==================== edge_event_arbiter
==> edge_event_arbiter/met1.png <==
Supply wires on this layer in grey.
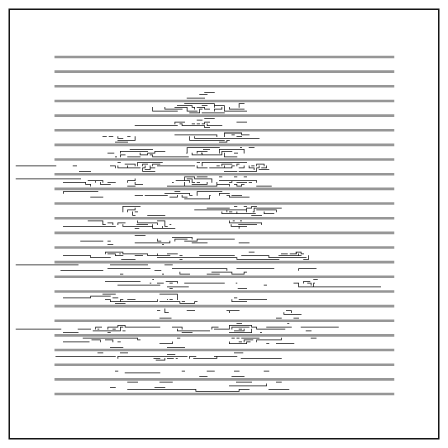
==> edge_event_arbiter/met2.png <==
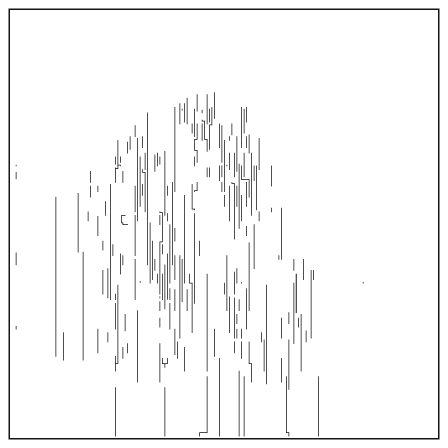
==> edge_event_arbiter/met3.png <==
Bar = 20 µm. Cells faint in the background.
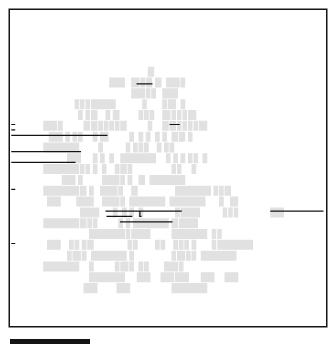
==> src/rtl/edge_event_arbiter.sv <==
// Edge-event collector: per-channel edge detect into a pending slot, then
// round-robin serialisation of pending events onto a registered valid/ready port.

module edge_event_lane #(
  parameter logic INITIAL_DATA = 1'b0,
  parameter logic DETECT_RISE  = 1'b1,
  parameter logic DETECT_FALL  = 1'b0
) (
  input  logic clk,
  input  logic rst_n,
  input  logic level_i,
  input  logic grant_i,
  input  logic clr_ovf_i,
  output logic pend_o,
  output logic ptype_o,
  output logic ovf_o
);
  logic lvl_q, pend_q, pend_d, ptype_q, ptype_d, ovf_q, ovf_d;
  logic rise, fall, edg;

  assign rise = level_i & ~lvl_q & DETECT_RISE;
  assign fall = ~level_i & lvl_q & DETECT_FALL;
  assign edg  = rise | fall;

  always_comb begin
    pend_d  = pend_q;
    ptype_d = ptype_q;
    ovf_d   = clr_ovf_i ? 1'b0 : ovf_q;
    if (grant_i) begin
      // old event leaves for the output slot; a same-cycle edge refills it
      pend_d = edg;
      if (edg) ptype_d = fall;
    end else if (edg) begin
      if (!pend_q) begin
        pend_d  = 1'b1;
        ptype_d = fall;
      end else begin
        ovf_d = 1'b1;
      end
    end
  end

  always_ff @(posedge clk or negedge rst_n) begin
    if (!rst_n) begin
      lvl_q   <= INITIAL_DATA;
      pend_q  <= 1'b0;
      ptype_q <= 1'b0;
      ovf_q   <= 1'b0;
    end else begin
      lvl_q   <= level_i;
      pend_q  <= pend_d;
      ptype_q <= ptype_d;
      ovf_q   <= ovf_d;
    end
  end

  assign pend_o  = pend_q;
  assign ptype_o = ptype_q;
  assign ovf_o   = ovf_q;
endmodule

module edge_event_arbiter #(
  parameter int   N            = 4,
  parameter logic INITIAL_DATA = 1'b0,
  parameter logic DETECT_RISE  = 1'b1,
  parameter logic DETECT_FALL  = 1'b0,
  parameter int   IDW          = $clog2(N)
) (
  input  logic           clk,
  input  logic           rst_n,
  input  logic [N-1:0]   level,
  output logic           event_valid,
  input  logic           event_ready,
  output logic [IDW-1:0] event_id,
  output logic           event_fall,
  output logic [N-1:0]   overflow,
  input  logic           clear_overflow
);
  logic [N-1:0]   pend, ptype, gnt_vec;
  logic [IDW-1:0] ptr_q, ptr_d, id_q, id_d, win_idx;
  logic           valid_q, valid_d, fall_q, fall_d;
  logic           slot_free, win_found, grant;

  for (genvar g = 0; g < N; g++) begin : g_lane
    edge_event_lane #(
      .INITIAL_DATA(INITIAL_DATA),
      .DETECT_RISE (DETECT_RISE),
      .DETECT_FALL (DETECT_FALL)
    ) u_lane (
      .clk      (clk),
      .rst_n    (rst_n),
      .level_i  (level[g]),
      .grant_i  (gnt_vec[g]),
      .clr_ovf_i(clear_overflow),
      .pend_o   (pend[g]),
      .ptype_o  (ptype[g]),
      .ovf_o    (overflow[g])
    );
  end

  assign slot_free = ~valid_q | event_ready;

  // Round-robin search starting at ptr, wrapping at N (not at 2**IDW).
  always_comb begin
    int p;
    p         = 0;
    win_found = 1'b0;
    win_idx   = '0;
    for (int k = 0; k < N; k++) begin
      p = int'(ptr_q) + k;
      if (p >= N) p = p - N;
      if (!win_found && pend[p]) begin
        win_found = 1'b1;
        win_idx   = IDW'(p);
      end
    end
  end

  assign grant = slot_free & win_found;

  always_comb begin
    gnt_vec = '0;
    ptr_d   = ptr_q;
    valid_d = valid_q;
    id_d    = id_q;
    fall_d  = fall_q;
    if (slot_free) valid_d = win_found;
    if (grant) begin
      gnt_vec[win_idx] = 1'b1;
      id_d   = win_idx;
      fall_d = ptype[win_idx];
      ptr_d  = (win_idx == IDW'(N-1)) ? '0 : win_idx + IDW'(1);
    end
  end

  always_ff @(posedge clk or negedge rst_n) begin
    if (!rst_n) begin
      ptr_q   <= '0;
      valid_q <= 1'b0;
      id_q    <= '0;
      fall_q  <= 1'b0;
    end else begin
      ptr_q   <= ptr_d;
      valid_q <= valid_d;
      id_q    <= id_d;
      fall_q  <= fall_d;
    end
  end

  assign event_valid = valid_q;
  assign event_id    = id_q;
  assign event_fall  = fall_q;
endmodule

==> config.mk <==
export PLATFORM = sky130hd
export DESIGN_NAME = edge_event_arbiter
export DESIGN_NICKNAME = d
export VERILOG_FILES = /design/src/rtl/edge_event_arbiter.sv
export SDC_FILE = /design/constraint.sdc
export NUM_CORES = 1
export LEC_CHECK = 0
export ABC_AREA = 1
export CAP_MARGIN = 20
export CORE_MARGIN = 8
export CORE_UTILIZATION = 30
export DETAILED_ROUTE_END_ITERATION = 10
export SETUP_SLACK_MARGIN = 0.15
export SYNTH_ARGS = -nofsm -noshare
export SYNTH_HDL_FRONTEND = slang
export SYNTH_HIERARCHICAL = 1
export SYNTH_SLANG_ARGS = --single-unit
==> constraint.sdc <==
create_clock -name clk -period 4.8 [get_ports clk]
set_clock_uncertainty 0.2 [all_clocks]
set_input_delay 0.96 -clock clk [delete_from_list [all_inputs] [get_ports clk]]
set_output_delay 0.96 -clock clk [all_outputs]
set_load 0.05 [all_outputs]
==> results.yml <==
# generated from flow reports
run_status:
  outcome: "complete, no violations"
sta:
  period_needed_ns: 2.571
yosys:
  top_cell: "nand2_1"
  synthTopCellsByCount: "nand2_1, inv_1, dfrtp_1"
  netlist_area_mm2: 0.001207
final_layout:
  clk_share_pct: 3.890
  layout_top_cell: "nand2_1"
  comb_area_um2: 565.5
  sh_comb_area_pct: 39.96
  largest_class: "combinational gates"
  fillers: 410
  layout-drive-gt1-share_pct: 10.05
worst_setup_path:
  timing.rr.start: "ptr_q[0]"
  worst-path-buf-inv: 1
global_route:
  grt_max_degree: 19
## Picture notes: edge_event_arbiter/met1.png
nets with wire on the layer: 178
longest straight run: 15.2 µm
main direction: horizontal
share of all routed wire: 46%
wire length on this layer: 1030 µm

## Picture notes: edge_event_arbiter/met2.png
longest straight run: 29.6 µm
share of all routed wire: 48%
wire length on this layer: 1060 µm
nets with wire on the layer: 140
main direction: vertical

## Picture notes: edge_event_arbiter/met3.png
main direction: horizontal
nets with wire on the layer: 12
longest straight run: 23.9 µm
share of all routed wire: 5.3%
wire length on this layer: 118 µm

[kinds of logic after synthesis]
group           count (synthesis)  share of synthesized area [%]
compound gates                 10                          4.145
buf+inv                        42                          15.85
fa+ha+maj                       4                          4.145
flops                          18                          37.31
other cells                     4                          1.243
simple gates                   99                          37.31
[through the flow]
step / worst slack (ns) / std cells / area, µm² / util (%)
global placement: 2.359 / 235 / 1360 / 34.50
detailed placement: 2.340 / 235 / 1360 / 34.50
floorplan: 2.863 / 177 / 1207 / -
global route: 2.170 / 239 / 1415 / 35.89
finish: 2.229 / 239 / 1415 / 35.89
CTS: 2.207 / 239 / 1415 / 35.89
[metal layers]
metal	wire, µm	part of all wire (%)	global-route usage [%]
met1	1034	46	9.278
met2	1062	47	13.28
met3	118	5.3	3.266
met4	20	0.89	2.222
met5	0	0	0

==================== router_pkt_sink
==> router_pkt_sink/met1.png <==
Supply wires on this layer in grey.
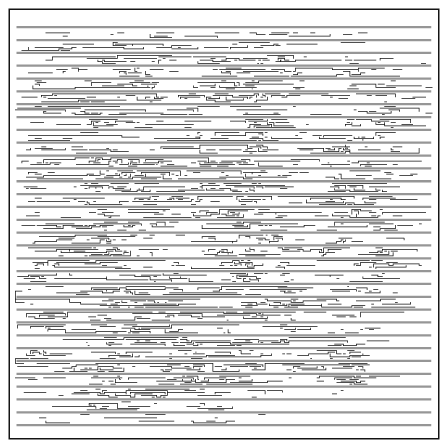
==> router_pkt_sink/met2.png <==
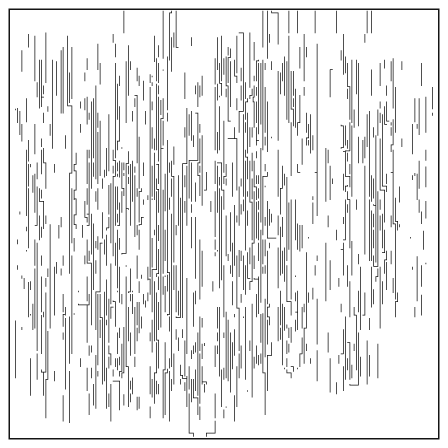
==> router_pkt_sink/met3.png <==
Bar = 20 µm. Cells faint in the background.
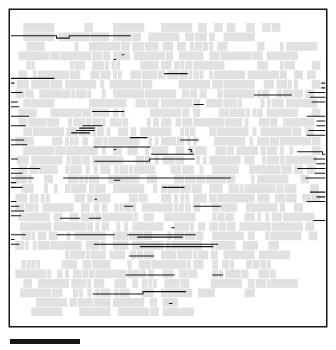
## config.mk

```make
export PLATFORM = sky130hd
export DESIGN_NAME = router_pkt_sink
export DESIGN_NICKNAME = d
export VERILOG_FILES = /design/src/rtl/router_pkt_sink_pkg.sv /design/src/rtl/router_pkt_sink_sat_counter.sv /design/src/rtl/router_pkt_sink.sv
export SDC_FILE = /design/constraint.sdc
export NUM_CORES = 1
export LEC_CHECK = 0
export CORE_UTILIZATION = 58
export CTS_BUF_LIST = sky130_fd_sc_hd__clkbuf_8
export CTS_CLUSTER_SIZE = 40
export DETAILED_ROUTE_END_ITERATION = 8
export PLACE_DENSITY = 0.83
export SLEW_MARGIN = 20
export SYNTH_ARGS = -nofsm -noshare
export SYNTH_HDL_FRONTEND = slang
export SYNTH_SLANG_ARGS = --single-unit
```

## constraint.sdc

```tcl
create_clock -name clock -period 3.2 [get_ports clock]
set_clock_uncertainty 0.05 [all_clocks]
set_input_delay 0.64 -clock clock [delete_from_list [all_inputs] [get_ports clock]]
set_output_delay 0.64 -clock clock [all_outputs]
set_load 0.1 [all_outputs]
```

## src/rtl/router_pkt_sink_pkg.sv

```systemverilog
// Shared router definitions for the packet sink.
// Contents: sink FSM state encoding, header field positions (LEN / ADDR),
// the router soft-reset timeout, and small header decode helpers.
package router_pkt_sink_pkg;

    // Sink FSM states
    typedef enum logic [2:0] {
        ST_IDLE = 3'd0,
        ST_WAIT = 3'd1,
        ST_HDR  = 3'd2,
        ST_BODY = 3'd3,
        ST_DONE = 3'd4
    } state_e;

    // Header byte layout: [7:2] payload length, [1:0] destination address
    localparam int HDR_LEN_MSB  = 7;
    localparam int HDR_LEN_LSB  = 2;
    localparam int HDR_ADDR_MSB = 1;
    localparam int HDR_ADDR_LSB = 0;

    // Router drops a port's packet if it is not read within this many cycles
    localparam int SOFT_RST_TIMEOUT = 30;

    function automatic logic [5:0] hdr_len(input logic [7:0] hdr);
        return hdr[HDR_LEN_MSB:HDR_LEN_LSB];
    endfunction

    function automatic logic [1:0] hdr_addr(input logic [7:0] hdr);
        return hdr[HDR_ADDR_MSB:HDR_ADDR_LSB];
    endfunction

    // Total FIFO reads for a packet: header + payload + parity
    function automatic logic [6:0] reads_for_hdr(input logic [7:0] hdr);
        return {1'b0, hdr_len(hdr)} + 7'd2;
    endfunction

endpackage

```

## src/rtl/router_pkt_sink_sat_counter.sv

```systemverilog
// Saturating up-counter: increments on inc_i, sticks at all-ones.
// Ports: clock_i, reset_i (async, active-high), inc_i, count_o[WIDTH-1:0].
module sat_counter #(
    parameter int WIDTH = 8
) (
    input  logic             clock_i,
    input  logic             reset_i,
    input  logic             inc_i,
    output logic [WIDTH-1:0] count_o
);

    localparam logic [WIDTH-1:0] MAX_C = {WIDTH{1'b1}};
    localparam logic [WIDTH-1:0] ONE_C = {{(WIDTH-1){1'b0}}, 1'b1};

    logic [WIDTH-1:0] count_q;
    logic [WIDTH-1:0] count_d;

    // Next count: step unless already saturated
    always_comb begin
        count_d = count_q;
        if (inc_i && (count_q != MAX_C)) begin
            count_d = count_q + ONE_C;
        end else begin
            count_d = count_q;
        end
    end

    // Count register
    always_ff @(posedge clock_i or posedge reset_i) begin
        if (reset_i) begin
            count_q <= '0;
        end else begin
            count_q <= count_d;
        end
    end

    assign count_o = count_q;

endmodule

```

## src/rtl/router_pkt_sink.sv

```systemverilog
// Router output-port packet sink. Waits READ_DELAY cycles after the port
// FIFO reports data, then reads one packet (header, payload, parity),
// forwards payload bytes, and reports completion plus error status.
// Ports:
//   clock, reset (async, active-high)
//   sink_en            - gate for starting a new packet
//   valid_out/data_out - router FIFO not-empty / data (one cycle after read)
//   read_enb           - registered FIFO read strobe
//   byte_data/byte_vld - forwarded payload byte
//   pkt_done + parity_err/len_err/trunc_err - end-of-packet pulses
//   pkt_len/pkt_addr   - header fields of the last packet
//   pkt_count/err_count - saturating packet / errored-packet counters
module router_pkt_sink
    import router_pkt_sink_pkg::*;
#(
    parameter int READ_DELAY = 2
) (
    input  logic        clock,
    input  logic        reset,
    input  logic        sink_en,
    input  logic        valid_out,
    input  logic [7:0]  data_out,
    output logic        read_enb,
    output logic [7:0]  byte_data,
    output logic        byte_vld,
    output logic        pkt_done,
    output logic [5:0]  pkt_len,
    output logic [1:0]  pkt_addr,
    output logic        parity_err,
    output logic        len_err,
    output logic        trunc_err,
    output logic [15:0] pkt_count,
    output logic [7:0]  err_count
);

    // Keep first-read latency (delay + IDLE + WAIT entry) under the router timeout
    localparam int EFF_DELAY = (READ_DELAY + 2 < SOFT_RST_TIMEOUT) ? READ_DELAY
                                                                   : SOFT_RST_TIMEOUT - 3;
    localparam logic [4:0] RD_C = 5'(EFF_DELAY);

    state_e      state_q, state_d;
    logic [4:0]  dly_q, dly_d;
    logic [6:0]  issued_q, issued_d;     // reads strobed so far
    logic [6:0]  req_q, req_d;           // reads this packet needs
    logic [6:0]  cap_q, cap_d;           // bytes captured so far
    logic        rd_pend_q, rd_pend_d;   // data_out holds a requested byte
    logic        hdr_seen_q, hdr_seen_d;
    logic [7:0]  parity_q, parity_d;
    logic        read_enb_q, read_enb_d;
    logic [7:0]  byte_data_q, byte_data_d;
    logic        byte_vld_q, byte_vld_d;
    logic        pkt_done_q, pkt_done_d;
    logic [5:0]  pkt_len_q, pkt_len_d;
    logic [1:0]  pkt_addr_q, pkt_addr_d;
    logic        parity_err_q, parity_err_d;
    logic        len_err_q, len_err_d;
    logic        trunc_err_q, trunc_err_d;

    logic        in_pkt_s;
    logic        capture_s;
    logic        last_byte_s;
    logic        trunc_s;
    logic        enter_done_s;
    logic        any_err_s;

    // Next-state, read control and datapath
    always_comb begin
        state_d      = state_q;
        dly_d        = dly_q;
        issued_d     = issued_q;
        req_d        = req_q;
        cap_d        = cap_q;
        hdr_seen_d   = hdr_seen_q;
        parity_d     = parity_q;
        pkt_len_d    = pkt_len_q;
        pkt_addr_d   = pkt_addr_q;
        byte_data_d  = byte_data_q;

        in_pkt_s    = (state_q == ST_HDR) || (state_q == ST_BODY);
        capture_s   = in_pkt_s && rd_pend_q;
        // Last byte of a packet is its parity byte; it is checked, not forwarded
        last_byte_s = (state_q == ST_BODY) && capture_s && ((cap_q + 7'd1) == req_q);
        // FIFO ran dry while this packet still needs reads
        trunc_s     = in_pkt_s && !valid_out && (issued_q < req_q);

        case (state_q)
            ST_IDLE: begin
                if (valid_out && sink_en) begin
                    state_d    = ST_WAIT;
                    dly_d      = 5'd0;
                    issued_d   = 7'd0;
                    cap_d      = 7'd0;
                    req_d      = 7'd2;   // header + at least one parity byte
                    hdr_seen_d = 1'b0;
                    parity_d   = 8'd0;
                end else begin
                    state_d = ST_IDLE;
                end
            end
            ST_WAIT: begin
                // Always at least one WAIT cycle, even for a zero delay
                if ((dly_q + 5'd1) >= RD_C) begin
                    state_d = ST_HDR;
                end else begin
                    state_d = ST_WAIT;
                    dly_d   = dly_q + 5'd1;
                end
            end
            ST_HDR: begin
                if (trunc_s) begin
                    state_d = ST_DONE;
                end else if (capture_s) begin
                    state_d = ST_BODY;
                end else begin
                    state_d = ST_HDR;
                end
            end
            ST_BODY: begin
                if (last_byte_s) begin
                    state_d = ST_DONE;
                end else if (trunc_s) begin
                    state_d = ST_DONE;
                end else begin
                    state_d = ST_BODY;
                end
            end
            ST_DONE: begin
                state_d = ST_IDLE;
            end
            default: begin
                state_d = ST_IDLE;
            end
        endcase

        if (in_pkt_s && read_enb_q) begin
            issued_d = issued_q + 7'd1;
        end else begin
            issued_d = issued_d;
        end

        // A byte already in flight is still taken on the truncation edge
        if (capture_s) begin
            parity_d = parity_q ^ data_out;
            cap_d    = cap_q + 7'd1;
            if (state_q == ST_HDR) begin
                hdr_seen_d = 1'b1;
                pkt_len_d  = hdr_len(data_out);
                pkt_addr_d = hdr_addr(data_out);
                req_d      = reads_for_hdr(data_out);
            end else begin
                hdr_seen_d = hdr_seen_q;
            end
        end else begin
            parity_d = parity_d;
        end

        rd_pend_d  = read_enb_q && valid_out;
        read_enb_d = ((state_d == ST_HDR) || (state_d == ST_BODY)) && (issued_d < req_d);

        byte_vld_d = (state_q == ST_BODY) && capture_s && !last_byte_s;
        if (byte_vld_d) begin
            byte_data_d = data_out;
        end else begin
            byte_data_d = byte_data_q;
        end

        enter_done_s = (state_d == ST_DONE) && (state_q != ST_DONE);
        pkt_done_d   = enter_done_s;
        trunc_err_d  = enter_done_s && !last_byte_s;
        parity_err_d = last_byte_s && (parity_d != 8'd0);
        len_err_d    = enter_done_s && hdr_seen_d && (pkt_len_d == 6'd0);
        any_err_s    = parity_err_d || len_err_d || trunc_err_d;
    end

    // State and output registers
    always_ff @(posedge clock or posedge reset) begin
        if (reset) begin
            state_q      <= ST_IDLE;
            dly_q        <= 5'd0;
            issued_q     <= 7'd0;
            req_q        <= 7'd2;
            cap_q        <= 7'd0;
            rd_pend_q    <= 1'b0;
            hdr_seen_q   <= 1'b0;
            parity_q     <= 8'd0;
            read_enb_q   <= 1'b0;
            byte_data_q  <= 8'd0;
            byte_vld_q   <= 1'b0;
            pkt_done_q   <= 1'b0;
            pkt_len_q    <= 6'd0;
            pkt_addr_q   <= 2'd0;
            parity_err_q <= 1'b0;
            len_err_q    <= 1'b0;
            trunc_err_q  <= 1'b0;
        end else begin
            state_q      <= state_d;
            dly_q        <= dly_d;
            issued_q     <= issued_d;
            req_q        <= req_d;
            cap_q        <= cap_d;
            rd_pend_q    <= rd_pend_d;
            hdr_seen_q   <= hdr_seen_d;
            parity_q     <= parity_d;
            read_enb_q   <= read_enb_d;
            byte_data_q  <= byte_data_d;
            byte_vld_q   <= byte_vld_d;
            pkt_done_q   <= pkt_done_d;
            pkt_len_q    <= pkt_len_d;
            pkt_addr_q   <= pkt_addr_d;
            parity_err_q <= parity_err_d;
            len_err_q    <= len_err_d;
            trunc_err_q  <= trunc_err_d;
        end
    end

    // Counters step on the DONE-entry edge so they change together with pkt_done
    sat_counter #(.WIDTH(16)) u_pkt_cnt (
        .clock_i (clock),
        .reset_i (reset),
        .inc_i   (enter_done_s),
        .count_o (pkt_count)
    );

    sat_counter #(.WIDTH(8)) u_err_cnt (
        .clock_i (clock),
        .reset_i (reset),
        .inc_i   (enter_done_s && any_err_s),
        .count_o (err_count)
    );

    assign read_enb   = read_enb_q;
    assign byte_data  = byte_data_q;
    assign byte_vld   = byte_vld_q;
    assign pkt_done   = pkt_done_q;
    assign pkt_len    = pkt_len_q;
    assign pkt_addr   = pkt_addr_q;
    assign parity_err = parity_err_q;
    assign len_err    = len_err_q;
    assign trunc_err  = trunc_err_q;

endmodule

```

==> results.yml <==
# generated from flow reports
yosys:
  yosysChipArea_mm2: 0.004562
  edf_count: 0
  area_leaders: "dfrtp_1, nand2_1, ha_1"
  synth-xor-area-share_pct: 9.572
clock_network:
  postCtsSetupRepairBufs: 0
  h-tree-depth: 3
final_layout:
  comb_cells: 323
  nClkBuffers: 9
  mostFrequentLayoutCells: "dfrtp_1, nand2_1, buf_4, nor2_1"
  n_all_buffers: 69
  antenna_cells: 0
  final_util_pct: 72.79
global_route:
  busiest_layer: "met2"
  grt_pass1_vias: 3465
  grt_overflow: 0
sta:
  timing.setup.tns_ns: 0
run:
  openroad.warnings: 27
worst_setup_path:
  required_ns: 3.43
  endpoint: "read_enb"
  arrival_ns: 3.02
placed_design:
  place.port_buffers: 57
floorplan:
  dieArea_mm2: 0.008224
  die_h_um: 90.69
  fp_util_pct: 61.58
run_status:
  outcome: "complete, no violations"
## Picture notes: router_pkt_sink/met1.png
nets with wire on the layer: 483
longest straight run: 24.8 µm

## Picture notes: router_pkt_sink/met2.png
wire length on this layer: 4790 µm
share of all routed wire: 48%

## Picture notes: router_pkt_sink/met3.png
nets with wire on the layer: 68
longest straight run: 47.8 µm

-- how the worst min path moves through the flow --
stage	from	endpoint	slack, ns
after floorplan	hdr_seen_q	hdr_seen_q	0.38
after global placement	hdr_seen_q	hdr_seen_q	0.40
after detailed placement	hdr_seen_q	hdr_seen_q	0.40
after CTS	hdr_seen_q	hdr_seen_q	0.42
after global routing	hdr_seen_q	hdr_seen_q	0.45
final	hdr_seen_q	hdr_seen_q	0.42
-- worst min-delay path: stages, from the launching register on --
cell and delay (ns):
dfrtp_1 0.33, nand2_1 0.05, nand2_1 0.06
-- synth_stat cells (all sizes together), types with 3 or more instances --
master,n
buf,6
and2,7
nand4b,4
o211ai,3
a21oi,4
a31oi,7
dfrtp,84
nand2,66
xnor2,25
nand3,21
mux2i,3
o21ai,20
nor2,37
and4,4
mux2,10
nand2b,3
inv,23
nand4,10
clkbuf,8
or3,3
and3,8
nor3,8
ha,19
xor2,24
nor4bb,3
-- power by group --
group	total [mW]	switching [mW]	internal, mW	leakage (nW)
sequential	1.72	0.340	1.38	1.11
combinational	2.83	2.04	0.788	1.24
clock	0.831	0.394	0.437	0.111

==================== mixcolumns_serial_flat
==> mixcolumns_serial_flat/met1.png <==
Supply wires on this layer in grey.
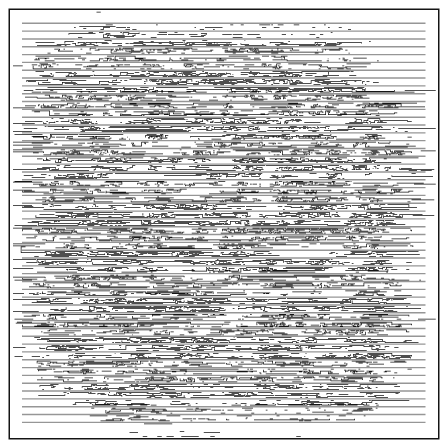
==> mixcolumns_serial_flat/met3.png <==
Bar = 50 µm. Cells faint in the background.
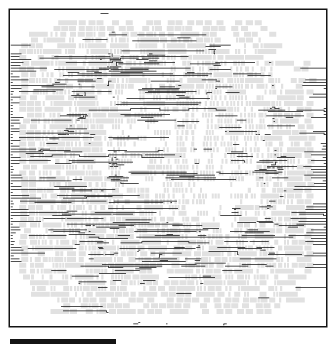
==> mixcolumns_serial_flat/met4.png <==
Supply wires on this layer in grey. Cells faint in the background.
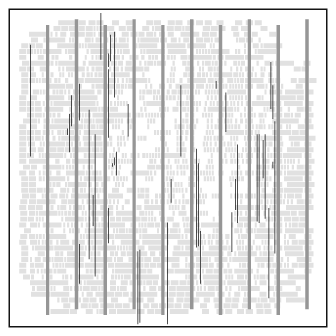
[config.mk]
export PLATFORM = sky130hd
export DESIGN_NAME = mixcolumns_serial_flat
export DESIGN_NICKNAME = d
export VERILOG_FILES = /design/src/rtl/mixcolumns_serial_if.sv /design/src/rtl/mixcolumns_serial.sv /design/src/flat_wrapper.sv
export SDC_FILE = /design/constraint.sdc
export NUM_CORES = 1
export LEC_CHECK = 0
export ABC_AREA = 1
export CORE_MARGIN = 4
export CORE_UTILIZATION = 50
export CTS_CLUSTER_DIAMETER = 200
export DETAILED_ROUTE_END_ITERATION = 8
export PLACE_DENSITY = 0.83
export SLEW_MARGIN = 20
export SYNTH_ARGS = -nofsm -noshare
export SYNTH_HDL_FRONTEND = slang
export SYNTH_SLANG_ARGS = --single-unit
[constraint.sdc]
create_clock -name clk -period 3.95 [get_ports clk]
set_input_delay 0.79 -clock clk [delete_from_list [all_inputs] [get_ports clk]]
set_output_delay 0.79 -clock clk [all_outputs]
set_load 0.02 [all_outputs]
[src/rtl/mixcolumns_serial_if.sv]
// Block-level stream bundle for mixcolumns_serial: ShiftRows-side input and
// AddRoundKey-side output, each with a valid/ready handshake.
interface mixcolumns_serial_if;
  logic         in_valid;
  logic         in_ready;
  logic [127:0] in_data;
  logic         in_last;
  logic         out_valid;
  logic         out_ready;
  logic [127:0] out_data;

  modport master (
    output in_valid, in_data, in_last, out_ready,
    input  in_ready, out_valid, out_data
  );

  modport slave (
    input  in_valid, in_data, in_last, out_ready,
    output in_ready, out_valid, out_data
  );
endinterface

[src/rtl/mixcolumns_serial.sv]
// Column-serial AES (Inv)MixColumns: one 32-bit column per clock through a
// single shared datapath, with per-block bypass for the final round.
module mixcolumns_serial #(
  parameter bit INVERSE = 1'b0
) (
  input  logic               clk,
  input  logic               rst_n,
  mixcolumns_serial_if.slave bus
);

  typedef enum logic [1:0] {IDLE, BUSY, DONE} state_t;

  localparam logic [3:0] C0 = INVERSE ? 4'he : 4'h2;
  localparam logic [3:0] C1 = INVERSE ? 4'hb : 4'h3;
  localparam logic [3:0] C2 = INVERSE ? 4'hd : 4'h1;
  localparam logic [3:0] C3 = INVERSE ? 4'h9 : 4'h1;

  state_t       state, state_next;
  logic [1:0]   col, col_next;
  logic [127:0] st, st_next;
  logic [31:0]  col_word, col_mixed;
  logic         accept;

  function automatic logic [7:0] xtime(input logic [7:0] b);
    return {b[6:0], 1'b0} ^ (b[7] ? 8'h1b : 8'h00);
  endfunction

  // Every coefficient used fits in 4 bits, so b*k is a sum of b, 2b, 4b, 8b.
  function automatic logic [7:0] gmul(input logic [7:0] b, input logic [3:0] k);
    logic [7:0] x2, x4, x8;
    x2 = xtime(b);
    x4 = xtime(x2);
    x8 = xtime(x4);
    return (k[0] ? b : 8'h00) ^ (k[1] ? x2 : 8'h00) ^
           (k[2] ? x4 : 8'h00) ^ (k[3] ? x8 : 8'h00);
  endfunction

  function automatic logic [31:0] mix_word(input logic [31:0] w);
    logic [7:0] a0, a1, a2, a3;
    {a0, a1, a2, a3} = w;
    return {gmul(a0, C0) ^ gmul(a1, C1) ^ gmul(a2, C2) ^ gmul(a3, C3),
            gmul(a0, C3) ^ gmul(a1, C0) ^ gmul(a2, C1) ^ gmul(a3, C2),
            gmul(a0, C2) ^ gmul(a1, C3) ^ gmul(a2, C0) ^ gmul(a3, C1),
            gmul(a0, C1) ^ gmul(a1, C2) ^ gmul(a2, C3) ^ gmul(a3, C0)};
  endfunction

  // A completed block in DONE may be released and replaced in the same cycle.
  assign bus.in_ready  = (state == IDLE) | ((state == DONE) & bus.out_ready);
  assign bus.out_valid = (state == DONE);
  assign bus.out_data  = st;
  assign accept        = bus.in_valid & bus.in_ready;

  always_comb begin
    col_word = st[127:96];
    case (col)
      2'd0:    col_word = st[127:96];
      2'd1:    col_word = st[95:64];
      2'd2:    col_word = st[63:32];
      default: col_word = st[31:0];
    endcase
  end

  assign col_mixed = mix_word(col_word);

  always_comb begin
    state_next = state;
    col_next   = col;
    st_next    = st;
    case (state)
      BUSY: begin
        case (col)
          2'd0:    st_next[127:96] = col_mixed;
          2'd1:    st_next[95:64]  = col_mixed;
          2'd2:    st_next[63:32]  = col_mixed;
          default: st_next[31:0]   = col_mixed;
        endcase
        col_next = col + 2'd1;
        if (col == 2'd3) state_next = DONE;
      end
      DONE: begin
        if (bus.out_ready) state_next = IDLE;
      end
      default: ;
    endcase
    if (accept) begin
      st_next    = bus.in_data;
      col_next   = 2'd0;
      state_next = bus.in_last ? DONE : BUSY;
    end
  end

  always_ff @(posedge clk or negedge rst_n) begin
    if (!rst_n) begin
      state <= IDLE;
      col   <= 2'd0;
      st    <= '0;
    end else begin
      state <= state_next;
      col   <= col_next;
      st    <= st_next;
    end
  end

endmodule
[src/flat_wrapper.sv]
// flat-port wrapper written by rule: the top's interface ports become plain ports
module mixcolumns_serial_flat 
#(
  parameter bit INVERSE = 1'b0
)
  (clk, rst_n, bus_in_valid, bus_in_data, bus_in_last, bus_out_ready, bus_in_ready, bus_out_valid, bus_out_data);
  mixcolumns_serial_if bus_i ();
  input  logic clk;
  input  logic rst_n;
  input wire logic [$bits(bus_i.in_valid)-1:0] bus_in_valid;
  input wire logic [$bits(bus_i.in_data)-1:0] bus_in_data;
  input wire logic [$bits(bus_i.in_last)-1:0] bus_in_last;
  input wire logic [$bits(bus_i.out_ready)-1:0] bus_out_ready;
  output wire logic [$bits(bus_i.in_ready)-1:0] bus_in_ready;
  output wire logic [$bits(bus_i.out_valid)-1:0] bus_out_valid;
  output wire logic [$bits(bus_i.out_data)-1:0] bus_out_data;
  assign bus_i.in_valid = bus_in_valid;
  assign bus_i.in_data = bus_in_data;
  assign bus_i.in_last = bus_in_last;
  assign bus_i.out_ready = bus_out_ready;
  assign bus_in_ready = bus_i.in_ready;
  assign bus_out_valid = bus_i.out_valid;
  assign bus_out_data = bus_i.out_data;
  mixcolumns_serial #(.INVERSE(INVERSE)) u_core (.clk(clk), .rst_n(rst_n), .bus(bus_i));
endmodule
==> results.yml <==
# generated from flow reports
sta:
  period_needed_ns: 3.337
  final-setup-viol-count: 0
  timing.setup.tns_ns: 0
final_layout:
  largest_class: "combinational gates"
  stdcell_area_mm2: 0.01331
  nClkBuffers: 18
yosys:
  ys_sh_mux_pct: 0
  fa_ha_area_share_pct: 1.010
  avgSynthCellArea_um2: 6.511
  syn_inst: 1522
run_status:
  outcome: "complete, no violations"
worst_setup_path:
  r2r-end: "u_core.bus.out_data[34]"
  path_depth: 15
global_route:
  busiest_layer: "met2"
  use_met2_pct: 56.38
floorplan:
  dieWidth_um: 148.8
placed_design:
  place_hpwl_mm: 27.12
detailed_routing:
  wl_met2_mm: 17.87
power_and_ir_drop:
  power_mw: 3.189
Notes on mixcolumns_serial_flat/met1.png above:
wire length on this layer: 14500 µm
share of all routed wire: 38%
longest straight run: 44.6 µm
nets with wire on the layer: 1703

Notes on mixcolumns_serial_flat/met3.png above:
longest straight run: 73.6 µm
share of all routed wire: 12%
main direction: horizontal
nets with wire on the layer: 306
wire length on this layer: 4360 µm

Notes on mixcolumns_serial_flat/met4.png above:
share of all routed wire: 2.8%
longest straight run: 70.0 µm
wire length on this layer: 1070 µm
nets with wire on the layer: 33
main direction: vertical

where the power goes:
group / internal [mW] / total, mW / switching (mW)
logic: 0.117 / 0.170 / 0.0525
clock network: 1.00 / 1.67 / 0.665
registers: 1.35 / 1.35 / 0
cell usage in the layout (no fill, tap or decap), types with 3 or more instances in the layout:
cell type and count:
a21oi_1 6, a22o_1 111, a32o_1 6, buf_12 3
buf_4 18, bufinv_16 3, clkbuf_16 17, clkdlybuf4s50_1 261
clkinv_2 3, dfrtp_1 132, ha_1 8, inv_1 167
inv_2 4, inv_6 5, nand2_1 691, nand2_2 6
nand3_1 103, nand4_1 64, nor2_1 67, nor2_2 8
nor2_4 4, o21ai_0 16, o21bai_1 23, o21bai_2 12
xnor2_1 4
worst register-to-register path, cell delays in order, from the launching register on:
cell	delay, ns
dfrtp_1	0.43
inv_1	0.13
ha_1	0.74
buf_4	0.42
nand2_1	0.08
nand2_1	0.08
inv_1	0.05
nand2_1	0.05
nand2_1	0.22
inv_1	0.29
nand2_1	0.12
nand3_1	0.13
nand2_1	0.06
o21ai_1	0.20
nand4_1	0.18
nand2_1	0.10
sequential cells by signal (all words and copies together), names as in the netlist:
signal               cells
u_core.state             2
u_core.bus.out_data    128
u_core.col               2

==================== seq_left_shifter
--- src/rtl/scrisc_shift_pkg.sv ---
// Shared definitions for the SCRISC-16 iterative shifter.
// Build option: SHL_ROTATE_EN adds the rotate-left mode to seq_left_shifter.
package scrisc_shift_pkg;

    // Datapath width of SCRISC-16; the shifter is not generalised beyond it.
    localparam int WIDTH   = 16;
    // Width of the requested shift amount (0..31).
    localparam int SHAMT_W = 5;
    // Width of a per-cycle step amount (0..4).
    localparam int STEP_W  = 3;

    typedef enum logic [1:0] {
        IDLE  = 2'd0,
        SHIFT = 2'd1,
        DONE  = 2'd2
    } state_t;

endpackage

--- src/rtl/seq_left_shifter_shl_step.sv ---
// Combinational single-step left shifter/rotator used by seq_left_shifter.
// Shifts value_i left by m_i bits, either filling with zeros or wrapping the
// bits that leave bit 15 back into the low end. The carry is the last bit to
// leave bit 15, which is 0 when m_i is 0.
module shl_step
    import scrisc_shift_pkg::*;
(
    input  logic [WIDTH-1:0]  value_i,
    input  logic [STEP_W-1:0] m_i,
    input  logic              rot_i,
    output logic [WIDTH-1:0]  value_o,
    output logic              carry_o
);

    // Double-width copy: the upper half collects the bits pushed out of the top.
    logic [2*WIDTH-1:0] ext;

    // Shift once; rotate folds the spilled bits back in, carry is the lowest spilled bit.
    always_comb begin
        ext     = {{WIDTH{1'b0}}, value_i} << m_i;
        value_o = ext[WIDTH-1:0] | (rot_i ? ext[2*WIDTH-1:WIDTH] : {WIDTH{1'b0}});
        carry_o = ext[WIDTH];
    end

endmodule

--- src/rtl/seq_left_shifter.sv ---
// Iterative multi-cycle 16-bit left shifter for the SCRISC-16 datapath.
// A start pulse in IDLE captures the operand and amount; the working register
// is then shifted STEP bits per cycle until the amount is used up, after which
// a one-cycle done pulse marks out/carry as valid.
// Build option: SHL_ROTATE_EN adds the rot port and rotate-left mode, where
// the effective amount is sh[3:0].
module seq_left_shifter
    import scrisc_shift_pkg::*;
#(
    parameter int STEP = 1
) (
    input  logic               clk,
    input  logic               rst_n,
    input  logic               start,
    input  logic [WIDTH-1:0]   in,
    input  logic [SHAMT_W-1:0] sh,
`ifdef SHL_ROTATE_EN
    input  logic               rot,
`endif
    output logic [WIDTH-1:0]   out,
    output logic               carry,
    output logic               busy,
    output logic               done
);

    // Only a fixed 16-bit datapath and step sizes 1, 2 and 4 are supported.
    if (WIDTH != 16) begin : g_bad_width
        $error("seq_left_shifter: WIDTH must be 16");
    end
    if (STEP != 1 && STEP != 2 && STEP != 4) begin : g_bad_step
        $error("seq_left_shifter: STEP must be 1, 2 or 4");
    end

    state_t             state_q, state_d;
    logic [WIDTH-1:0]   val_q,   val_d;
    logic               carry_q, carry_d;
    logic [SHAMT_W-1:0] cnt_q,   cnt_d;
    logic               rot_q,   rot_d;

    logic               rot_req;
    logic [SHAMT_W-1:0] n_req;
    logic [STEP_W-1:0]  m;
    logic [WIDTH-1:0]   step_val;
    logic               step_carry;

`ifdef SHL_ROTATE_EN
    // Effective amount of a request: rotates only use the low four bits.
    always_comb begin
        rot_req = rot;
        n_req   = rot ? {1'b0, sh[3:0]} : sh;
    end
`else
    // Effective amount of a request: logical shifts use the full amount.
    always_comb begin
        rot_req = 1'b0;
        n_req   = sh;
    end
`endif

    // Bits to move this cycle: a full step, or whatever remains if less.
    always_comb begin
        if (cnt_q >= SHAMT_W'(STEP)) begin
            m = STEP_W'(STEP);
        end else begin
            m = cnt_q[STEP_W-1:0];
        end
    end

    shl_step u_step (
        .value_i (val_q),
        .m_i     (m),
        .rot_i   (rot_q),
        .value_o (step_val),
        .carry_o (step_carry)
    );

    // Next-state and datapath update for the IDLE/SHIFT/DONE sequence.
    always_comb begin
        // NOTE: every signal gets its hold value first so no path through the case infers a latch.
        state_d = state_q;
        val_d   = val_q;
        carry_d = carry_q;
        cnt_d   = cnt_q;
        rot_d   = rot_q;
        unique case (state_q)
            IDLE: begin
                if (start) begin
                    val_d   = in;
                    cnt_d   = n_req;
                    carry_d = 1'b0;
                    rot_d   = rot_req;
                    state_d = (n_req == '0) ? DONE : SHIFT;
                end
            end
            SHIFT: begin
                val_d   = step_val;
                carry_d = step_carry;
                cnt_d   = cnt_q - SHAMT_W'(m);
                if (cnt_q == SHAMT_W'(m)) begin
                    state_d = DONE;
                end
            end
            DONE: begin
                state_d = IDLE;
            end
            default: begin
                state_d = IDLE;
            end
        endcase
    end

    // State and working registers with synchronous active-low reset.
    always_ff @(posedge clk) begin
        // NOTE: non-blocking assignments so every register samples pre-edge values.
        if (!rst_n) begin
            state_q <= IDLE;
            val_q   <= '0;
            carry_q <= 1'b0;
            cnt_q   <= '0;
            rot_q   <= 1'b0;
        end else begin
            state_q <= state_d;
            val_q   <= val_d;
            carry_q <= carry_d;
            cnt_q   <= cnt_d;
            rot_q   <= rot_d;
        end
    end

    assign out   = val_q;
    assign carry = carry_q;
    assign busy  = (state_q == SHIFT);
    assign done  = (state_q == DONE);

endmodule

--- config.mk ---
export PLATFORM = sky130hd
export DESIGN_NAME = seq_left_shifter
export DESIGN_NICKNAME = d
export VERILOG_FILES = /design/src/rtl/scrisc_shift_pkg.sv /design/src/rtl/seq_left_shifter_shl_step.sv /design/src/rtl/seq_left_shifter.sv
export SDC_FILE = /design/constraint.sdc
export NUM_CORES = 1
export LEC_CHECK = 0
export ABC_CLOCK_PERIOD_IN_PS = 2200
export CAP_MARGIN = 10
export CORE_ASPECT_RATIO = 0.8
export CORE_MARGIN = 2
export CORE_UTILIZATION = 45
export DETAILED_ROUTE_END_ITERATION = 7
export GPL_TIMING_DRIVEN = 0
export PLACE_DENSITY = 0.76
export SLEW_MARGIN = 15
export SYNTH_ARGS = -nofsm -noshare
export SYNTH_HDL_FRONTEND = slang
export SYNTH_HIERARCHICAL = 1
export SYNTH_SLANG_ARGS = --single-unit
--- constraint.sdc ---
create_clock -name clk -period 2.2 [get_ports clk]
set_input_delay 0.22 -clock clk [delete_from_list [all_inputs] [get_ports clk]]
set_output_delay 0.22 -clock clk [all_outputs]
set_load 0.02 [all_outputs]
==> seq_left_shifter/met1.png <==
Supply wires on this layer in grey.
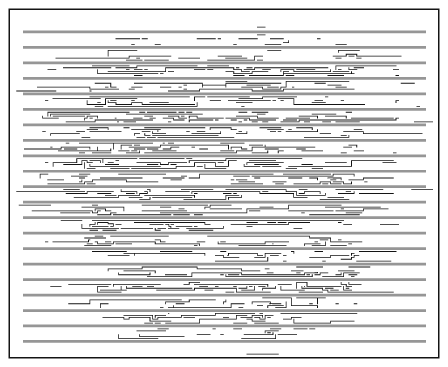
wire length on this layer: 2490 µm
nets with wire on the layer: 258

## worst max-delay path by stage
stage	startpoint	to	slack, ns
after global placement	cnt_q[1]	out[13]	-0.32
after detailed placement	cnt_q[1]	out[11]	-0.38
after global routing	cnt_q[1]	out[15]	-0.01
after floorplan	cnt_q[1]	out[11]	0.0004
after CTS	cnt_q[4]	out[11]	0.02
final	cnt_q[1]	out[11]	0.07
## routing by layer
layer	GRT usage [%]	share of wire (%)
met2	33.58	42
met1	36.40	50
met3	3.488	7.2
met4	6.015	0.98
met5	0	0
## cell type report
class / count / area, µm²
well taps: 55 / 68.82
repair buffers: 47 / 457.9
multi-input cells: 161 / 1255
clock buffers: 4 / 55.05
flip-flops and latches: 24 / 484.2
plain buffers: 15 / 120.1
fillers: 344 / 1383
inverters: 8 / 30.03
## state kept, by name, summed over array words and instances, names as in the netlist
signal   cells
out         16
cnt_q        5
state_q      2
carry        1
## worst min-delay path, stage by stage (launching register included)
cell and delay, ns:
dfxtp_1 0.34, a22oi_1 0.07, nor2_1 0.08
==> results.yml <==
# generated from flow reports
run_status:
  outcome: "complete, no violations"
clock_network:
  path_clk_slew_ns: 0.09
  insertion_delay_ns: 0.27
  max-clock-path-buffers: 2
  h-tree-depth: 1
floorplan:
  fp_util_pct: 47.40
  num_rows: 20
  die_h_um: 60.99
global_route:
  grt.total_usage_pct: 23.33
worst_setup_path:
  cp-start-kind: "flop"
  critical_path.top_delay_family: "multiplexers"
  critical_path.cell_chain: "nor4_4 -> nand2b_1 -> buf_6 -> mux4_2 -> mux2_2 -> mux2i_1 -> a211oi_1"
yosys:
  simple_gate_share_pct: 15.75
  yosysChipArea_mm2: 0.001827
  synth_warnings: 6
  synth_cell_type_count: 44
  synthTopCellsByCount: "mux2i_1, dfxtp_1, nor2_1"
  top_area_cell: "dfxtp_1"
  fa_ha_area_share_pct: 0.6849
detailed_routing:
  drt-initial-drc-count: 152
  ant_nets: 0
sta:
  period_used_pct: 97.00
  timing.setup.tns_ns: 0
power_and_ir_drop:
  maxPowerGroup: "combinational logic"
  ir_drop_mv: 0.5290
  p_clk_share_pct: 16.2
final_layout:
  mostFrequentLayoutCells: "clkdlybuf4s50_1, mux2i_1, nor2_1, dfxtp_1, a211oi_1"
worst_hold_path:
  holdPathStages: 2
  worstHoldEndpoint: "carry"

==================== truth_table_sweeper
==> truth_table_sweeper/met1.png <==
Supply wires on this layer in grey.
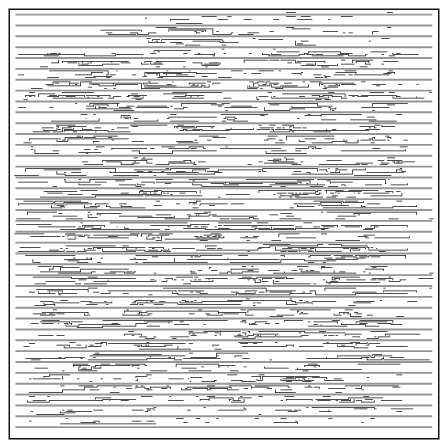
File: config.mk
export PLATFORM = sky130hd
export DESIGN_NAME = truth_table_sweeper
export DESIGN_NICKNAME = d
export VERILOG_FILES = /design/src/rtl/truth_table_pkg.sv /design/src/rtl/sweep_hold_counter.sv /design/src/rtl/truth_table_sweeper.sv
export SDC_FILE = /design/constraint.sdc
export NUM_CORES = 1
export LEC_CHECK = 0
export ABC_AREA = 1
export CELL_PAD_IN_SITES_DETAIL_PLACEMENT = 1
export CELL_PAD_IN_SITES_GLOBAL_PLACEMENT = 1
export CORE_UTILIZATION = 41
export DETAILED_ROUTE_END_ITERATION = 16
export HOLD_SLACK_MARGIN = 0.03
export PLACE_DENSITY_LB_ADDON = 0.1
export SYNTH_ARGS = -nofsm -noshare
export SYNTH_HDL_FRONTEND = slang
export SYNTH_HIERARCHICAL = 1
export SYNTH_SLANG_ARGS = --single-unit
File: constraint.sdc
create_clock -name clk -period 2.6 [get_ports clk]
set_input_delay 0.78 -clock clk [delete_from_list [all_inputs] [get_ports clk]]
set_output_delay 0.78 -clock clk [all_outputs]
set_load 0.01 [all_outputs]
File: src/rtl/truth_table_pkg.sv
`default_nettype none
// ============================================================================
// Package : truth_table_pkg
// Brief   : Shared state encoding and sizing constants for the truth-table
//           sweeper and its hold counter.
// Revision: 1.0 - initial release
// ============================================================================
package truth_table_pkg;

    // A 4-input truth table has 16 rows
    localparam int NUM_VECTORS = 16;
    // Width of the row index driven onto {A,B,C,D}
    localparam int IDX_W       = 4;
    // Error count must reach 16, so it needs one bit more than the index
    localparam int ERR_W       = 5;

    typedef enum logic [1:0] {
        IDLE  = 2'd0,
        SWEEP = 2'd1,
        DONE  = 2'd2
    } sweep_state_t;

endpackage
`default_nettype wire

File: src/rtl/sweep_hold_counter.sv
`default_nettype none
// ============================================================================
// Module  : sweep_hold_counter
// Brief   : Counts the cycles a vector is held; tc flags the last hold cycle
//           (count == HOLD_CYCLES-1) and the counter wraps back to zero there.
// Revision: 1.0 - initial release
// ============================================================================
module sweep_hold_counter #(
    parameter int HOLD_CYCLES = 10
) (
    input  logic clk,
    input  logic rst_n,
    input  logic clear,
    input  logic enable,
    output logic tc
);

    // Hold lengths are limited to 1..255, so 8 bits always suffice
    localparam logic [7:0] c_TC_VALUE = 8'(HOLD_CYCLES - 1);

    logic [7:0] r_count;

    // Hold-cycle count: cleared outside a sweep, wraps on terminal count
    always_ff @(posedge clk or negedge rst_n) begin
        if (!rst_n) begin
            r_count <= 8'd0;
        end else if (clear) begin
            r_count <= 8'd0;
        end else if (enable) begin
            if (r_count == c_TC_VALUE) begin
                r_count <= 8'd0;
            end else begin
                r_count <= r_count + 8'd1;
            end
        end
    end

    assign tc = (r_count == c_TC_VALUE);

endmodule
`default_nettype wire

File: src/rtl/truth_table_sweeper.sv
`default_nettype none
// ============================================================================
// Module  : truth_table_sweeper
// Brief   : Drives all 16 combinations of {A,B,C,D} onto an external circuit,
//           holds each for HOLD_CYCLES, samples E/F at the end of the hold and
//           compares them against the expected truth-table columns.
// Revision: 1.0 - initial release
// ============================================================================
module truth_table_sweeper
    import truth_table_pkg::*;
#(
    parameter int HOLD_CYCLES = 10
) (
    input  logic              clk,
    input  logic              rst_n,
    input  logic              start,
    input  logic [15:0]       exp_E,
    input  logic [15:0]       exp_F,
    output logic              A,
    output logic              B,
    output logic              C,
    output logic              D,
    input  logic              E,
    input  logic              F,
    output logic              busy,
    output logic              done,
    output logic              pass,
    output logic [ERR_W-1:0]  err_count,
    output logic [IDX_W-1:0]  first_err_idx,
    output logic [15:0]       cap_E,
    output logic [15:0]       cap_F
);

    localparam logic [IDX_W-1:0] c_LAST_IDX = IDX_W'(NUM_VECTORS - 1);

    sweep_state_t       r_state;
    logic [IDX_W-1:0]   r_idx;
    logic [15:0]        r_exp_e;
    logic [15:0]        r_exp_f;
    logic [15:0]        r_cap_e;
    logic [15:0]        r_cap_f;
    logic [ERR_W-1:0]   r_err_count;
    logic [IDX_W-1:0]   r_first_err_idx;
    logic               r_busy;
    logic               r_done;
    logic               r_pass;

    logic               w_hold_tc;
    logic               w_hold_clear;
    logic               w_hold_enable;
    logic               w_sample;
    logic               w_mismatch;

    // The hold counter only runs during a sweep and sits at zero otherwise,
    // so the start edge always begins a fresh hold interval
    assign w_hold_clear  = (r_state != SWEEP);
    assign w_hold_enable = (r_state == SWEEP);

    sweep_hold_counter #(
        .HOLD_CYCLES (HOLD_CYCLES)
    ) u_hold_counter (
        .clk    (clk),
        .rst_n  (rst_n),
        .clear  (w_hold_clear),
        .enable (w_hold_enable),
        .tc     (w_hold_tc)
    );

    assign w_sample   = (r_state == SWEEP) && w_hold_tc;
    // One mismatch per vector, regardless of how many outputs disagree
    assign w_mismatch = (E != r_exp_e[r_idx]) || (F != r_exp_f[r_idx]);

    // Sweep sequencer, response capture and result bookkeeping
    always_ff @(posedge clk or negedge rst_n) begin
        if (!rst_n) begin
            r_state         <= IDLE;
            r_idx           <= '0;
            r_exp_e         <= '0;
            r_exp_f         <= '0;
            r_cap_e         <= '0;
            r_cap_f         <= '0;
            r_err_count     <= '0;
            r_first_err_idx <= '0;
            r_busy          <= 1'b0;
            r_done          <= 1'b0;
            r_pass          <= 1'b0;
        end else begin
            case (r_state)
                IDLE: begin
                    r_done <= 1'b0;
                    if (start) begin
                        r_state         <= SWEEP;
                        r_idx           <= '0;
                        r_busy          <= 1'b1;
                        r_exp_e         <= exp_E;
                        r_exp_f         <= exp_F;
                        r_cap_e         <= '0;
                        r_cap_f         <= '0;
                        r_err_count     <= '0;
                        r_first_err_idx <= '0;
                        r_pass          <= 1'b0;
                    end
                end

                SWEEP: begin
                    if (w_sample) begin
                        r_cap_e[r_idx] <= E;
                        r_cap_f[r_idx] <= F;
                        if (w_mismatch) begin
                            r_err_count <= r_err_count + ERR_W'(1);
                            // Only the first failing row is remembered
                            if (r_err_count == '0) begin
                                r_first_err_idx <= r_idx;
                            end
                        end
                        if (r_idx == c_LAST_IDX) begin
                            // Verdict includes the row sampled on this edge,
                            // so pass is already valid while done is high
                            r_state <= DONE;
                            r_idx   <= '0;
                            r_busy  <= 1'b0;
                            r_done  <= 1'b1;
                            r_pass  <= (r_err_count == '0) && !w_mismatch;
                        end else begin
                            r_idx <= r_idx + IDX_W'(1);
                        end
                    end
                end

                DONE: begin
                    r_state <= IDLE;
                    r_done  <= 1'b0;
                end

                default: begin
                    r_state <= IDLE;
                    r_idx   <= '0;
                    r_busy  <= 1'b0;
                    r_done  <= 1'b0;
                end
            endcase
        end
    end

    assign {A, B, C, D}  = r_idx;
    assign busy          = r_busy;
    assign done          = r_done;
    assign pass          = r_pass;
    assign err_count     = r_err_count;
    assign first_err_idx = r_first_err_idx;
    assign cap_E         = r_cap_e;
    assign cap_F         = r_cap_f;

endmodule
`default_nettype wire

==> results.yml <==
# generated from flow reports
final_layout:
  fillers: 1368
  antenna_cells: 0
global_route:
  use_met2_pct: 38.76
  grtUsageMet3_pct: 3.891
power_and_ir_drop:
  maxPowerGroup: "combinational logic"
  p_leak_nw: 2.674
worst_setup_path:
  crit_type: "flop to output pin"
  slowest_stage: "clkdlybuf4s50_1"
  cp-start-kind: "flop"
run_status:
  outcome: "complete, no violations"
floorplan:
  die_h_um: 107.2
  dieArea_mm2: 0.01150
placed_design:
  place.port_buffers: 84
  place_area_mm2: 0.005520
yosys:
  top_cell: "nand2_1"
  synth.top_cell.area_share_pct: 49.60
sta:
  slew_headroom_pct: 63.90
  period_used_pct: 88.80
  drv_slew: 0
Notes on truth_table_sweeper/met1.png above:
main direction: horizontal
share of all routed wire: 45%
longest straight run: 36.3 µm

==> final cells by class <==
| class | instances | area, µm² | area share (%) |
|---|---|---|---|
| tap | 140 | 175.2 | 3.072 |
| sequential | 90 | 2252 | 39.49 |
| clock buffer | 14 | 172.7 | 3.028 |
| inverter | 80 | 302.8 | 5.309 |
| clock inverter | 2 | 10.01 | 0.1755 |
| timing repair buffer | 92 | 923.4 | 16.19 |
| multi-input combinational | 379 | 1867 | 32.73 |
==> cell families after synthesis <==
| kind of cell | after synthesis |
|---|---|
| AND-OR/OR-AND | 76 |
| XOR/XNOR | 6 |
| adder cells (fa/ha/maj) | 8 |
| buffers and inverters | 98 |
| flip-flops | 90 |
| AND/OR/NAND/NOR | 289 |
==> worst max path at each step <==
| stage | to | slack [ns] | cells past startpoint |
|---|---|---|---|
| global route | D | 0.21 | 1 |
| global placement | cap_E[9] | 0.31 | 10 |
| CTS | D | 0.26 | 1 |
| finish | D | 0.29 | 1 |
| detailed placement | cap_E[4] | 0.23 | 10 |
| floorplan | cap_E[11] | 0.83 | 14 |

==================== dp_ctrl_flat
`config.mk`:
```
export PLATFORM = sky130hd
export DESIGN_NAME = dp_ctrl_flat
export DESIGN_NICKNAME = d
export VERILOG_FILES = /design/src/rtl/dp_ctrl_if.sv /design/src/rtl/dp_ctrl.sv /design/src/flat_wrapper.sv
export SDC_FILE = /design/constraint.sdc
export NUM_CORES = 1
export LEC_CHECK = 0
export CORE_MARGIN = 2
export CORE_UTILIZATION = 43
export CTS_CLUSTER_DIAMETER = 80
export DETAILED_ROUTE_END_ITERATION = 10
export PLACE_DENSITY = 0.73
export SKIP_CTS_REPAIR_TIMING = 1
export SLEW_MARGIN = 5
export SYNTH_ARGS = -nofsm -noshare
export SYNTH_HDL_FRONTEND = slang
export SYNTH_SLANG_ARGS = --single-unit
```
`constraint.sdc`:
```
create_clock -name clka -period 1.35 [get_ports clka]
set_clock_uncertainty 0.05 [all_clocks]
set_input_delay 0.2025 -clock clka [delete_from_list [all_inputs] [get_ports clka]]
set_output_delay 0.2025 -clock clka [all_outputs]
set_load 0.03 [all_outputs]
```
`src/rtl/dp_ctrl_if.sv`:
```
// Handshake and status bundle between a cipher sequencer and the dp_ctrl controller.
// The master side issues operation requests and byte pairs; the slave side (dp_ctrl)
// returns the datapath step code, handshake ready and status.
interface dp_ctrl_if;
   logic       start;
   logic       mode;
   logic       abort;
   logic       in_valid;
   logic       in_ready;
   logic       out1;
   logic       out2;
   logic       out3;
   logic       dp_clr;
   logic       busy;
   logic       done;
   logic [7:0] op_count;

   modport master (
      output start, mode, abort, in_valid,
      input  in_ready, out1, out2, out3, dp_clr, busy, done, op_count
   );

   modport slave (
      input  start, mode, abort, in_valid,
      output in_ready, out1, out2, out3, dp_clr, busy, done, op_count
   );
endinterface

```
`src/rtl/dp_ctrl.sv`:
```
// Cipher datapath controller. One operation clears the datapath, loads a high and a
// low byte pair (each waiting on in_valid), runs two key steps, holds the encrypt or
// decrypt code for RUN_CYC cycles, then pulses done and bumps the completion counter.
// An abort routes through a single clear cycle back to IDLE without completing.
module dp_ctrl #(
   parameter int unsigned RUN_CYC = 2
) (
   input logic      clka,
   input logic      restart,
   dp_ctrl_if.slave bus
);

   typedef enum logic [2:0] {
      IDLE,
      CLR,
      LD_HI,
      LD_LO,
      KEY1,
      KEY2,
      RUN,
      DONE
   } state_t;

   // The counter is loaded with RUN_CYC-1 and RUN exits when it reads zero,
   // which gives exactly RUN_CYC cycles in RUN.
   localparam logic [3:0] RUN_LOAD = 4'(RUN_CYC - 1);

   state_t     state;
   state_t     state_nxt;
   logic       mode_q;
   logic       mode_nxt;
   logic       clr_to_idle;
   logic       clr_to_idle_nxt;
   logic [3:0] run_cnt;
   logic [3:0] run_cnt_nxt;
   logic [7:0] op_count_q;
   logic [7:0] op_count_nxt;
   logic [2:0] code;

   // State register and operation context; restart clears everything immediately.
   always_ff @(posedge clka or negedge restart) begin
      if (!restart) begin
         state       <= IDLE;
         mode_q      <= 1'b0;
         clr_to_idle <= 1'b0;
         run_cnt     <= 4'd0;
         op_count_q  <= 8'd0;
      end else begin
         state       <= state_nxt;
         mode_q      <= mode_nxt;
         clr_to_idle <= clr_to_idle_nxt;
         run_cnt     <= run_cnt_nxt;
         op_count_q  <= op_count_nxt;
      end
   end

   // Next-state logic; the CLR cycle remembers whether it came from an abort so it
   // knows to return to IDLE instead of starting the load phase.
   always_comb begin
      state_nxt       = state;
      mode_nxt        = mode_q;
      clr_to_idle_nxt = clr_to_idle;
      run_cnt_nxt     = run_cnt;
      op_count_nxt    = op_count_q;

      case (state)
         IDLE: begin
            if (bus.start && !bus.abort) begin
               state_nxt       = CLR;
               mode_nxt        = bus.mode;
               clr_to_idle_nxt = 1'b0;
            end
         end
         CLR: begin
            state_nxt = clr_to_idle ? IDLE : LD_HI;
         end
         LD_HI: begin
            if (bus.in_valid) begin
               state_nxt = LD_LO;
            end
         end
         LD_LO: begin
            if (bus.in_valid) begin
               state_nxt = KEY1;
            end
         end
         KEY1: begin
            state_nxt = KEY2;
         end
         KEY2: begin
            state_nxt   = RUN;
            run_cnt_nxt = RUN_LOAD;
         end
         RUN: begin
            if (run_cnt == 4'd0) begin
               state_nxt = DONE;
            end else begin
               run_cnt_nxt = run_cnt - 4'd1;
            end
         end
         DONE: begin
            state_nxt    = IDLE;
            op_count_nxt = op_count_q + 8'd1;
         end
         default: begin
            state_nxt = IDLE;
         end
      endcase

      // Abort wins over in_valid and RUN expiry; IDLE and CLR are not abortable.
      if (bus.abort && (state != IDLE) && (state != CLR)) begin
         state_nxt       = CLR;
         clr_to_idle_nxt = 1'b1;
      end
   end

   // Step code decode from state, latched mode and in_valid only.
   always_comb begin
      code = 3'b000;
      case (state)
         LD_HI:   code = bus.in_valid ? 3'b100 : 3'b000;
         LD_LO:   code = bus.in_valid ? 3'b010 : 3'b000;
         KEY1:    code = 3'b110;
         KEY2:    code = 3'b011;
         RUN:     code = mode_q ? 3'b101 : 3'b001;
         default: code = 3'b000;
      endcase
   end

   assign bus.out1     = code[2];
   assign bus.out2     = code[1];
   assign bus.out3     = code[0];
   assign bus.in_ready = (state == LD_HI) || (state == LD_LO);
   assign bus.dp_clr   = (state == CLR) || !restart;
   assign bus.busy     = (state != IDLE);
   assign bus.done     = (state == DONE);
   assign bus.op_count = op_count_q;

endmodule

```
`src/flat_wrapper.sv`:
```
// flat-port wrapper written by rule: the top's interface ports become plain ports
module dp_ctrl_flat 
#(
   parameter int unsigned RUN_CYC = 2
)
  (clka, restart, bus_start, bus_mode, bus_abort, bus_in_valid, bus_in_ready, bus_out1, bus_out2, bus_out3, bus_dp_clr, bus_busy, bus_done, bus_op_count);
  dp_ctrl_if bus_i ();
  input logic clka;
  input logic restart;
  input wire logic [$bits(bus_i.start)-1:0] bus_start;
  input wire logic [$bits(bus_i.mode)-1:0] bus_mode;
  input wire logic [$bits(bus_i.abort)-1:0] bus_abort;
  input wire logic [$bits(bus_i.in_valid)-1:0] bus_in_valid;
  output wire logic [$bits(bus_i.in_ready)-1:0] bus_in_ready;
  output wire logic [$bits(bus_i.out1)-1:0] bus_out1;
  output wire logic [$bits(bus_i.out2)-1:0] bus_out2;
  output wire logic [$bits(bus_i.out3)-1:0] bus_out3;
  output wire logic [$bits(bus_i.dp_clr)-1:0] bus_dp_clr;
  output wire logic [$bits(bus_i.busy)-1:0] bus_busy;
  output wire logic [$bits(bus_i.done)-1:0] bus_done;
  output wire logic [$bits(bus_i.op_count)-1:0] bus_op_count;
  assign bus_i.start = bus_start;
  assign bus_i.mode = bus_mode;
  assign bus_i.abort = bus_abort;
  assign bus_i.in_valid = bus_in_valid;
  assign bus_in_ready = bus_i.in_ready;
  assign bus_out1 = bus_i.out1;
  assign bus_out2 = bus_i.out2;
  assign bus_out3 = bus_i.out3;
  assign bus_dp_clr = bus_i.dp_clr;
  assign bus_busy = bus_i.busy;
  assign bus_done = bus_i.done;
  assign bus_op_count = bus_i.op_count;
  dp_ctrl #(.RUN_CYC(RUN_CYC)) u_core (.clka(clka), .restart(restart), .bus(bus_i));
endmodule
```
==> dp_ctrl_flat/met1.png <==
Supply wires on this layer in grey.
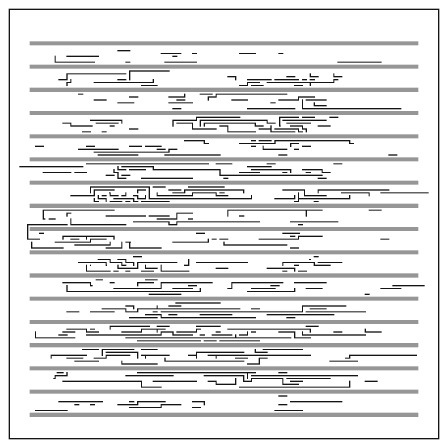
wire length on this layer: 1120 µm
longest straight run: 19.3 µm

==> dp_ctrl_flat/met2.png <==
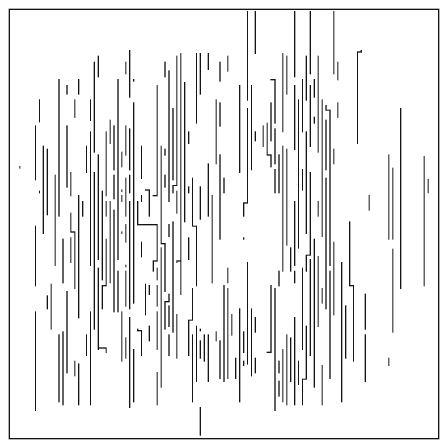
share of all routed wire: 52%
nets with wire on the layer: 147
wire length on this layer: 1390 µm
main direction: vertical

## synthesized netlist by cell type, drive strengths merged
cell	number
dfrtp	17
nand2	13
inv	7
o21ai	7
nor2	6
xnor2	5
a21oi	4
nand3	4
ha	3
mux2i	3
nand3b	3
nand4	3
xor2	3
clkbuf	2
nor3	2
nor3b	2
or3	2
or4	2
a221o	1
and3	1
and3b	1
buf	1
mux2	1
nand2b	1
nor2b	1
o211ai	1
o21a	1
o32a	1
## layer usage
metal | track usage (%) | share of wire, % | vias to the layer above
met1 | 24.66 | 42 | 460
met4 | 5.093 | 1.4 | 0
li1 | - | - | 452
met2 | 31.14 | 52 | 30
met3 | 3.869 | 4.3 | 4
met5 | 0 | 0 | -
## cell type report
class	instances	area share, %
Sequential cell	17	26.46
Clock inverter	1	0.3113
Clock buffer	3	1.401
Tap cell	27	2.101
Inverter	7	1.634
Timing Repair Buffer	56	31.60
Multi-Input combinational cell	71	36.50
## report_power, final
group	internal (mW)	leakage (nW)	total (mW)	switching, mW
Combinational	0.913	0.620	1.74	0.829
Sequential	0.630	0.226	0.722	0.0920
Clock	0.110	0.0177	0.290	0.180
Total	1.65	0.864	2.75	1.10
==> results.yml <==
# generated from flow reports
run_status:
  outcome: "complete, but fails checks"
  violations: "negative setup slack"
placed_design:
  place.port_buffers: 20
global_route:
  antenna_found_initial: 0
  grt_overflow: 0
  grt_pass1_wl_mm: 3.615
sta:
  fin_ws_ns: -0.3184
  holdWs_ns: 0.2447
  final-setup-viol-count: 15
  rsz0062_at_grt: "yes"
clock_network:
  cts_tree: "yes"
  cts_root_buf: "clkbuf_4"
worst_setup_path:
  r2r-end: "u_core.run_cnt[3]"
  critical_path.cell_chain: "buf_6 -> nor2b_4 -> nand2_2 -> a21oi_2 -> buf_6"
  rr_worst_depth: 5
  worst-path-buf-inv: 2
  crit_start: "u_core.state[1]"
yosys:
  synth_warnings: 0
power_and_ir_drop:
  p_leak_nw: 0.8636
final_layout:
  stdcell_area_mm2: 0.001608

==================== stream_addr_demux_ordered
<file path="config.mk">
export PLATFORM = sky130hd
export DESIGN_NAME = stream_addr_demux_ordered
export DESIGN_NICKNAME = d
export VERILOG_FILES = /design/src/rtl/stream_addr_demux_ordered.sv
export SDC_FILE = /design/constraint.sdc
export NUM_CORES = 1
export LEC_CHECK = 0
export ABC_AREA = 1
export CORE_AREA = 2 2 122 124
export DETAILED_ROUTE_END_ITERATION = 16
export DIE_AREA = 0 0 124 126
export PLACE_DENSITY = 0.67
export SLEW_MARGIN = 20
export SYNTH_ARGS = -nofsm -noshare
export SYNTH_HDL_FRONTEND = slang
export SYNTH_SLANG_ARGS = --single-unit
</file>
<file path="constraint.sdc">
create_clock -name clk_i -period 2.95 [get_ports clk_i]
set_input_delay 0.59 -clock clk_i [delete_from_list [all_inputs] [get_ports clk_i]]
set_output_delay 0.59 -clock clk_i [all_outputs]
set_load 0.05 [all_outputs]
</file>
<file path="src/rtl/stream_addr_demux_ordered.sv">
// Address-decoding stream demux with one registered output stage.
// A new target is only selected once every beat sent to the previous target has been retired.
module stream_addr_demux_ordered #(
    parameter int unsigned NrOutput     = 2,
    parameter int unsigned AddressWidth = 32,
    parameter int unsigned NrRules      = 4,
    parameter int unsigned DefaultSlave = 0,
    parameter int unsigned MaxTrans     = 8,
    localparam int unsigned SelW        = (NrOutput > 2) ? $clog2(NrOutput) : 1,
    localparam int unsigned CntW        = $clog2(MaxTrans + 1)
) (
    input  logic                            clk_i,
    input  logic                            rst_i,
    input  logic                            inp_valid_i,
    output logic                            inp_ready_o,
    input  logic [AddressWidth-1:0]         inp_addr_i,
    output logic [NrOutput-1:0]             oup_valid_o,
    input  logic [NrOutput-1:0]             oup_ready_i,
    output logic [SelW-1:0]                 oup_sel_o,
    output logic                            oup_dec_err_o,
    input  logic                            rsp_done_i,
    input  logic [NrRules-1:0]              rule_en_i,
    input  logic [NrRules*AddressWidth-1:0] addr_base_i,
    input  logic [NrRules*AddressWidth-1:0] addr_mask_i,
    input  logic [NrRules*SelW-1:0]         addr_slave_i,
    output logic [CntW-1:0]                 outstanding_o,
    output logic                            busy_o
);

    if (NrOutput < 2) begin : g_chk_nr_output
        $error("NrOutput must be at least 2");
    end
    if (DefaultSlave >= NrOutput) begin : g_chk_default_slave
        $error("DefaultSlave must be below NrOutput");
    end
    if (MaxTrans < 1) begin : g_chk_max_trans
        $error("MaxTrans must be at least 1");
    end

    logic            valid_q;
    logic [SelW-1:0] sel_q;
    logic            err_q;
    logic [SelW-1:0] last_q;
    logic [CntW-1:0] cnt_q;

    logic [SelW-1:0] tgt;
    logic            err;
    logic            found;
    logic            drain;
    logic            accept;
    logic            retire;

    // Lowest-index enabled match wins; the found flag stops later rules from overriding it.
    always_comb begin
        tgt   = SelW'(DefaultSlave);
        err   = 1'b1;
        found = 1'b0;
        for (int unsigned i = 0; i < NrRules; i++) begin
            if (!found && rule_en_i[i] &&
                (((inp_addr_i ^ addr_base_i[i*AddressWidth +: AddressWidth])
                  & addr_mask_i[i*AddressWidth +: AddressWidth]) == '0)) begin
                found = 1'b1;
                tgt   = addr_slave_i[i*SelW +: SelW];
                err   = 1'b0;
            end
        end
    end

    assign drain  = valid_q & oup_ready_i[sel_q];
    assign retire = rsp_done_i & (cnt_q != '0);

    // rsp_done_i deliberately stays out of the ready path: a retire only opens ready next cycle.
    assign inp_ready_o = (!valid_q || drain)
                       && ((cnt_q == '0) || (tgt == last_q))
                       && (cnt_q < CntW'(MaxTrans));
    assign accept = inp_valid_i & inp_ready_o;

    always_ff @(posedge clk_i) begin
        if (rst_i) begin
            valid_q <= 1'b0;
            sel_q   <= '0;
            err_q   <= 1'b0;
            last_q  <= '0;
            cnt_q   <= '0;
        end else begin
            if (accept) begin
                valid_q <= 1'b1;
                sel_q   <= tgt;
                err_q   <= err;
                last_q  <= tgt;
            end else if (drain) begin
                valid_q <= 1'b0;
            end
            if (accept && !retire) begin
                cnt_q <= cnt_q + CntW'(1);
            end else if (!accept && retire) begin
                cnt_q <= cnt_q - CntW'(1);
            end
        end
    end

    always_comb begin
        oup_valid_o = '0;
        for (int unsigned k = 0; k < NrOutput; k++) begin
            oup_valid_o[k] = valid_q && (sel_q == SelW'(k));
        end
    end

    assign oup_sel_o     = sel_q;
    assign oup_dec_err_o = err_q;
    assign outstanding_o = cnt_q;
    assign busy_o        = (cnt_q != '0);

    property p_no_spurious_retire;
        @(posedge clk_i) disable iff (rst_i) !(rsp_done_i && (cnt_q == '0));
    endproperty
    a_no_spurious_retire: assert property (p_no_spurious_retire);

endmodule

</file>
==> stream_addr_demux_ordered/met4.png <==
Supply wires on this layer in grey. Cells faint in the background.
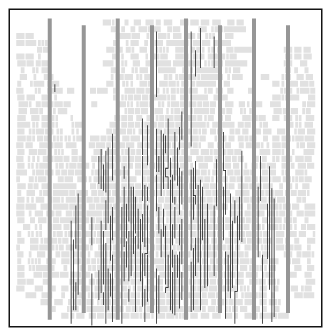
longest straight run: 53.0 µm
wire length on this layer: 2420 µm
share of all routed wire: 8.0%
main direction: vertical
nets with wire on the layer: 116

==> results.yml <==
# generated from flow reports
power_and_ir_drop:
  power_mw: 2.592
  p_sw_share_pct: 46.18
  internal-power_mw: 1.395
worst_setup_path:
  slowest_stage: "fa_2"
  worst-path-buf-inv: 6
  crit_type: "input port to flop"
  critical_path.top_delay_family: "simple AND/OR/NAND/NOR gates"
placed_design:
  place_inst: 1344
clock_network:
  hold_buffers: 0
detailed_routing:
  drt_wl_total_mm: 30.44
  wl_met2_mm: 14.06
yosys:
  top_area_cell: "nand2_1"
  topCombFamilyByArea: "simple AND/OR/NAND/NOR gates"
  edf_count: 0
  yosysChipArea_mm2: 0.003537
  synth_nets: 1038
final_layout:
  buffer_area_share_pct: 52.11
  seq_area_share_pct: 1.365
  comb_area_mm2: 0.004021
  layout-drive-gt1-share_pct: 48.14
  sh_comb_area_pct: 39.18
  nClkBuffers: 3
  n_all_buffers: 638
sta:
  final-setup-viol-count: 5
  skew_ns: 0.006192
  fin_ws_ns: -0.3967
  timing.fmax_mhz: 298.8
global_route:
  use_met2_pct: 58.14
run_status:
  violations: "negative setup slack"
  outcome: "complete, but fails checks"
## final timing paths
| path | end | cells after the start |
|---|---|---|
| setup / recovery | outstanding_o[2] | 25 |
| hold / removal | oup_dec_err_o | 4 |
| setup reg to reg | outstanding_o[2] | 12 |
| hold reg to reg | oup_dec_err_o | 4 |
## placed cells by master (no fill, tap or decap), drive strengths merged, types with 2 or more instances in the layout
| master | instances |
|---|---|
| nor3b | 3 |
| nor2 | 81 |
| clkbuf | 25 |
| dlygate4sd2 | 115 |
| inv | 113 |
| clkdlybuf4s50 | 83 |
| nand2 | 283 |
| dfxtp | 7 |
| nor3 | 10 |
| xor2 | 16 |
| dlymetal6s2s | 23 |
| nor4 | 3 |
| or2 | 38 |
| diode | 4 |
| o2111ai | 6 |
| a21oi | 5 |
| o21ai | 10 |
| clkdlybuf4s15 | 30 |
| o22ai | 3 |
| nand3 | 117 |
| ha | 3 |
| a31oi | 2 |
| nand4 | 27 |
| buf | 365 |
## state kept, by name (all words and copies together), names as in the netlist
signal and count:
outstanding_o 4, last_q 1, valid_q 1, oup_dec_err_o 1

==================== trace_dispatcher
==> trace_dispatcher/final_clocks.png <==
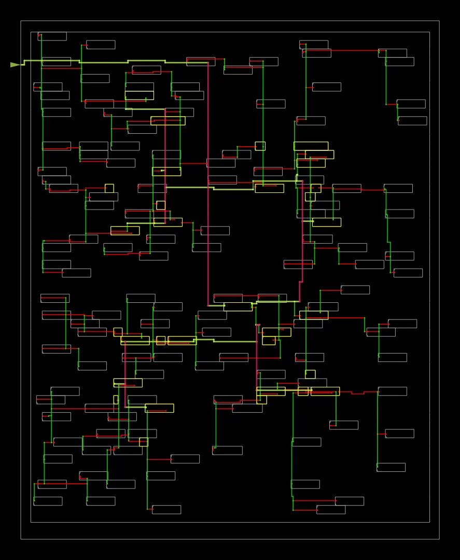
===== src/rtl/trace_dispatcher.sv =====
// Trace-record dispatcher: decodes trace operations into instruction/data cache
// requests, clear and print strobes, and keeps saturating read/write/fetch statistics.
module trace_dispatcher #(
    parameter int ADDR_W = 32,
    parameter int CNT_W  = 16
) (
    input  logic              clk,
    input  logic              rst_n,
    input  logic              mode,
    input  logic              cmd_valid,
    output logic              cmd_ready,
    input  logic [3:0]        cmd_op,
    input  logic [ADDR_W-1:0] cmd_addr,
    output logic              ic_req,
    output logic [ADDR_W-1:0] ic_addr,
    input  logic              ic_done,
    output logic              dc_req,
    output logic [2:0]        dc_op,
    output logic [ADDR_W-1:0] dc_addr,
    input  logic              dc_done,
    output logic              clr_pulse,
    output logic              print_req,
    input  logic              print_done,
    output logic [CNT_W-1:0]  rd_cnt,
    output logic [CNT_W-1:0]  wr_cnt,
    output logic [CNT_W-1:0]  if_cnt,
    output logic              err_op
);

    typedef enum logic [2:0] {
        IDLE    = 3'd0,
        ISSUE_I = 3'd1,
        ISSUE_D = 3'd2,
        CLEAR   = 3'd3,
        PRINT   = 3'd4
    } state_e;

    state_e state_q, state_d;

    logic              mode_q;
    logic [3:0]        op_q;
    logic [ADDR_W-1:0] ic_addr_q;
    logic [ADDR_W-1:0] dc_addr_q;
    logic [2:0]        dc_op_q;
    logic              err_q;

    logic accept;
    logic op_is_data, op_is_fetch, op_is_clear, op_is_print, op_is_illegal;

    assign accept = cmd_valid && cmd_ready;

    always_comb begin
        op_is_data    = (cmd_op == 4'd0) || (cmd_op == 4'd1) ||
                        (cmd_op == 4'd3) || (cmd_op == 4'd4);
        op_is_fetch   = (cmd_op == 4'd2);
        op_is_clear   = (cmd_op == 4'd8);
        op_is_print   = (cmd_op == 4'd9);
        op_is_illegal = !(op_is_data || op_is_fetch || op_is_clear || op_is_print);
    end

    // State register
    always_ff @(posedge clk or negedge rst_n) begin
        if (!rst_n) begin
            state_q <= IDLE;
        end else begin
            state_q <= state_d;
        end
    end

    // Next-state logic; done inputs only matter while their request is raised
    always_comb begin
        state_d = state_q;
        case (state_q)
            IDLE: begin
                if (accept) begin
                    if (op_is_data)       state_d = ISSUE_D;
                    else if (op_is_fetch) state_d = ISSUE_I;
                    else if (op_is_clear) state_d = CLEAR;
                    else if (op_is_print) state_d = PRINT;
                    else                  state_d = IDLE;
                end
            end
            ISSUE_I: begin
                if (ic_done) state_d = mode_q ? PRINT : IDLE;
            end
            ISSUE_D: begin
                if (dc_done) state_d = mode_q ? PRINT : IDLE;
            end
            CLEAR: begin
                state_d = IDLE;
            end
            PRINT: begin
                if (print_done) state_d = IDLE;
            end
            default: begin
                state_d = IDLE;
            end
        endcase
    end

    // Moore outputs; ready is gated by rst_n so it stays low throughout reset
    always_comb begin
        cmd_ready = rst_n && (state_q == IDLE);
        ic_req    = (state_q == ISSUE_I);
        dc_req    = (state_q == ISSUE_D);
        clr_pulse = (state_q == CLEAR);
        print_req = (state_q == PRINT);
    end

    // Latched record; cache-channel address/op persist until the next command for that cache
    always_ff @(posedge clk or negedge rst_n) begin
        if (!rst_n) begin
            mode_q    <= 1'b0;
            op_q      <= 4'd0;
            ic_addr_q <= '0;
            dc_addr_q <= '0;
            dc_op_q   <= 3'd0;
            err_q     <= 1'b0;
        end else if (accept) begin
            mode_q <= mode;
            op_q   <= cmd_op;
            if (op_is_fetch) begin
                ic_addr_q <= cmd_addr;
            end
            if (op_is_data) begin
                dc_addr_q <= cmd_addr;
                dc_op_q   <= cmd_op[2:0];
            end
            if (op_is_illegal) begin
                err_q <= 1'b1;
            end
        end
    end

    assign ic_addr = ic_addr_q;
    assign dc_addr = dc_addr_q;
    assign dc_op   = dc_op_q;
    assign err_op  = err_q;

    // Statistics: index 0 = reads, 1 = writes, 2 = fetches
    logic [2:0]       cnt_inc;
    logic             cnt_clr;
    logic [CNT_W-1:0] cnt_vec [3];

    always_comb begin
        cnt_inc[0] = (state_q == ISSUE_D) && dc_done && (op_q == 4'd0);
        cnt_inc[1] = (state_q == ISSUE_D) && dc_done && (op_q == 4'd1);
        cnt_inc[2] = (state_q == ISSUE_I) && ic_done;
        cnt_clr    = (state_q == CLEAR);
    end

    localparam logic [CNT_W-1:0] CNT_MAX = {CNT_W{1'b1}};
    localparam logic [CNT_W-1:0] CNT_ONE = {{(CNT_W-1){1'b0}}, 1'b1};

    genvar gi;
    generate
        for (gi = 0; gi < 3; gi++) begin : g_cnt
            logic [CNT_W-1:0] cnt_q, cnt_d;

            always_comb begin
                cnt_d = cnt_q;
                if (cnt_clr) begin
                    cnt_d = '0;
                end else if (cnt_inc[gi] && (cnt_q != CNT_MAX)) begin
                    cnt_d = cnt_q + CNT_ONE;
                end
            end

            always_ff @(posedge clk or negedge rst_n) begin
                if (!rst_n) begin
                    cnt_q <= '0;
                end else begin
                    cnt_q <= cnt_d;
                end
            end

            assign cnt_vec[gi] = cnt_q;
        end
    endgenerate

    assign rd_cnt = cnt_vec[0];
    assign wr_cnt = cnt_vec[1];
    assign if_cnt = cnt_vec[2];

endmodule


===== config.mk =====
export PLATFORM = sky130hd
export DESIGN_NAME = trace_dispatcher
export DESIGN_NICKNAME = d
export VERILOG_FILES = /design/src/rtl/trace_dispatcher.sv
export SDC_FILE = /design/constraint.sdc
export NUM_CORES = 1
export LEC_CHECK = 0
export CAP_MARGIN = 30
export CELL_PAD_IN_SITES_DETAIL_PLACEMENT = 1
export CELL_PAD_IN_SITES_GLOBAL_PLACEMENT = 2
export CORE_ASPECT_RATIO = 1.25
export CORE_MARGIN = 3
export CORE_UTILIZATION = 28
export CTS_CLUSTER_DIAMETER = 40
export DETAILED_ROUTE_END_ITERATION = 10
export PLACE_DENSITY_LB_ADDON = 0.1
export REMOVE_ABC_BUFFERS = 1
export SETUP_SLACK_MARGIN = 0.4
export SYNTH_ARGS = -nofsm -noshare
export SYNTH_HDL_FRONTEND = slang
export SYNTH_SLANG_ARGS = --single-unit

===== constraint.sdc =====
create_clock -name clk -period 2.4 [get_ports clk]
set_input_delay 0.36 -clock clk [delete_from_list [all_inputs] [get_ports clk]]
set_output_delay 0.36 -clock clk [all_outputs]
set_load 0.03 [all_outputs]

==> results.yml <==
# generated from flow reports
yosys:
  fa_ha_area_share_pct: 0.6478
power_and_ir_drop:
  p_clk_share_pct: 26.0
  combPwrFrac_pct: 41.8
global_route:
  grt.total_usage_pct: 16.47
  grt_pass1_vias: 5370
sta:
  slew_headroom_pct: 52.45
  holdWs_ns: 0.07376
  period_needed_ns: 2.051
worst_setup_path:
  required_ns: 2.04
clock_network:
  cts_tree: "yes"
  cts_root_buf: "clkbuf_16"
run_status:
  outcome: "complete, no violations"
run:
  drv_cap: 0
placed_design:
  place_congestion: 0.7854
floorplan:
  dieArea_mm2: 0.02247
Notes on trace_dispatcher/final_clocks.png above:
Clock Sinks: 124
CLK BUF: 18
Flop Count: 124
worst-skew pair later-pin latency: 0.42 ns
CTS Buf Count: 17

-- power by group through the flow --
stage,Clock [mW],Sequential [mW],Combinational (mW)
floorplan,0,4.39,1.04
global placement,0,3.24,3.95
detailed placement,0,3.27,3.99
CTS,2.69,3.26,4.21
global route,2.80,3.37,4.47
finish,2.62,3.25,4.21
-- per-layer routing --
layer  GRT usage (%)  wire (µm)
met4           4.473        230
met5               0          0
met3           7.372       1484
met1           18.57       7060
met2           28.17       9149
-- sequential cells by signal (all words and copies together) (netlist names) --
register / flops
err_op: 1
wr_cnt: 16
dc_op: 3
if_cnt: 16
rd_cnt: 16
dc_addr: 32
mode_q: 1
op_q: 4
state_q: 3
ic_addr: 32
-- area by class of cell --
class / instances / area share [%]
Sequential cell: 124 / 34.46
Multi-Input combinational cell: 330 / 29.52
Timing Repair Buffer: 223 / 25.33
Clock buffer: 18 / 4.758
Tap cell: 270 / 3.745
Clock inverter: 14 / 1.789
Inverter: 8 / 0.4023
-- repair_timing --
action                                  4_1_cts  5_1_grt
setup buffers                                10        6
endpoints found under the setup margin       86       73
gates resized                                37       43
cloned                                        3        1
hold endpoints to repair                      0        0
pin swaps                                     5       12

==================== atuador_de_porta
==> atuador_de_porta/met1.png <==
Supply wires on this layer in grey.
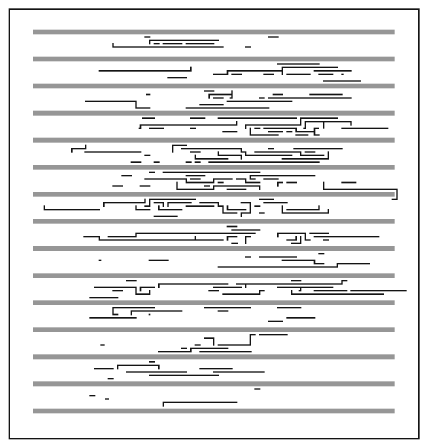
==> atuador_de_porta/met2.png <==
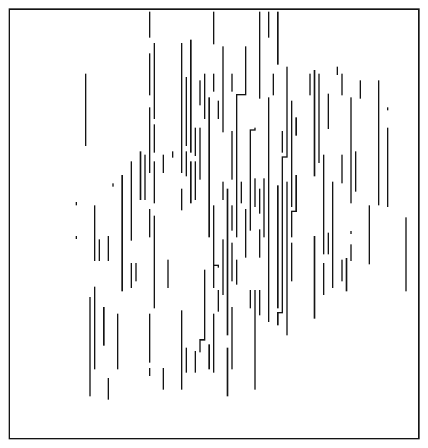
[src/rtl/atuador_de_porta.sv]
// Door motor actuator: sequences open, hold, close and fault states from the
// open request, limit switches and obstacle sensor, with motion/hold timeouts.
module atuador_de_porta #(
  parameter int T_ESPERA  = 4,
  parameter int T_MAX_MOV = 8
) (
  input  logic       clk,
  input  logic       rst,
  input  logic       abrir,
  input  logic       fim_aberta,
  input  logic       fim_fechada,
  input  logic       obstaculo,
  input  logic       rearme,
  output logic       motor_abrir,
  output logic       motor_fechar,
  output logic       porta_aberta,
  output logic       alarme,
  output logic [2:0] estado
);

  localparam int MAXT = (T_ESPERA > T_MAX_MOV) ? T_ESPERA : T_MAX_MOV;
  localparam int CW   = $clog2(MAXT) + 1;
  localparam logic [CW-1:0] ESP_LAST = CW'(T_ESPERA - 1);
  localparam logic [CW-1:0] MOV_LAST = CW'(T_MAX_MOV - 1);

  typedef enum logic [2:0] {
    FECHADA  = 3'd0,
    ABRINDO  = 3'd1,
    ABERTA   = 3'd2,
    FECHANDO = 3'd3,
    FALHA    = 3'd4
  } state_t;

  state_t        state_q, state_d;
  logic [CW-1:0] cnt_q, cnt_d;
  logic          reload;
  logic          conflito;

  assign conflito = fim_aberta & fim_fechada;

  always_ff @(posedge clk) begin
    if (rst) begin
      state_q <= FECHADA;
      cnt_q   <= '0;
    end else begin
      state_q <= state_d;
      cnt_q   <= cnt_d;
    end
  end

  always_comb begin
    state_d = state_q;
    reload  = 1'b0;
    case (state_q)
      FECHADA: begin
        if (abrir) state_d = ABRINDO;
      end
      ABRINDO: begin
        if (conflito)              state_d = FALHA;
        else if (fim_aberta)       state_d = ABERTA;
        else if (cnt_q == MOV_LAST) state_d = FALHA;
      end
      ABERTA: begin
        if (abrir | obstaculo)      reload  = 1'b1;
        else if (cnt_q == ESP_LAST) state_d = FECHANDO;
      end
      FECHANDO: begin
        // Reversal is checked before the closed switch so a person is never trapped.
        if (conflito)               state_d = FALHA;
        else if (obstaculo | abrir) state_d = ABRINDO;
        else if (fim_fechada)       state_d = FECHADA;
        else if (cnt_q == MOV_LAST) state_d = FALHA;
      end
      FALHA: begin
        if (rearme) state_d = FECHANDO;
      end
      default: state_d = FALHA;
    endcase
  end

  always_comb begin
    cnt_d = '0;
    if ((state_d == state_q) && !reload &&
        ((state_q == ABRINDO) || (state_q == ABERTA) || (state_q == FECHANDO)))
      cnt_d = cnt_q + 1'b1;
  end

  // Moore outputs, decoded from the registered state only.
  always_comb begin
    motor_abrir  = 1'b0;
    motor_fechar = 1'b0;
    porta_aberta = 1'b0;
    alarme       = 1'b0;
    case (state_q)
      ABRINDO:  motor_abrir  = 1'b1;
      ABERTA:   porta_aberta = 1'b1;
      FECHANDO: motor_fechar = 1'b1;
      FALHA:    alarme       = 1'b1;
      default:  ;
    endcase
  end

  assign estado = state_q;

endmodule

[config.mk]
export PLATFORM = sky130hd
export DESIGN_NAME = atuador_de_porta
export DESIGN_NICKNAME = d
export VERILOG_FILES = /design/src/rtl/atuador_de_porta.sv
export SDC_FILE = /design/constraint.sdc
export NUM_CORES = 1
export LEC_CHECK = 0
export CORE_AREA = 2 2 39 41
export DETAILED_ROUTE_END_ITERATION = 16
export DIE_AREA = 0 0 41 43
export HOLD_SLACK_MARGIN = 0.06
export PLACE_DENSITY = 0.7
export SLEW_MARGIN = 25
export SYNTH_ARGS = -nofsm -noshare
export SYNTH_HDL_FRONTEND = slang
export SYNTH_SLANG_ARGS = --single-unit
[constraint.sdc]
create_clock -name clk -period 1.8 [get_ports clk]
set_clock_uncertainty 0.05 [all_clocks]
set_input_delay 0.27 -clock clk [delete_from_list [all_inputs] [get_ports clk]]
set_output_delay 0.27 -clock clk [all_outputs]
set_load 0.01 [all_outputs]
==> results.yml <==
# generated from flow reports
run_status:
  outcome: "complete, no violations"
power_and_ir_drop:
  power_mw: 0.4465
  powerSeq_mw: 0.170
  pg_clk_mw: 0.134
  ir_drop_mv: 0.3936
  internal-power_mw: 0.3292
  power_density_mw_per_mm2: 540.6
sta:
  finalHoldViolations: 0
  timing.setup.tns_ns: 0
  holdWs_ns: 0.4737
  fin_ws_ns: 0.06689
final_layout:
  final-seq-area_um2: 148.9
  fillers: 124
placed_design:
  place_hpwl_um: 916.3
  place_ws_ns: -0.2654
detailed_routing:
  wl_per_cell_um: 12.04
  wl_met1_um: 576
  drt_wl_total_mm: 1.264
worst_setup_path:
  timing.rr.start: "estado[2]"
  rr_worst_depth: 5
yosys:
  synth_cell_type_count: 34
  ys_seq_elements: 7
clock_network:
  max-clock-path-buffers: 2
  path_clk_slew_ns: 0.05
  insertion_delay_ns: 0.24
floorplan:
  ioPinCount: 14
worst_hold_path:
  worstHoldEndpoint: "cnt_q[0]"
global_route:
  grtUsageMet3_pct: 4.188
Notes on atuador_de_porta/met1.png above:
main direction: horizontal
share of all routed wire: 46%
wire length on this layer: 576 µm

Notes on atuador_de_porta/met2.png above:
wire length on this layer: 610 µm
longest straight run: 22.4 µm
main direction: vertical

-- repair_timing --
action                     CTS  global route
hold buffers                 0             0
gates resized               12             4
pin swaps                    3             2
setup endpoints to repair    8             4
setup buffers                1             4
-- worst register-to-register path, cell delays in order (launching register included) --
cell	delay, ns
dfxtp_4	0.37
or4b_4	0.54
o32ai_4	0.11
a211oi_2	0.09
mux2_4	0.33
nor3b_2	0.16
-- final cells by class --
class                      count  share of cell area, %
sequential                     7                  18.03
inverter                       2                 0.9091
multi-input combinational     45                  43.94
timing repair buffer          31                  31.52
tap                           16                  2.424
clock buffer                   4                  3.182
-- cells by family after synthesis --
kind of cell / count (synthesis) / synth area share (%)
flip-flops: 7 / 28.21
AND/OR/NAND/NOR: 27 / 37.28
multiplexers: 2 / 5.037
adder cells (fa/ha/maj): 1 / 2.518
buffers and inverters: 5 / 5.540
XOR/XNOR: 2 / 3.527
AND-OR/OR-AND: 13 / 17.89
-- registers in the layout, summed over array words and instances, names as in the netlist --
register and cells:
cnt_q 4, estado 3

==================== calc_cmd_ctrl_flat
==> calc_cmd_ctrl_flat/met1.png <==
Supply wires on this layer in grey.
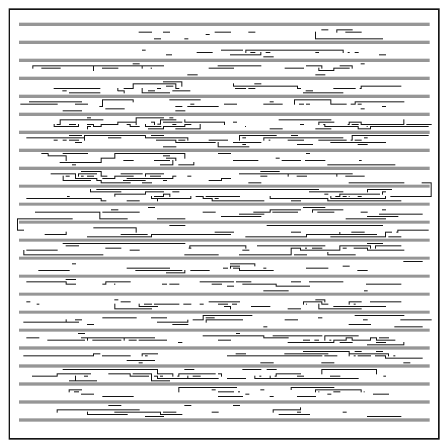
==> calc_cmd_ctrl_flat/met2.png <==
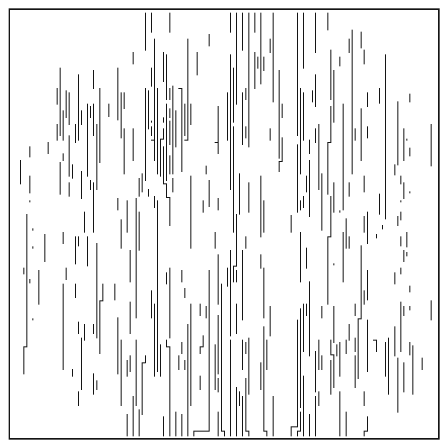
==> calc_cmd_ctrl_flat/met3.png <==
Bar = 20 µm. Cells faint in the background.
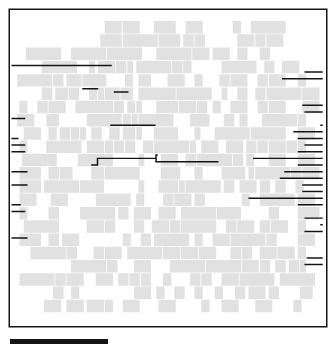
File: config.mk
export PLATFORM = sky130hd
export DESIGN_NAME = calc_cmd_ctrl_flat
export DESIGN_NICKNAME = d
export VERILOG_FILES = /design/src/rtl/calc_cmd_ctrl_if.sv /design/src/rtl/calc_cmd_ctrl.sv /design/src/flat_wrapper.sv
export SDC_FILE = /design/constraint.sdc
export NUM_CORES = 1
export LEC_CHECK = 0
export CAP_MARGIN = 20
export CORE_UTILIZATION = 46
export DETAILED_ROUTE_END_ITERATION = 16
export GPL_ROUTABILITY_DRIVEN = 1
export GPL_TIMING_DRIVEN = 0
export HOLD_SLACK_MARGIN = 0.12
export PLACE_DENSITY = 0.84
export SKIP_CTS_REPAIR_TIMING = 1
export SYNTH_ARGS = -nofsm -noshare
export SYNTH_HDL_FRONTEND = slang
export SYNTH_SLANG_ARGS = --single-unit
File: constraint.sdc
create_clock -name clk -period 1.8 [get_ports clk]
set_clock_uncertainty 0.05 [all_clocks]
set_input_delay 0.36 -clock clk [delete_from_list [all_inputs] [get_ports clk]]
set_output_delay 0.36 -clock clk [all_outputs]
set_load 0.1 [all_outputs]
File: src/rtl/calc_cmd_ctrl_if.sv
// Pin-side bundle of the calculator command controller: command request,
// key input and transmitter handshake in, datapath control strobes out.
interface calc_cmd_ctrl_if;
    logic       input_key;
    logic       valid_cmd;
    logic       rw_mem;
    logic [7:0] addr;
    logic [7:0] in_a;
    logic [7:0] in_b;
    logic [3:0] sel;
    logic       tx_done;

    logic       calc_active;
    logic       calc_mode;
    logic       busy;
    logic       cmd_ack;
    logic [7:0] op_a;
    logic [7:0] op_b;
    logic [3:0] alu_sel;
    logic       alu_en;
    logic [7:0] mem_addr;
    logic       access_mem;
    logic       mem_rw;
    logic       tx_start;
    logic       tx_timeout;

    modport master (
        output input_key, valid_cmd, rw_mem, addr, in_a, in_b, sel, tx_done,
        input  calc_active, calc_mode, busy, cmd_ack, op_a, op_b, alu_sel,
               alu_en, mem_addr, access_mem, mem_rw, tx_start, tx_timeout
    );

    modport slave (
        input  input_key, valid_cmd, rw_mem, addr, in_a, in_b, sel, tx_done,
        output calc_active, calc_mode, busy, cmd_ack, op_a, op_b, alu_sel,
               alu_en, mem_addr, access_mem, mem_rw, tx_start, tx_timeout
    );
endinterface

File: src/rtl/calc_cmd_ctrl.sv
// Calculator command controller: serial key unlock plus command sequencing FSM.
// Optional TX_WAIT watchdog is enabled with `define CALC_CTRL_TXTIMEOUT_EN.
module calc_cmd_ctrl #(
    parameter int unsigned TX_TIMEOUT = 255
) (
    input  logic           clk,
    input  logic           reset,
    calc_cmd_ctrl_if.slave bus
);
    typedef enum logic [2:0] {
        ST_IDLE     = 3'd0,
        ST_EXEC     = 3'd1,
        ST_MEM_WR   = 3'd2,
        ST_MEM_RD   = 3'd3,
        ST_TX_START = 3'd4,
        ST_TX_WAIT  = 3'd5
    } state_t;

    if ((TX_TIMEOUT < 1) || (TX_TIMEOUT > 65535)) begin : g_bad_timeout
        $error("TX_TIMEOUT must be within 1..65535");
    end

    state_t     state_r, state_nx_s;
    logic       accept_s;
    logic       cmd_mem_r;
    logic [2:0] key_hist_r;
    logic [3:0] key_win_s;
    logic       key_dir_s, key_mem_s;
    logic       calc_active_r, calc_mode_r, busy_r, cmd_ack_r;
    logic       alu_en_r, access_mem_r, mem_rw_r, tx_start_r;
    logic [7:0] op_a_r, op_b_r, mem_addr_r;
    logic [3:0] alu_sel_r;

`ifdef CALC_CTRL_TXTIMEOUT_EN
    logic [15:0] to_cnt_r;
    logic        timeout_hit_s;
    logic        tx_timeout_r;
    localparam logic [15:0] TO_LAST = 16'(TX_TIMEOUT - 32'd1);
`endif

    // The 4-bit key window is the three previous bits plus the bit being sampled now
    always_comb begin
        key_win_s = {key_hist_r, bus.input_key};
        key_dir_s = (key_win_s == 4'b1010);
        key_mem_s = (key_win_s == 4'b1011);
    end

    // Next-state decode; the command kind is latched so a mode change cannot redirect it
    always_comb begin
        state_nx_s = state_r;
        accept_s   = 1'b0;
`ifdef CALC_CTRL_TXTIMEOUT_EN
        timeout_hit_s = 1'b0;
`endif
        case (state_r)
            ST_IDLE: begin
                if (calc_active_r && bus.valid_cmd) begin
                    accept_s = 1'b1;
                    if (calc_mode_r && !bus.rw_mem) begin
                        state_nx_s = ST_MEM_RD;
                    end else begin
                        state_nx_s = ST_EXEC;
                    end
                end else begin
                    state_nx_s = ST_IDLE;
                end
            end
            ST_EXEC: begin
                if (cmd_mem_r) begin
                    state_nx_s = ST_MEM_WR;
                end else begin
                    state_nx_s = ST_TX_START;
                end
            end
            ST_MEM_WR:   state_nx_s = ST_IDLE;
            ST_MEM_RD:   state_nx_s = ST_TX_START;
            ST_TX_START: state_nx_s = ST_TX_WAIT;
            ST_TX_WAIT: begin
                if (bus.tx_done) begin
                    state_nx_s = ST_IDLE;
`ifdef CALC_CTRL_TXTIMEOUT_EN
                end else if (to_cnt_r == TO_LAST) begin
                    state_nx_s    = ST_IDLE;
                    timeout_hit_s = 1'b1;
`endif
                end else begin
                    state_nx_s = ST_TX_WAIT;
                end
            end
            default: state_nx_s = ST_IDLE;
        endcase
    end

    // Key detector; activation picks the mode, deactivation keeps it
    always_ff @(posedge clk) begin
        if (reset) begin
            key_hist_r    <= 3'b000;
            calc_active_r <= 1'b0;
            calc_mode_r   <= 1'b0;
        end else if (key_dir_s || key_mem_s) begin
            key_hist_r <= 3'b000;
            if (calc_active_r) begin
                calc_active_r <= 1'b0;
            end else begin
                calc_active_r <= 1'b1;
                calc_mode_r   <= key_mem_s;
            end
        end else begin
            key_hist_r <= key_win_s[2:0];
        end
    end

    // State register, registered strobes decoded from the next state, operand latches
    always_ff @(posedge clk) begin
        if (reset) begin
            state_r      <= ST_IDLE;
            cmd_mem_r    <= 1'b0;
            busy_r       <= 1'b0;
            cmd_ack_r    <= 1'b0;
            alu_en_r     <= 1'b0;
            access_mem_r <= 1'b0;
            mem_rw_r     <= 1'b0;
            tx_start_r   <= 1'b0;
            op_a_r       <= 8'h00;
            op_b_r       <= 8'h00;
            alu_sel_r    <= 4'h0;
            mem_addr_r   <= 8'h00;
        end else begin
            state_r      <= state_nx_s;
            busy_r       <= (state_nx_s != ST_IDLE);
            cmd_ack_r    <= accept_s;
            alu_en_r     <= (state_nx_s == ST_EXEC);
            access_mem_r <= (state_nx_s == ST_MEM_WR) || (state_nx_s == ST_MEM_RD);
            mem_rw_r     <= (state_nx_s == ST_MEM_WR);
            tx_start_r   <= (state_nx_s == ST_TX_START);
            if (accept_s) begin
                cmd_mem_r  <= calc_mode_r;
                op_a_r     <= bus.in_a;
                op_b_r     <= bus.in_b;
                alu_sel_r  <= bus.sel;
                mem_addr_r <= bus.addr;
            end
        end
    end

`ifdef CALC_CTRL_TXTIMEOUT_EN
    // Watchdog: counts TX_WAIT cycles; flag is sticky until the next accepted command
    always_ff @(posedge clk) begin
        if (reset) begin
            to_cnt_r     <= 16'h0000;
            tx_timeout_r <= 1'b0;
        end else begin
            if (state_r == ST_TX_WAIT) begin
                to_cnt_r <= to_cnt_r + 16'h0001;
            end else begin
                to_cnt_r <= 16'h0000;
            end
            if (accept_s) begin
                tx_timeout_r <= 1'b0;
            end else if (timeout_hit_s) begin
                tx_timeout_r <= 1'b1;
            end
        end
    end
    assign bus.tx_timeout = tx_timeout_r;
`else
    assign bus.tx_timeout = 1'b0;
`endif

    assign bus.calc_active = calc_active_r;
    assign bus.calc_mode   = calc_mode_r;
    assign bus.busy        = busy_r;
    assign bus.cmd_ack     = cmd_ack_r;
    assign bus.op_a        = op_a_r;
    assign bus.op_b        = op_b_r;
    assign bus.alu_sel     = alu_sel_r;
    assign bus.alu_en      = alu_en_r;
    assign bus.mem_addr    = mem_addr_r;
    assign bus.access_mem  = access_mem_r;
    assign bus.mem_rw      = mem_rw_r;
    assign bus.tx_start    = tx_start_r;
endmodule

File: src/flat_wrapper.sv
// flat-port wrapper written by rule: the top's interface ports become plain ports
module calc_cmd_ctrl_flat 
#(
    parameter int unsigned TX_TIMEOUT = 255
)
  (clk, reset, bus_input_key, bus_valid_cmd, bus_rw_mem, bus_addr, bus_in_a, bus_in_b, bus_sel, bus_tx_done, bus_calc_active, bus_calc_mode, bus_busy, bus_cmd_ack, bus_op_a, bus_op_b, bus_alu_sel, bus_alu_en, bus_mem_addr, bus_access_mem, bus_mem_rw, bus_tx_start, bus_tx_timeout);
  calc_cmd_ctrl_if bus_i ();
  input  logic clk;
  input  logic reset;
  input wire logic [$bits(bus_i.input_key)-1:0] bus_input_key;
  input wire logic [$bits(bus_i.valid_cmd)-1:0] bus_valid_cmd;
  input wire logic [$bits(bus_i.rw_mem)-1:0] bus_rw_mem;
  input wire logic [$bits(bus_i.addr)-1:0] bus_addr;
  input wire logic [$bits(bus_i.in_a)-1:0] bus_in_a;
  input wire logic [$bits(bus_i.in_b)-1:0] bus_in_b;
  input wire logic [$bits(bus_i.sel)-1:0] bus_sel;
  input wire logic [$bits(bus_i.tx_done)-1:0] bus_tx_done;
  output wire logic [$bits(bus_i.calc_active)-1:0] bus_calc_active;
  output wire logic [$bits(bus_i.calc_mode)-1:0] bus_calc_mode;
  output wire logic [$bits(bus_i.busy)-1:0] bus_busy;
  output wire logic [$bits(bus_i.cmd_ack)-1:0] bus_cmd_ack;
  output wire logic [$bits(bus_i.op_a)-1:0] bus_op_a;
  output wire logic [$bits(bus_i.op_b)-1:0] bus_op_b;
  output wire logic [$bits(bus_i.alu_sel)-1:0] bus_alu_sel;
  output wire logic [$bits(bus_i.alu_en)-1:0] bus_alu_en;
  output wire logic [$bits(bus_i.mem_addr)-1:0] bus_mem_addr;
  output wire logic [$bits(bus_i.access_mem)-1:0] bus_access_mem;
  output wire logic [$bits(bus_i.mem_rw)-1:0] bus_mem_rw;
  output wire logic [$bits(bus_i.tx_start)-1:0] bus_tx_start;
  output wire logic [$bits(bus_i.tx_timeout)-1:0] bus_tx_timeout;
  assign bus_i.input_key = bus_input_key;
  assign bus_i.valid_cmd = bus_valid_cmd;
  assign bus_i.rw_mem = bus_rw_mem;
  assign bus_i.addr = bus_addr;
  assign bus_i.in_a = bus_in_a;
  assign bus_i.in_b = bus_in_b;
  assign bus_i.sel = bus_sel;
  assign bus_i.tx_done = bus_tx_done;
  assign bus_calc_active = bus_i.calc_active;
  assign bus_calc_mode = bus_i.calc_mode;
  assign bus_busy = bus_i.busy;
  assign bus_cmd_ack = bus_i.cmd_ack;
  assign bus_op_a = bus_i.op_a;
  assign bus_op_b = bus_i.op_b;
  assign bus_alu_sel = bus_i.alu_sel;
  assign bus_alu_en = bus_i.alu_en;
  assign bus_mem_addr = bus_i.mem_addr;
  assign bus_access_mem = bus_i.access_mem;
  assign bus_mem_rw = bus_i.mem_rw;
  assign bus_tx_start = bus_i.tx_start;
  assign bus_tx_timeout = bus_i.tx_timeout;
  calc_cmd_ctrl #(.TX_TIMEOUT(TX_TIMEOUT)) u_core (.clk(clk), .reset(reset), .bus(bus_i));
endmodule
==> results.yml <==
# generated from flow reports
run_status:
  outcome: "complete, no violations"
global_route:
  grt.total_usage_pct: 17.80
clock_network:
  cts_root_buf: "clkbuf_8"
  cts.sinks: 43
yosys:
  yosys_cells: 176
  top_cell: "nand2b_1"
  ys_seq_elements: 43
  async_flop_share_pct: 0
floorplan:
  core_mm2: 0.003716
  die_h_um: 64.74
detailed_routing:
  ant_nets: 0
worst_setup_path:
  critical_path.cell_chain: "dlymetal6s2s_1"
  cpPeakStageDelay_ns: 0.74
  required_ns: 1.39
final_layout:
  final_util_pct: 67.41
sta:
  rsz0062_at_grt: "no"
About calc_cmd_ctrl_flat/met1.png:
wire length on this layer: 1650 µm
nets with wire on the layer: 253
share of all routed wire: 46%

About calc_cmd_ctrl_flat/met2.png:
longest straight run: 25.8 µm
share of all routed wire: 47%
main direction: vertical
wire length on this layer: 1700 µm
nets with wire on the layer: 241

About calc_cmd_ctrl_flat/met3.png:
share of all routed wire: 5.6%
nets with wire on the layer: 34
longest straight run: 20.2 µm

[metal layers]
layer  vias up  wire (µm)  track usage, %
met5         -          0               0
met4         0         27           5.000
met3         4        199           5.810
met2        38       1698           29.82
met1       635       1651           21.57
li1        723          -               -
[through the flow]
step | setup slack (ns) | cell area [µm²] | hold slack, ns | power (mW)
floorplan | 0.1430 | 1812 | 0.3941 | 1.084
global placement | -0.1084 | 2552 | 0.4066 | 1.175
detailed placement | -0.1030 | 2552 | 0.4119 | 1.176
CTS | -0.4222 | 2625 | 0.3938 | 1.726
global route | 0.001248 | 2505 | 0.4074 | 1.773
finish | 0.04060 | 2505 | 0.3933 | 1.698
[cell type report]
type / count / area share, %
Tap cell: 48 / 2.398
Timing Repair Buffer: 68 / 22.38
Multi-Input combinational cell: 121 / 35.06
Buffer: 11 / 2.697
Inverter: 1 / 0.1499
Sequential cell: 43 / 34.42
Clock buffer: 6 / 2.897
[power by group through the flow]
stage,registers (mW),logic (mW),clock network [mW]
6_report,0.963,0.188,0.548
5_1_grt,0.963,0.201,0.609
4_1_cts,0.962,0.192,0.571
3_5_place_dp,0.985,0.191,0
3_3_place_gp,0.985,0.191,0
2_1_floorplan,1.01,0.0702,0


==> layout pictures side by side <==
Clock routing.
(a)
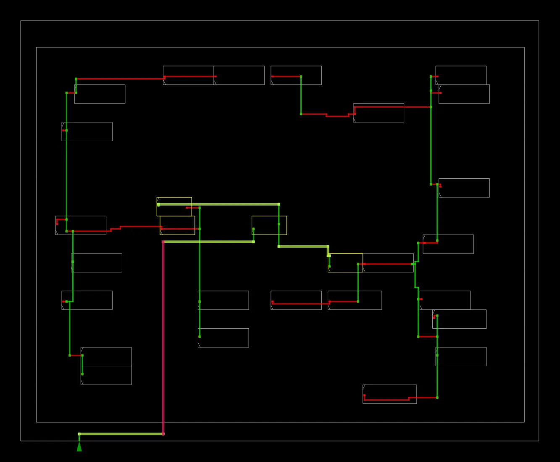
(b)
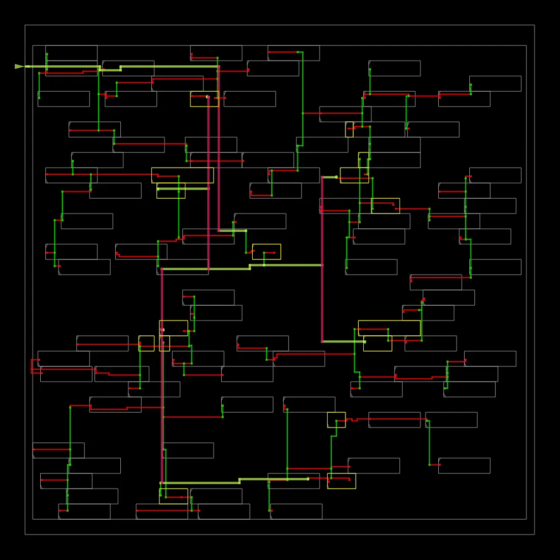
(c)
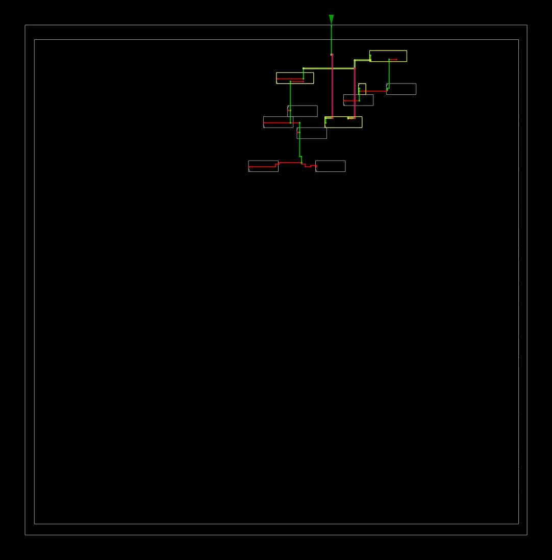
(d)
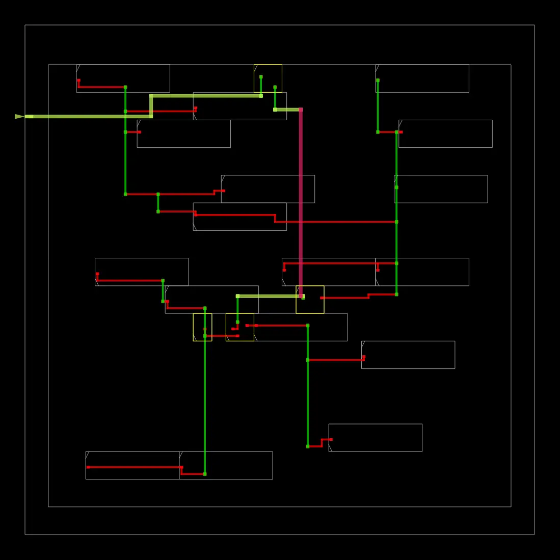
(e)
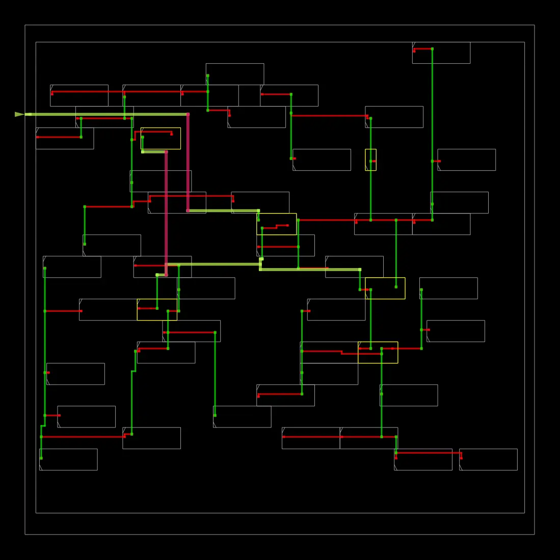
(f)
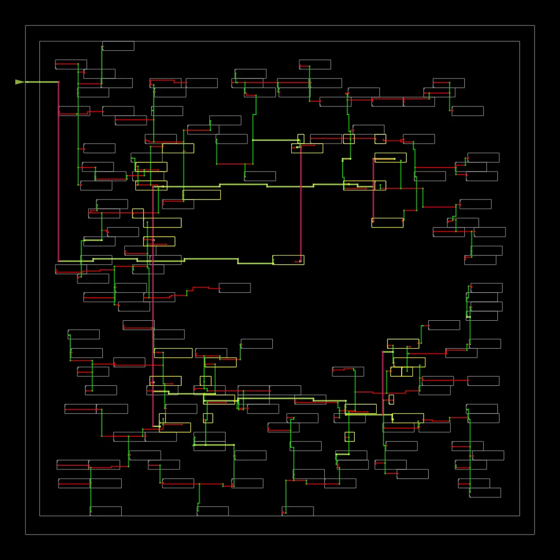
(e) is calc_cmd_ctrl_flat.
(a) is seq_left_shifter.
(f) is mixcolumns_serial_flat.
(b) is router_pkt_sink.
(c) is stream_addr_demux_ordered.
(d) is dp_ctrl_flat.
- most sequential cells: (f)


==> notes/layouts.md <==
Pictures saved along the way, in no particular order.

Selected gate families.
panel A
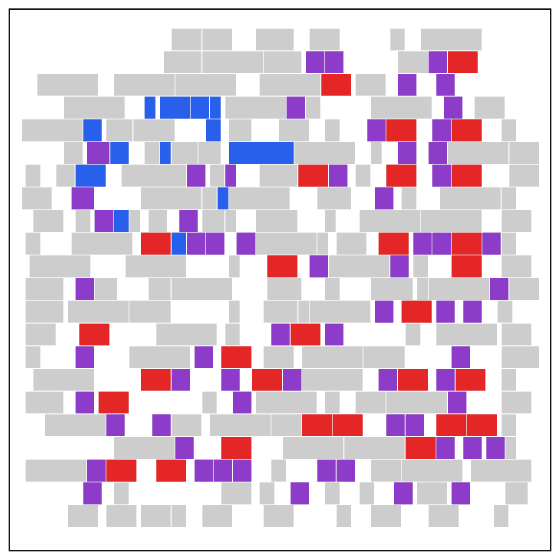
panel B
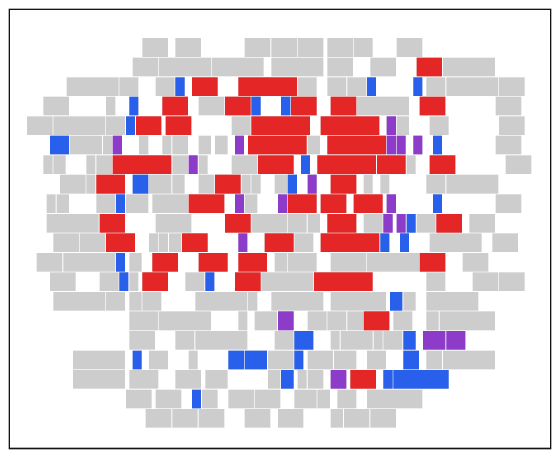
panel C
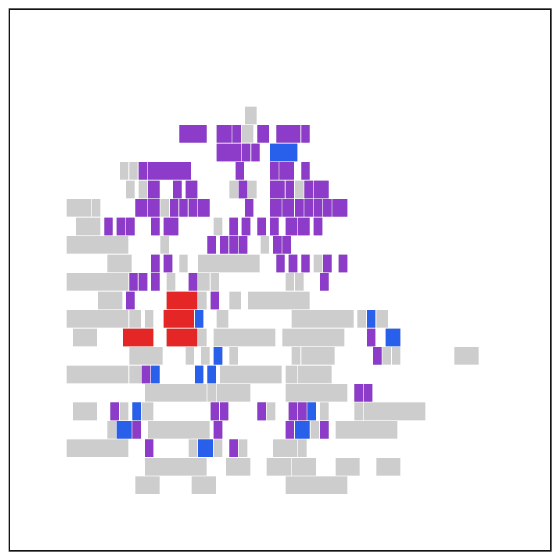
panel D
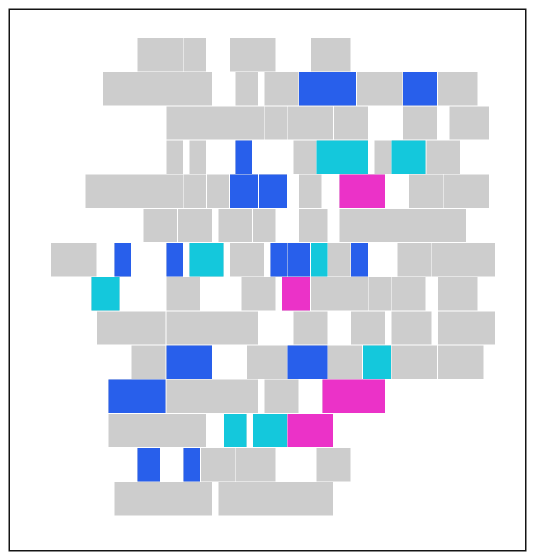
panel E
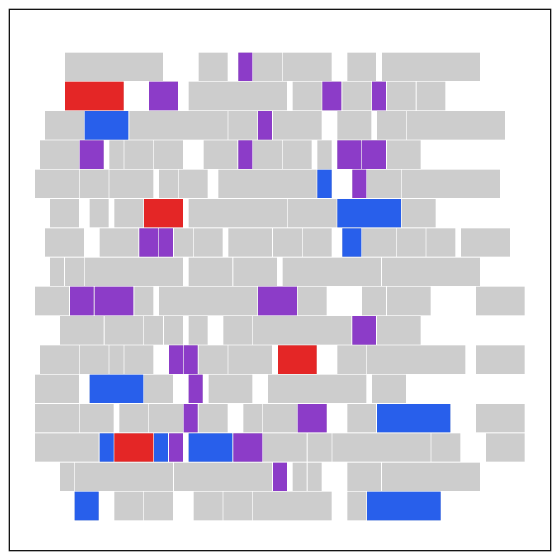
- fewest cells: panel D
panel D -> atuador_de_porta
panel A -> calc_cmd_ctrl_flat
panel C -> edge_event_arbiter
panel E -> dp_ctrl_flat
panel B -> seq_left_shifter

Power is estimated from default activity; no workload was simulated.
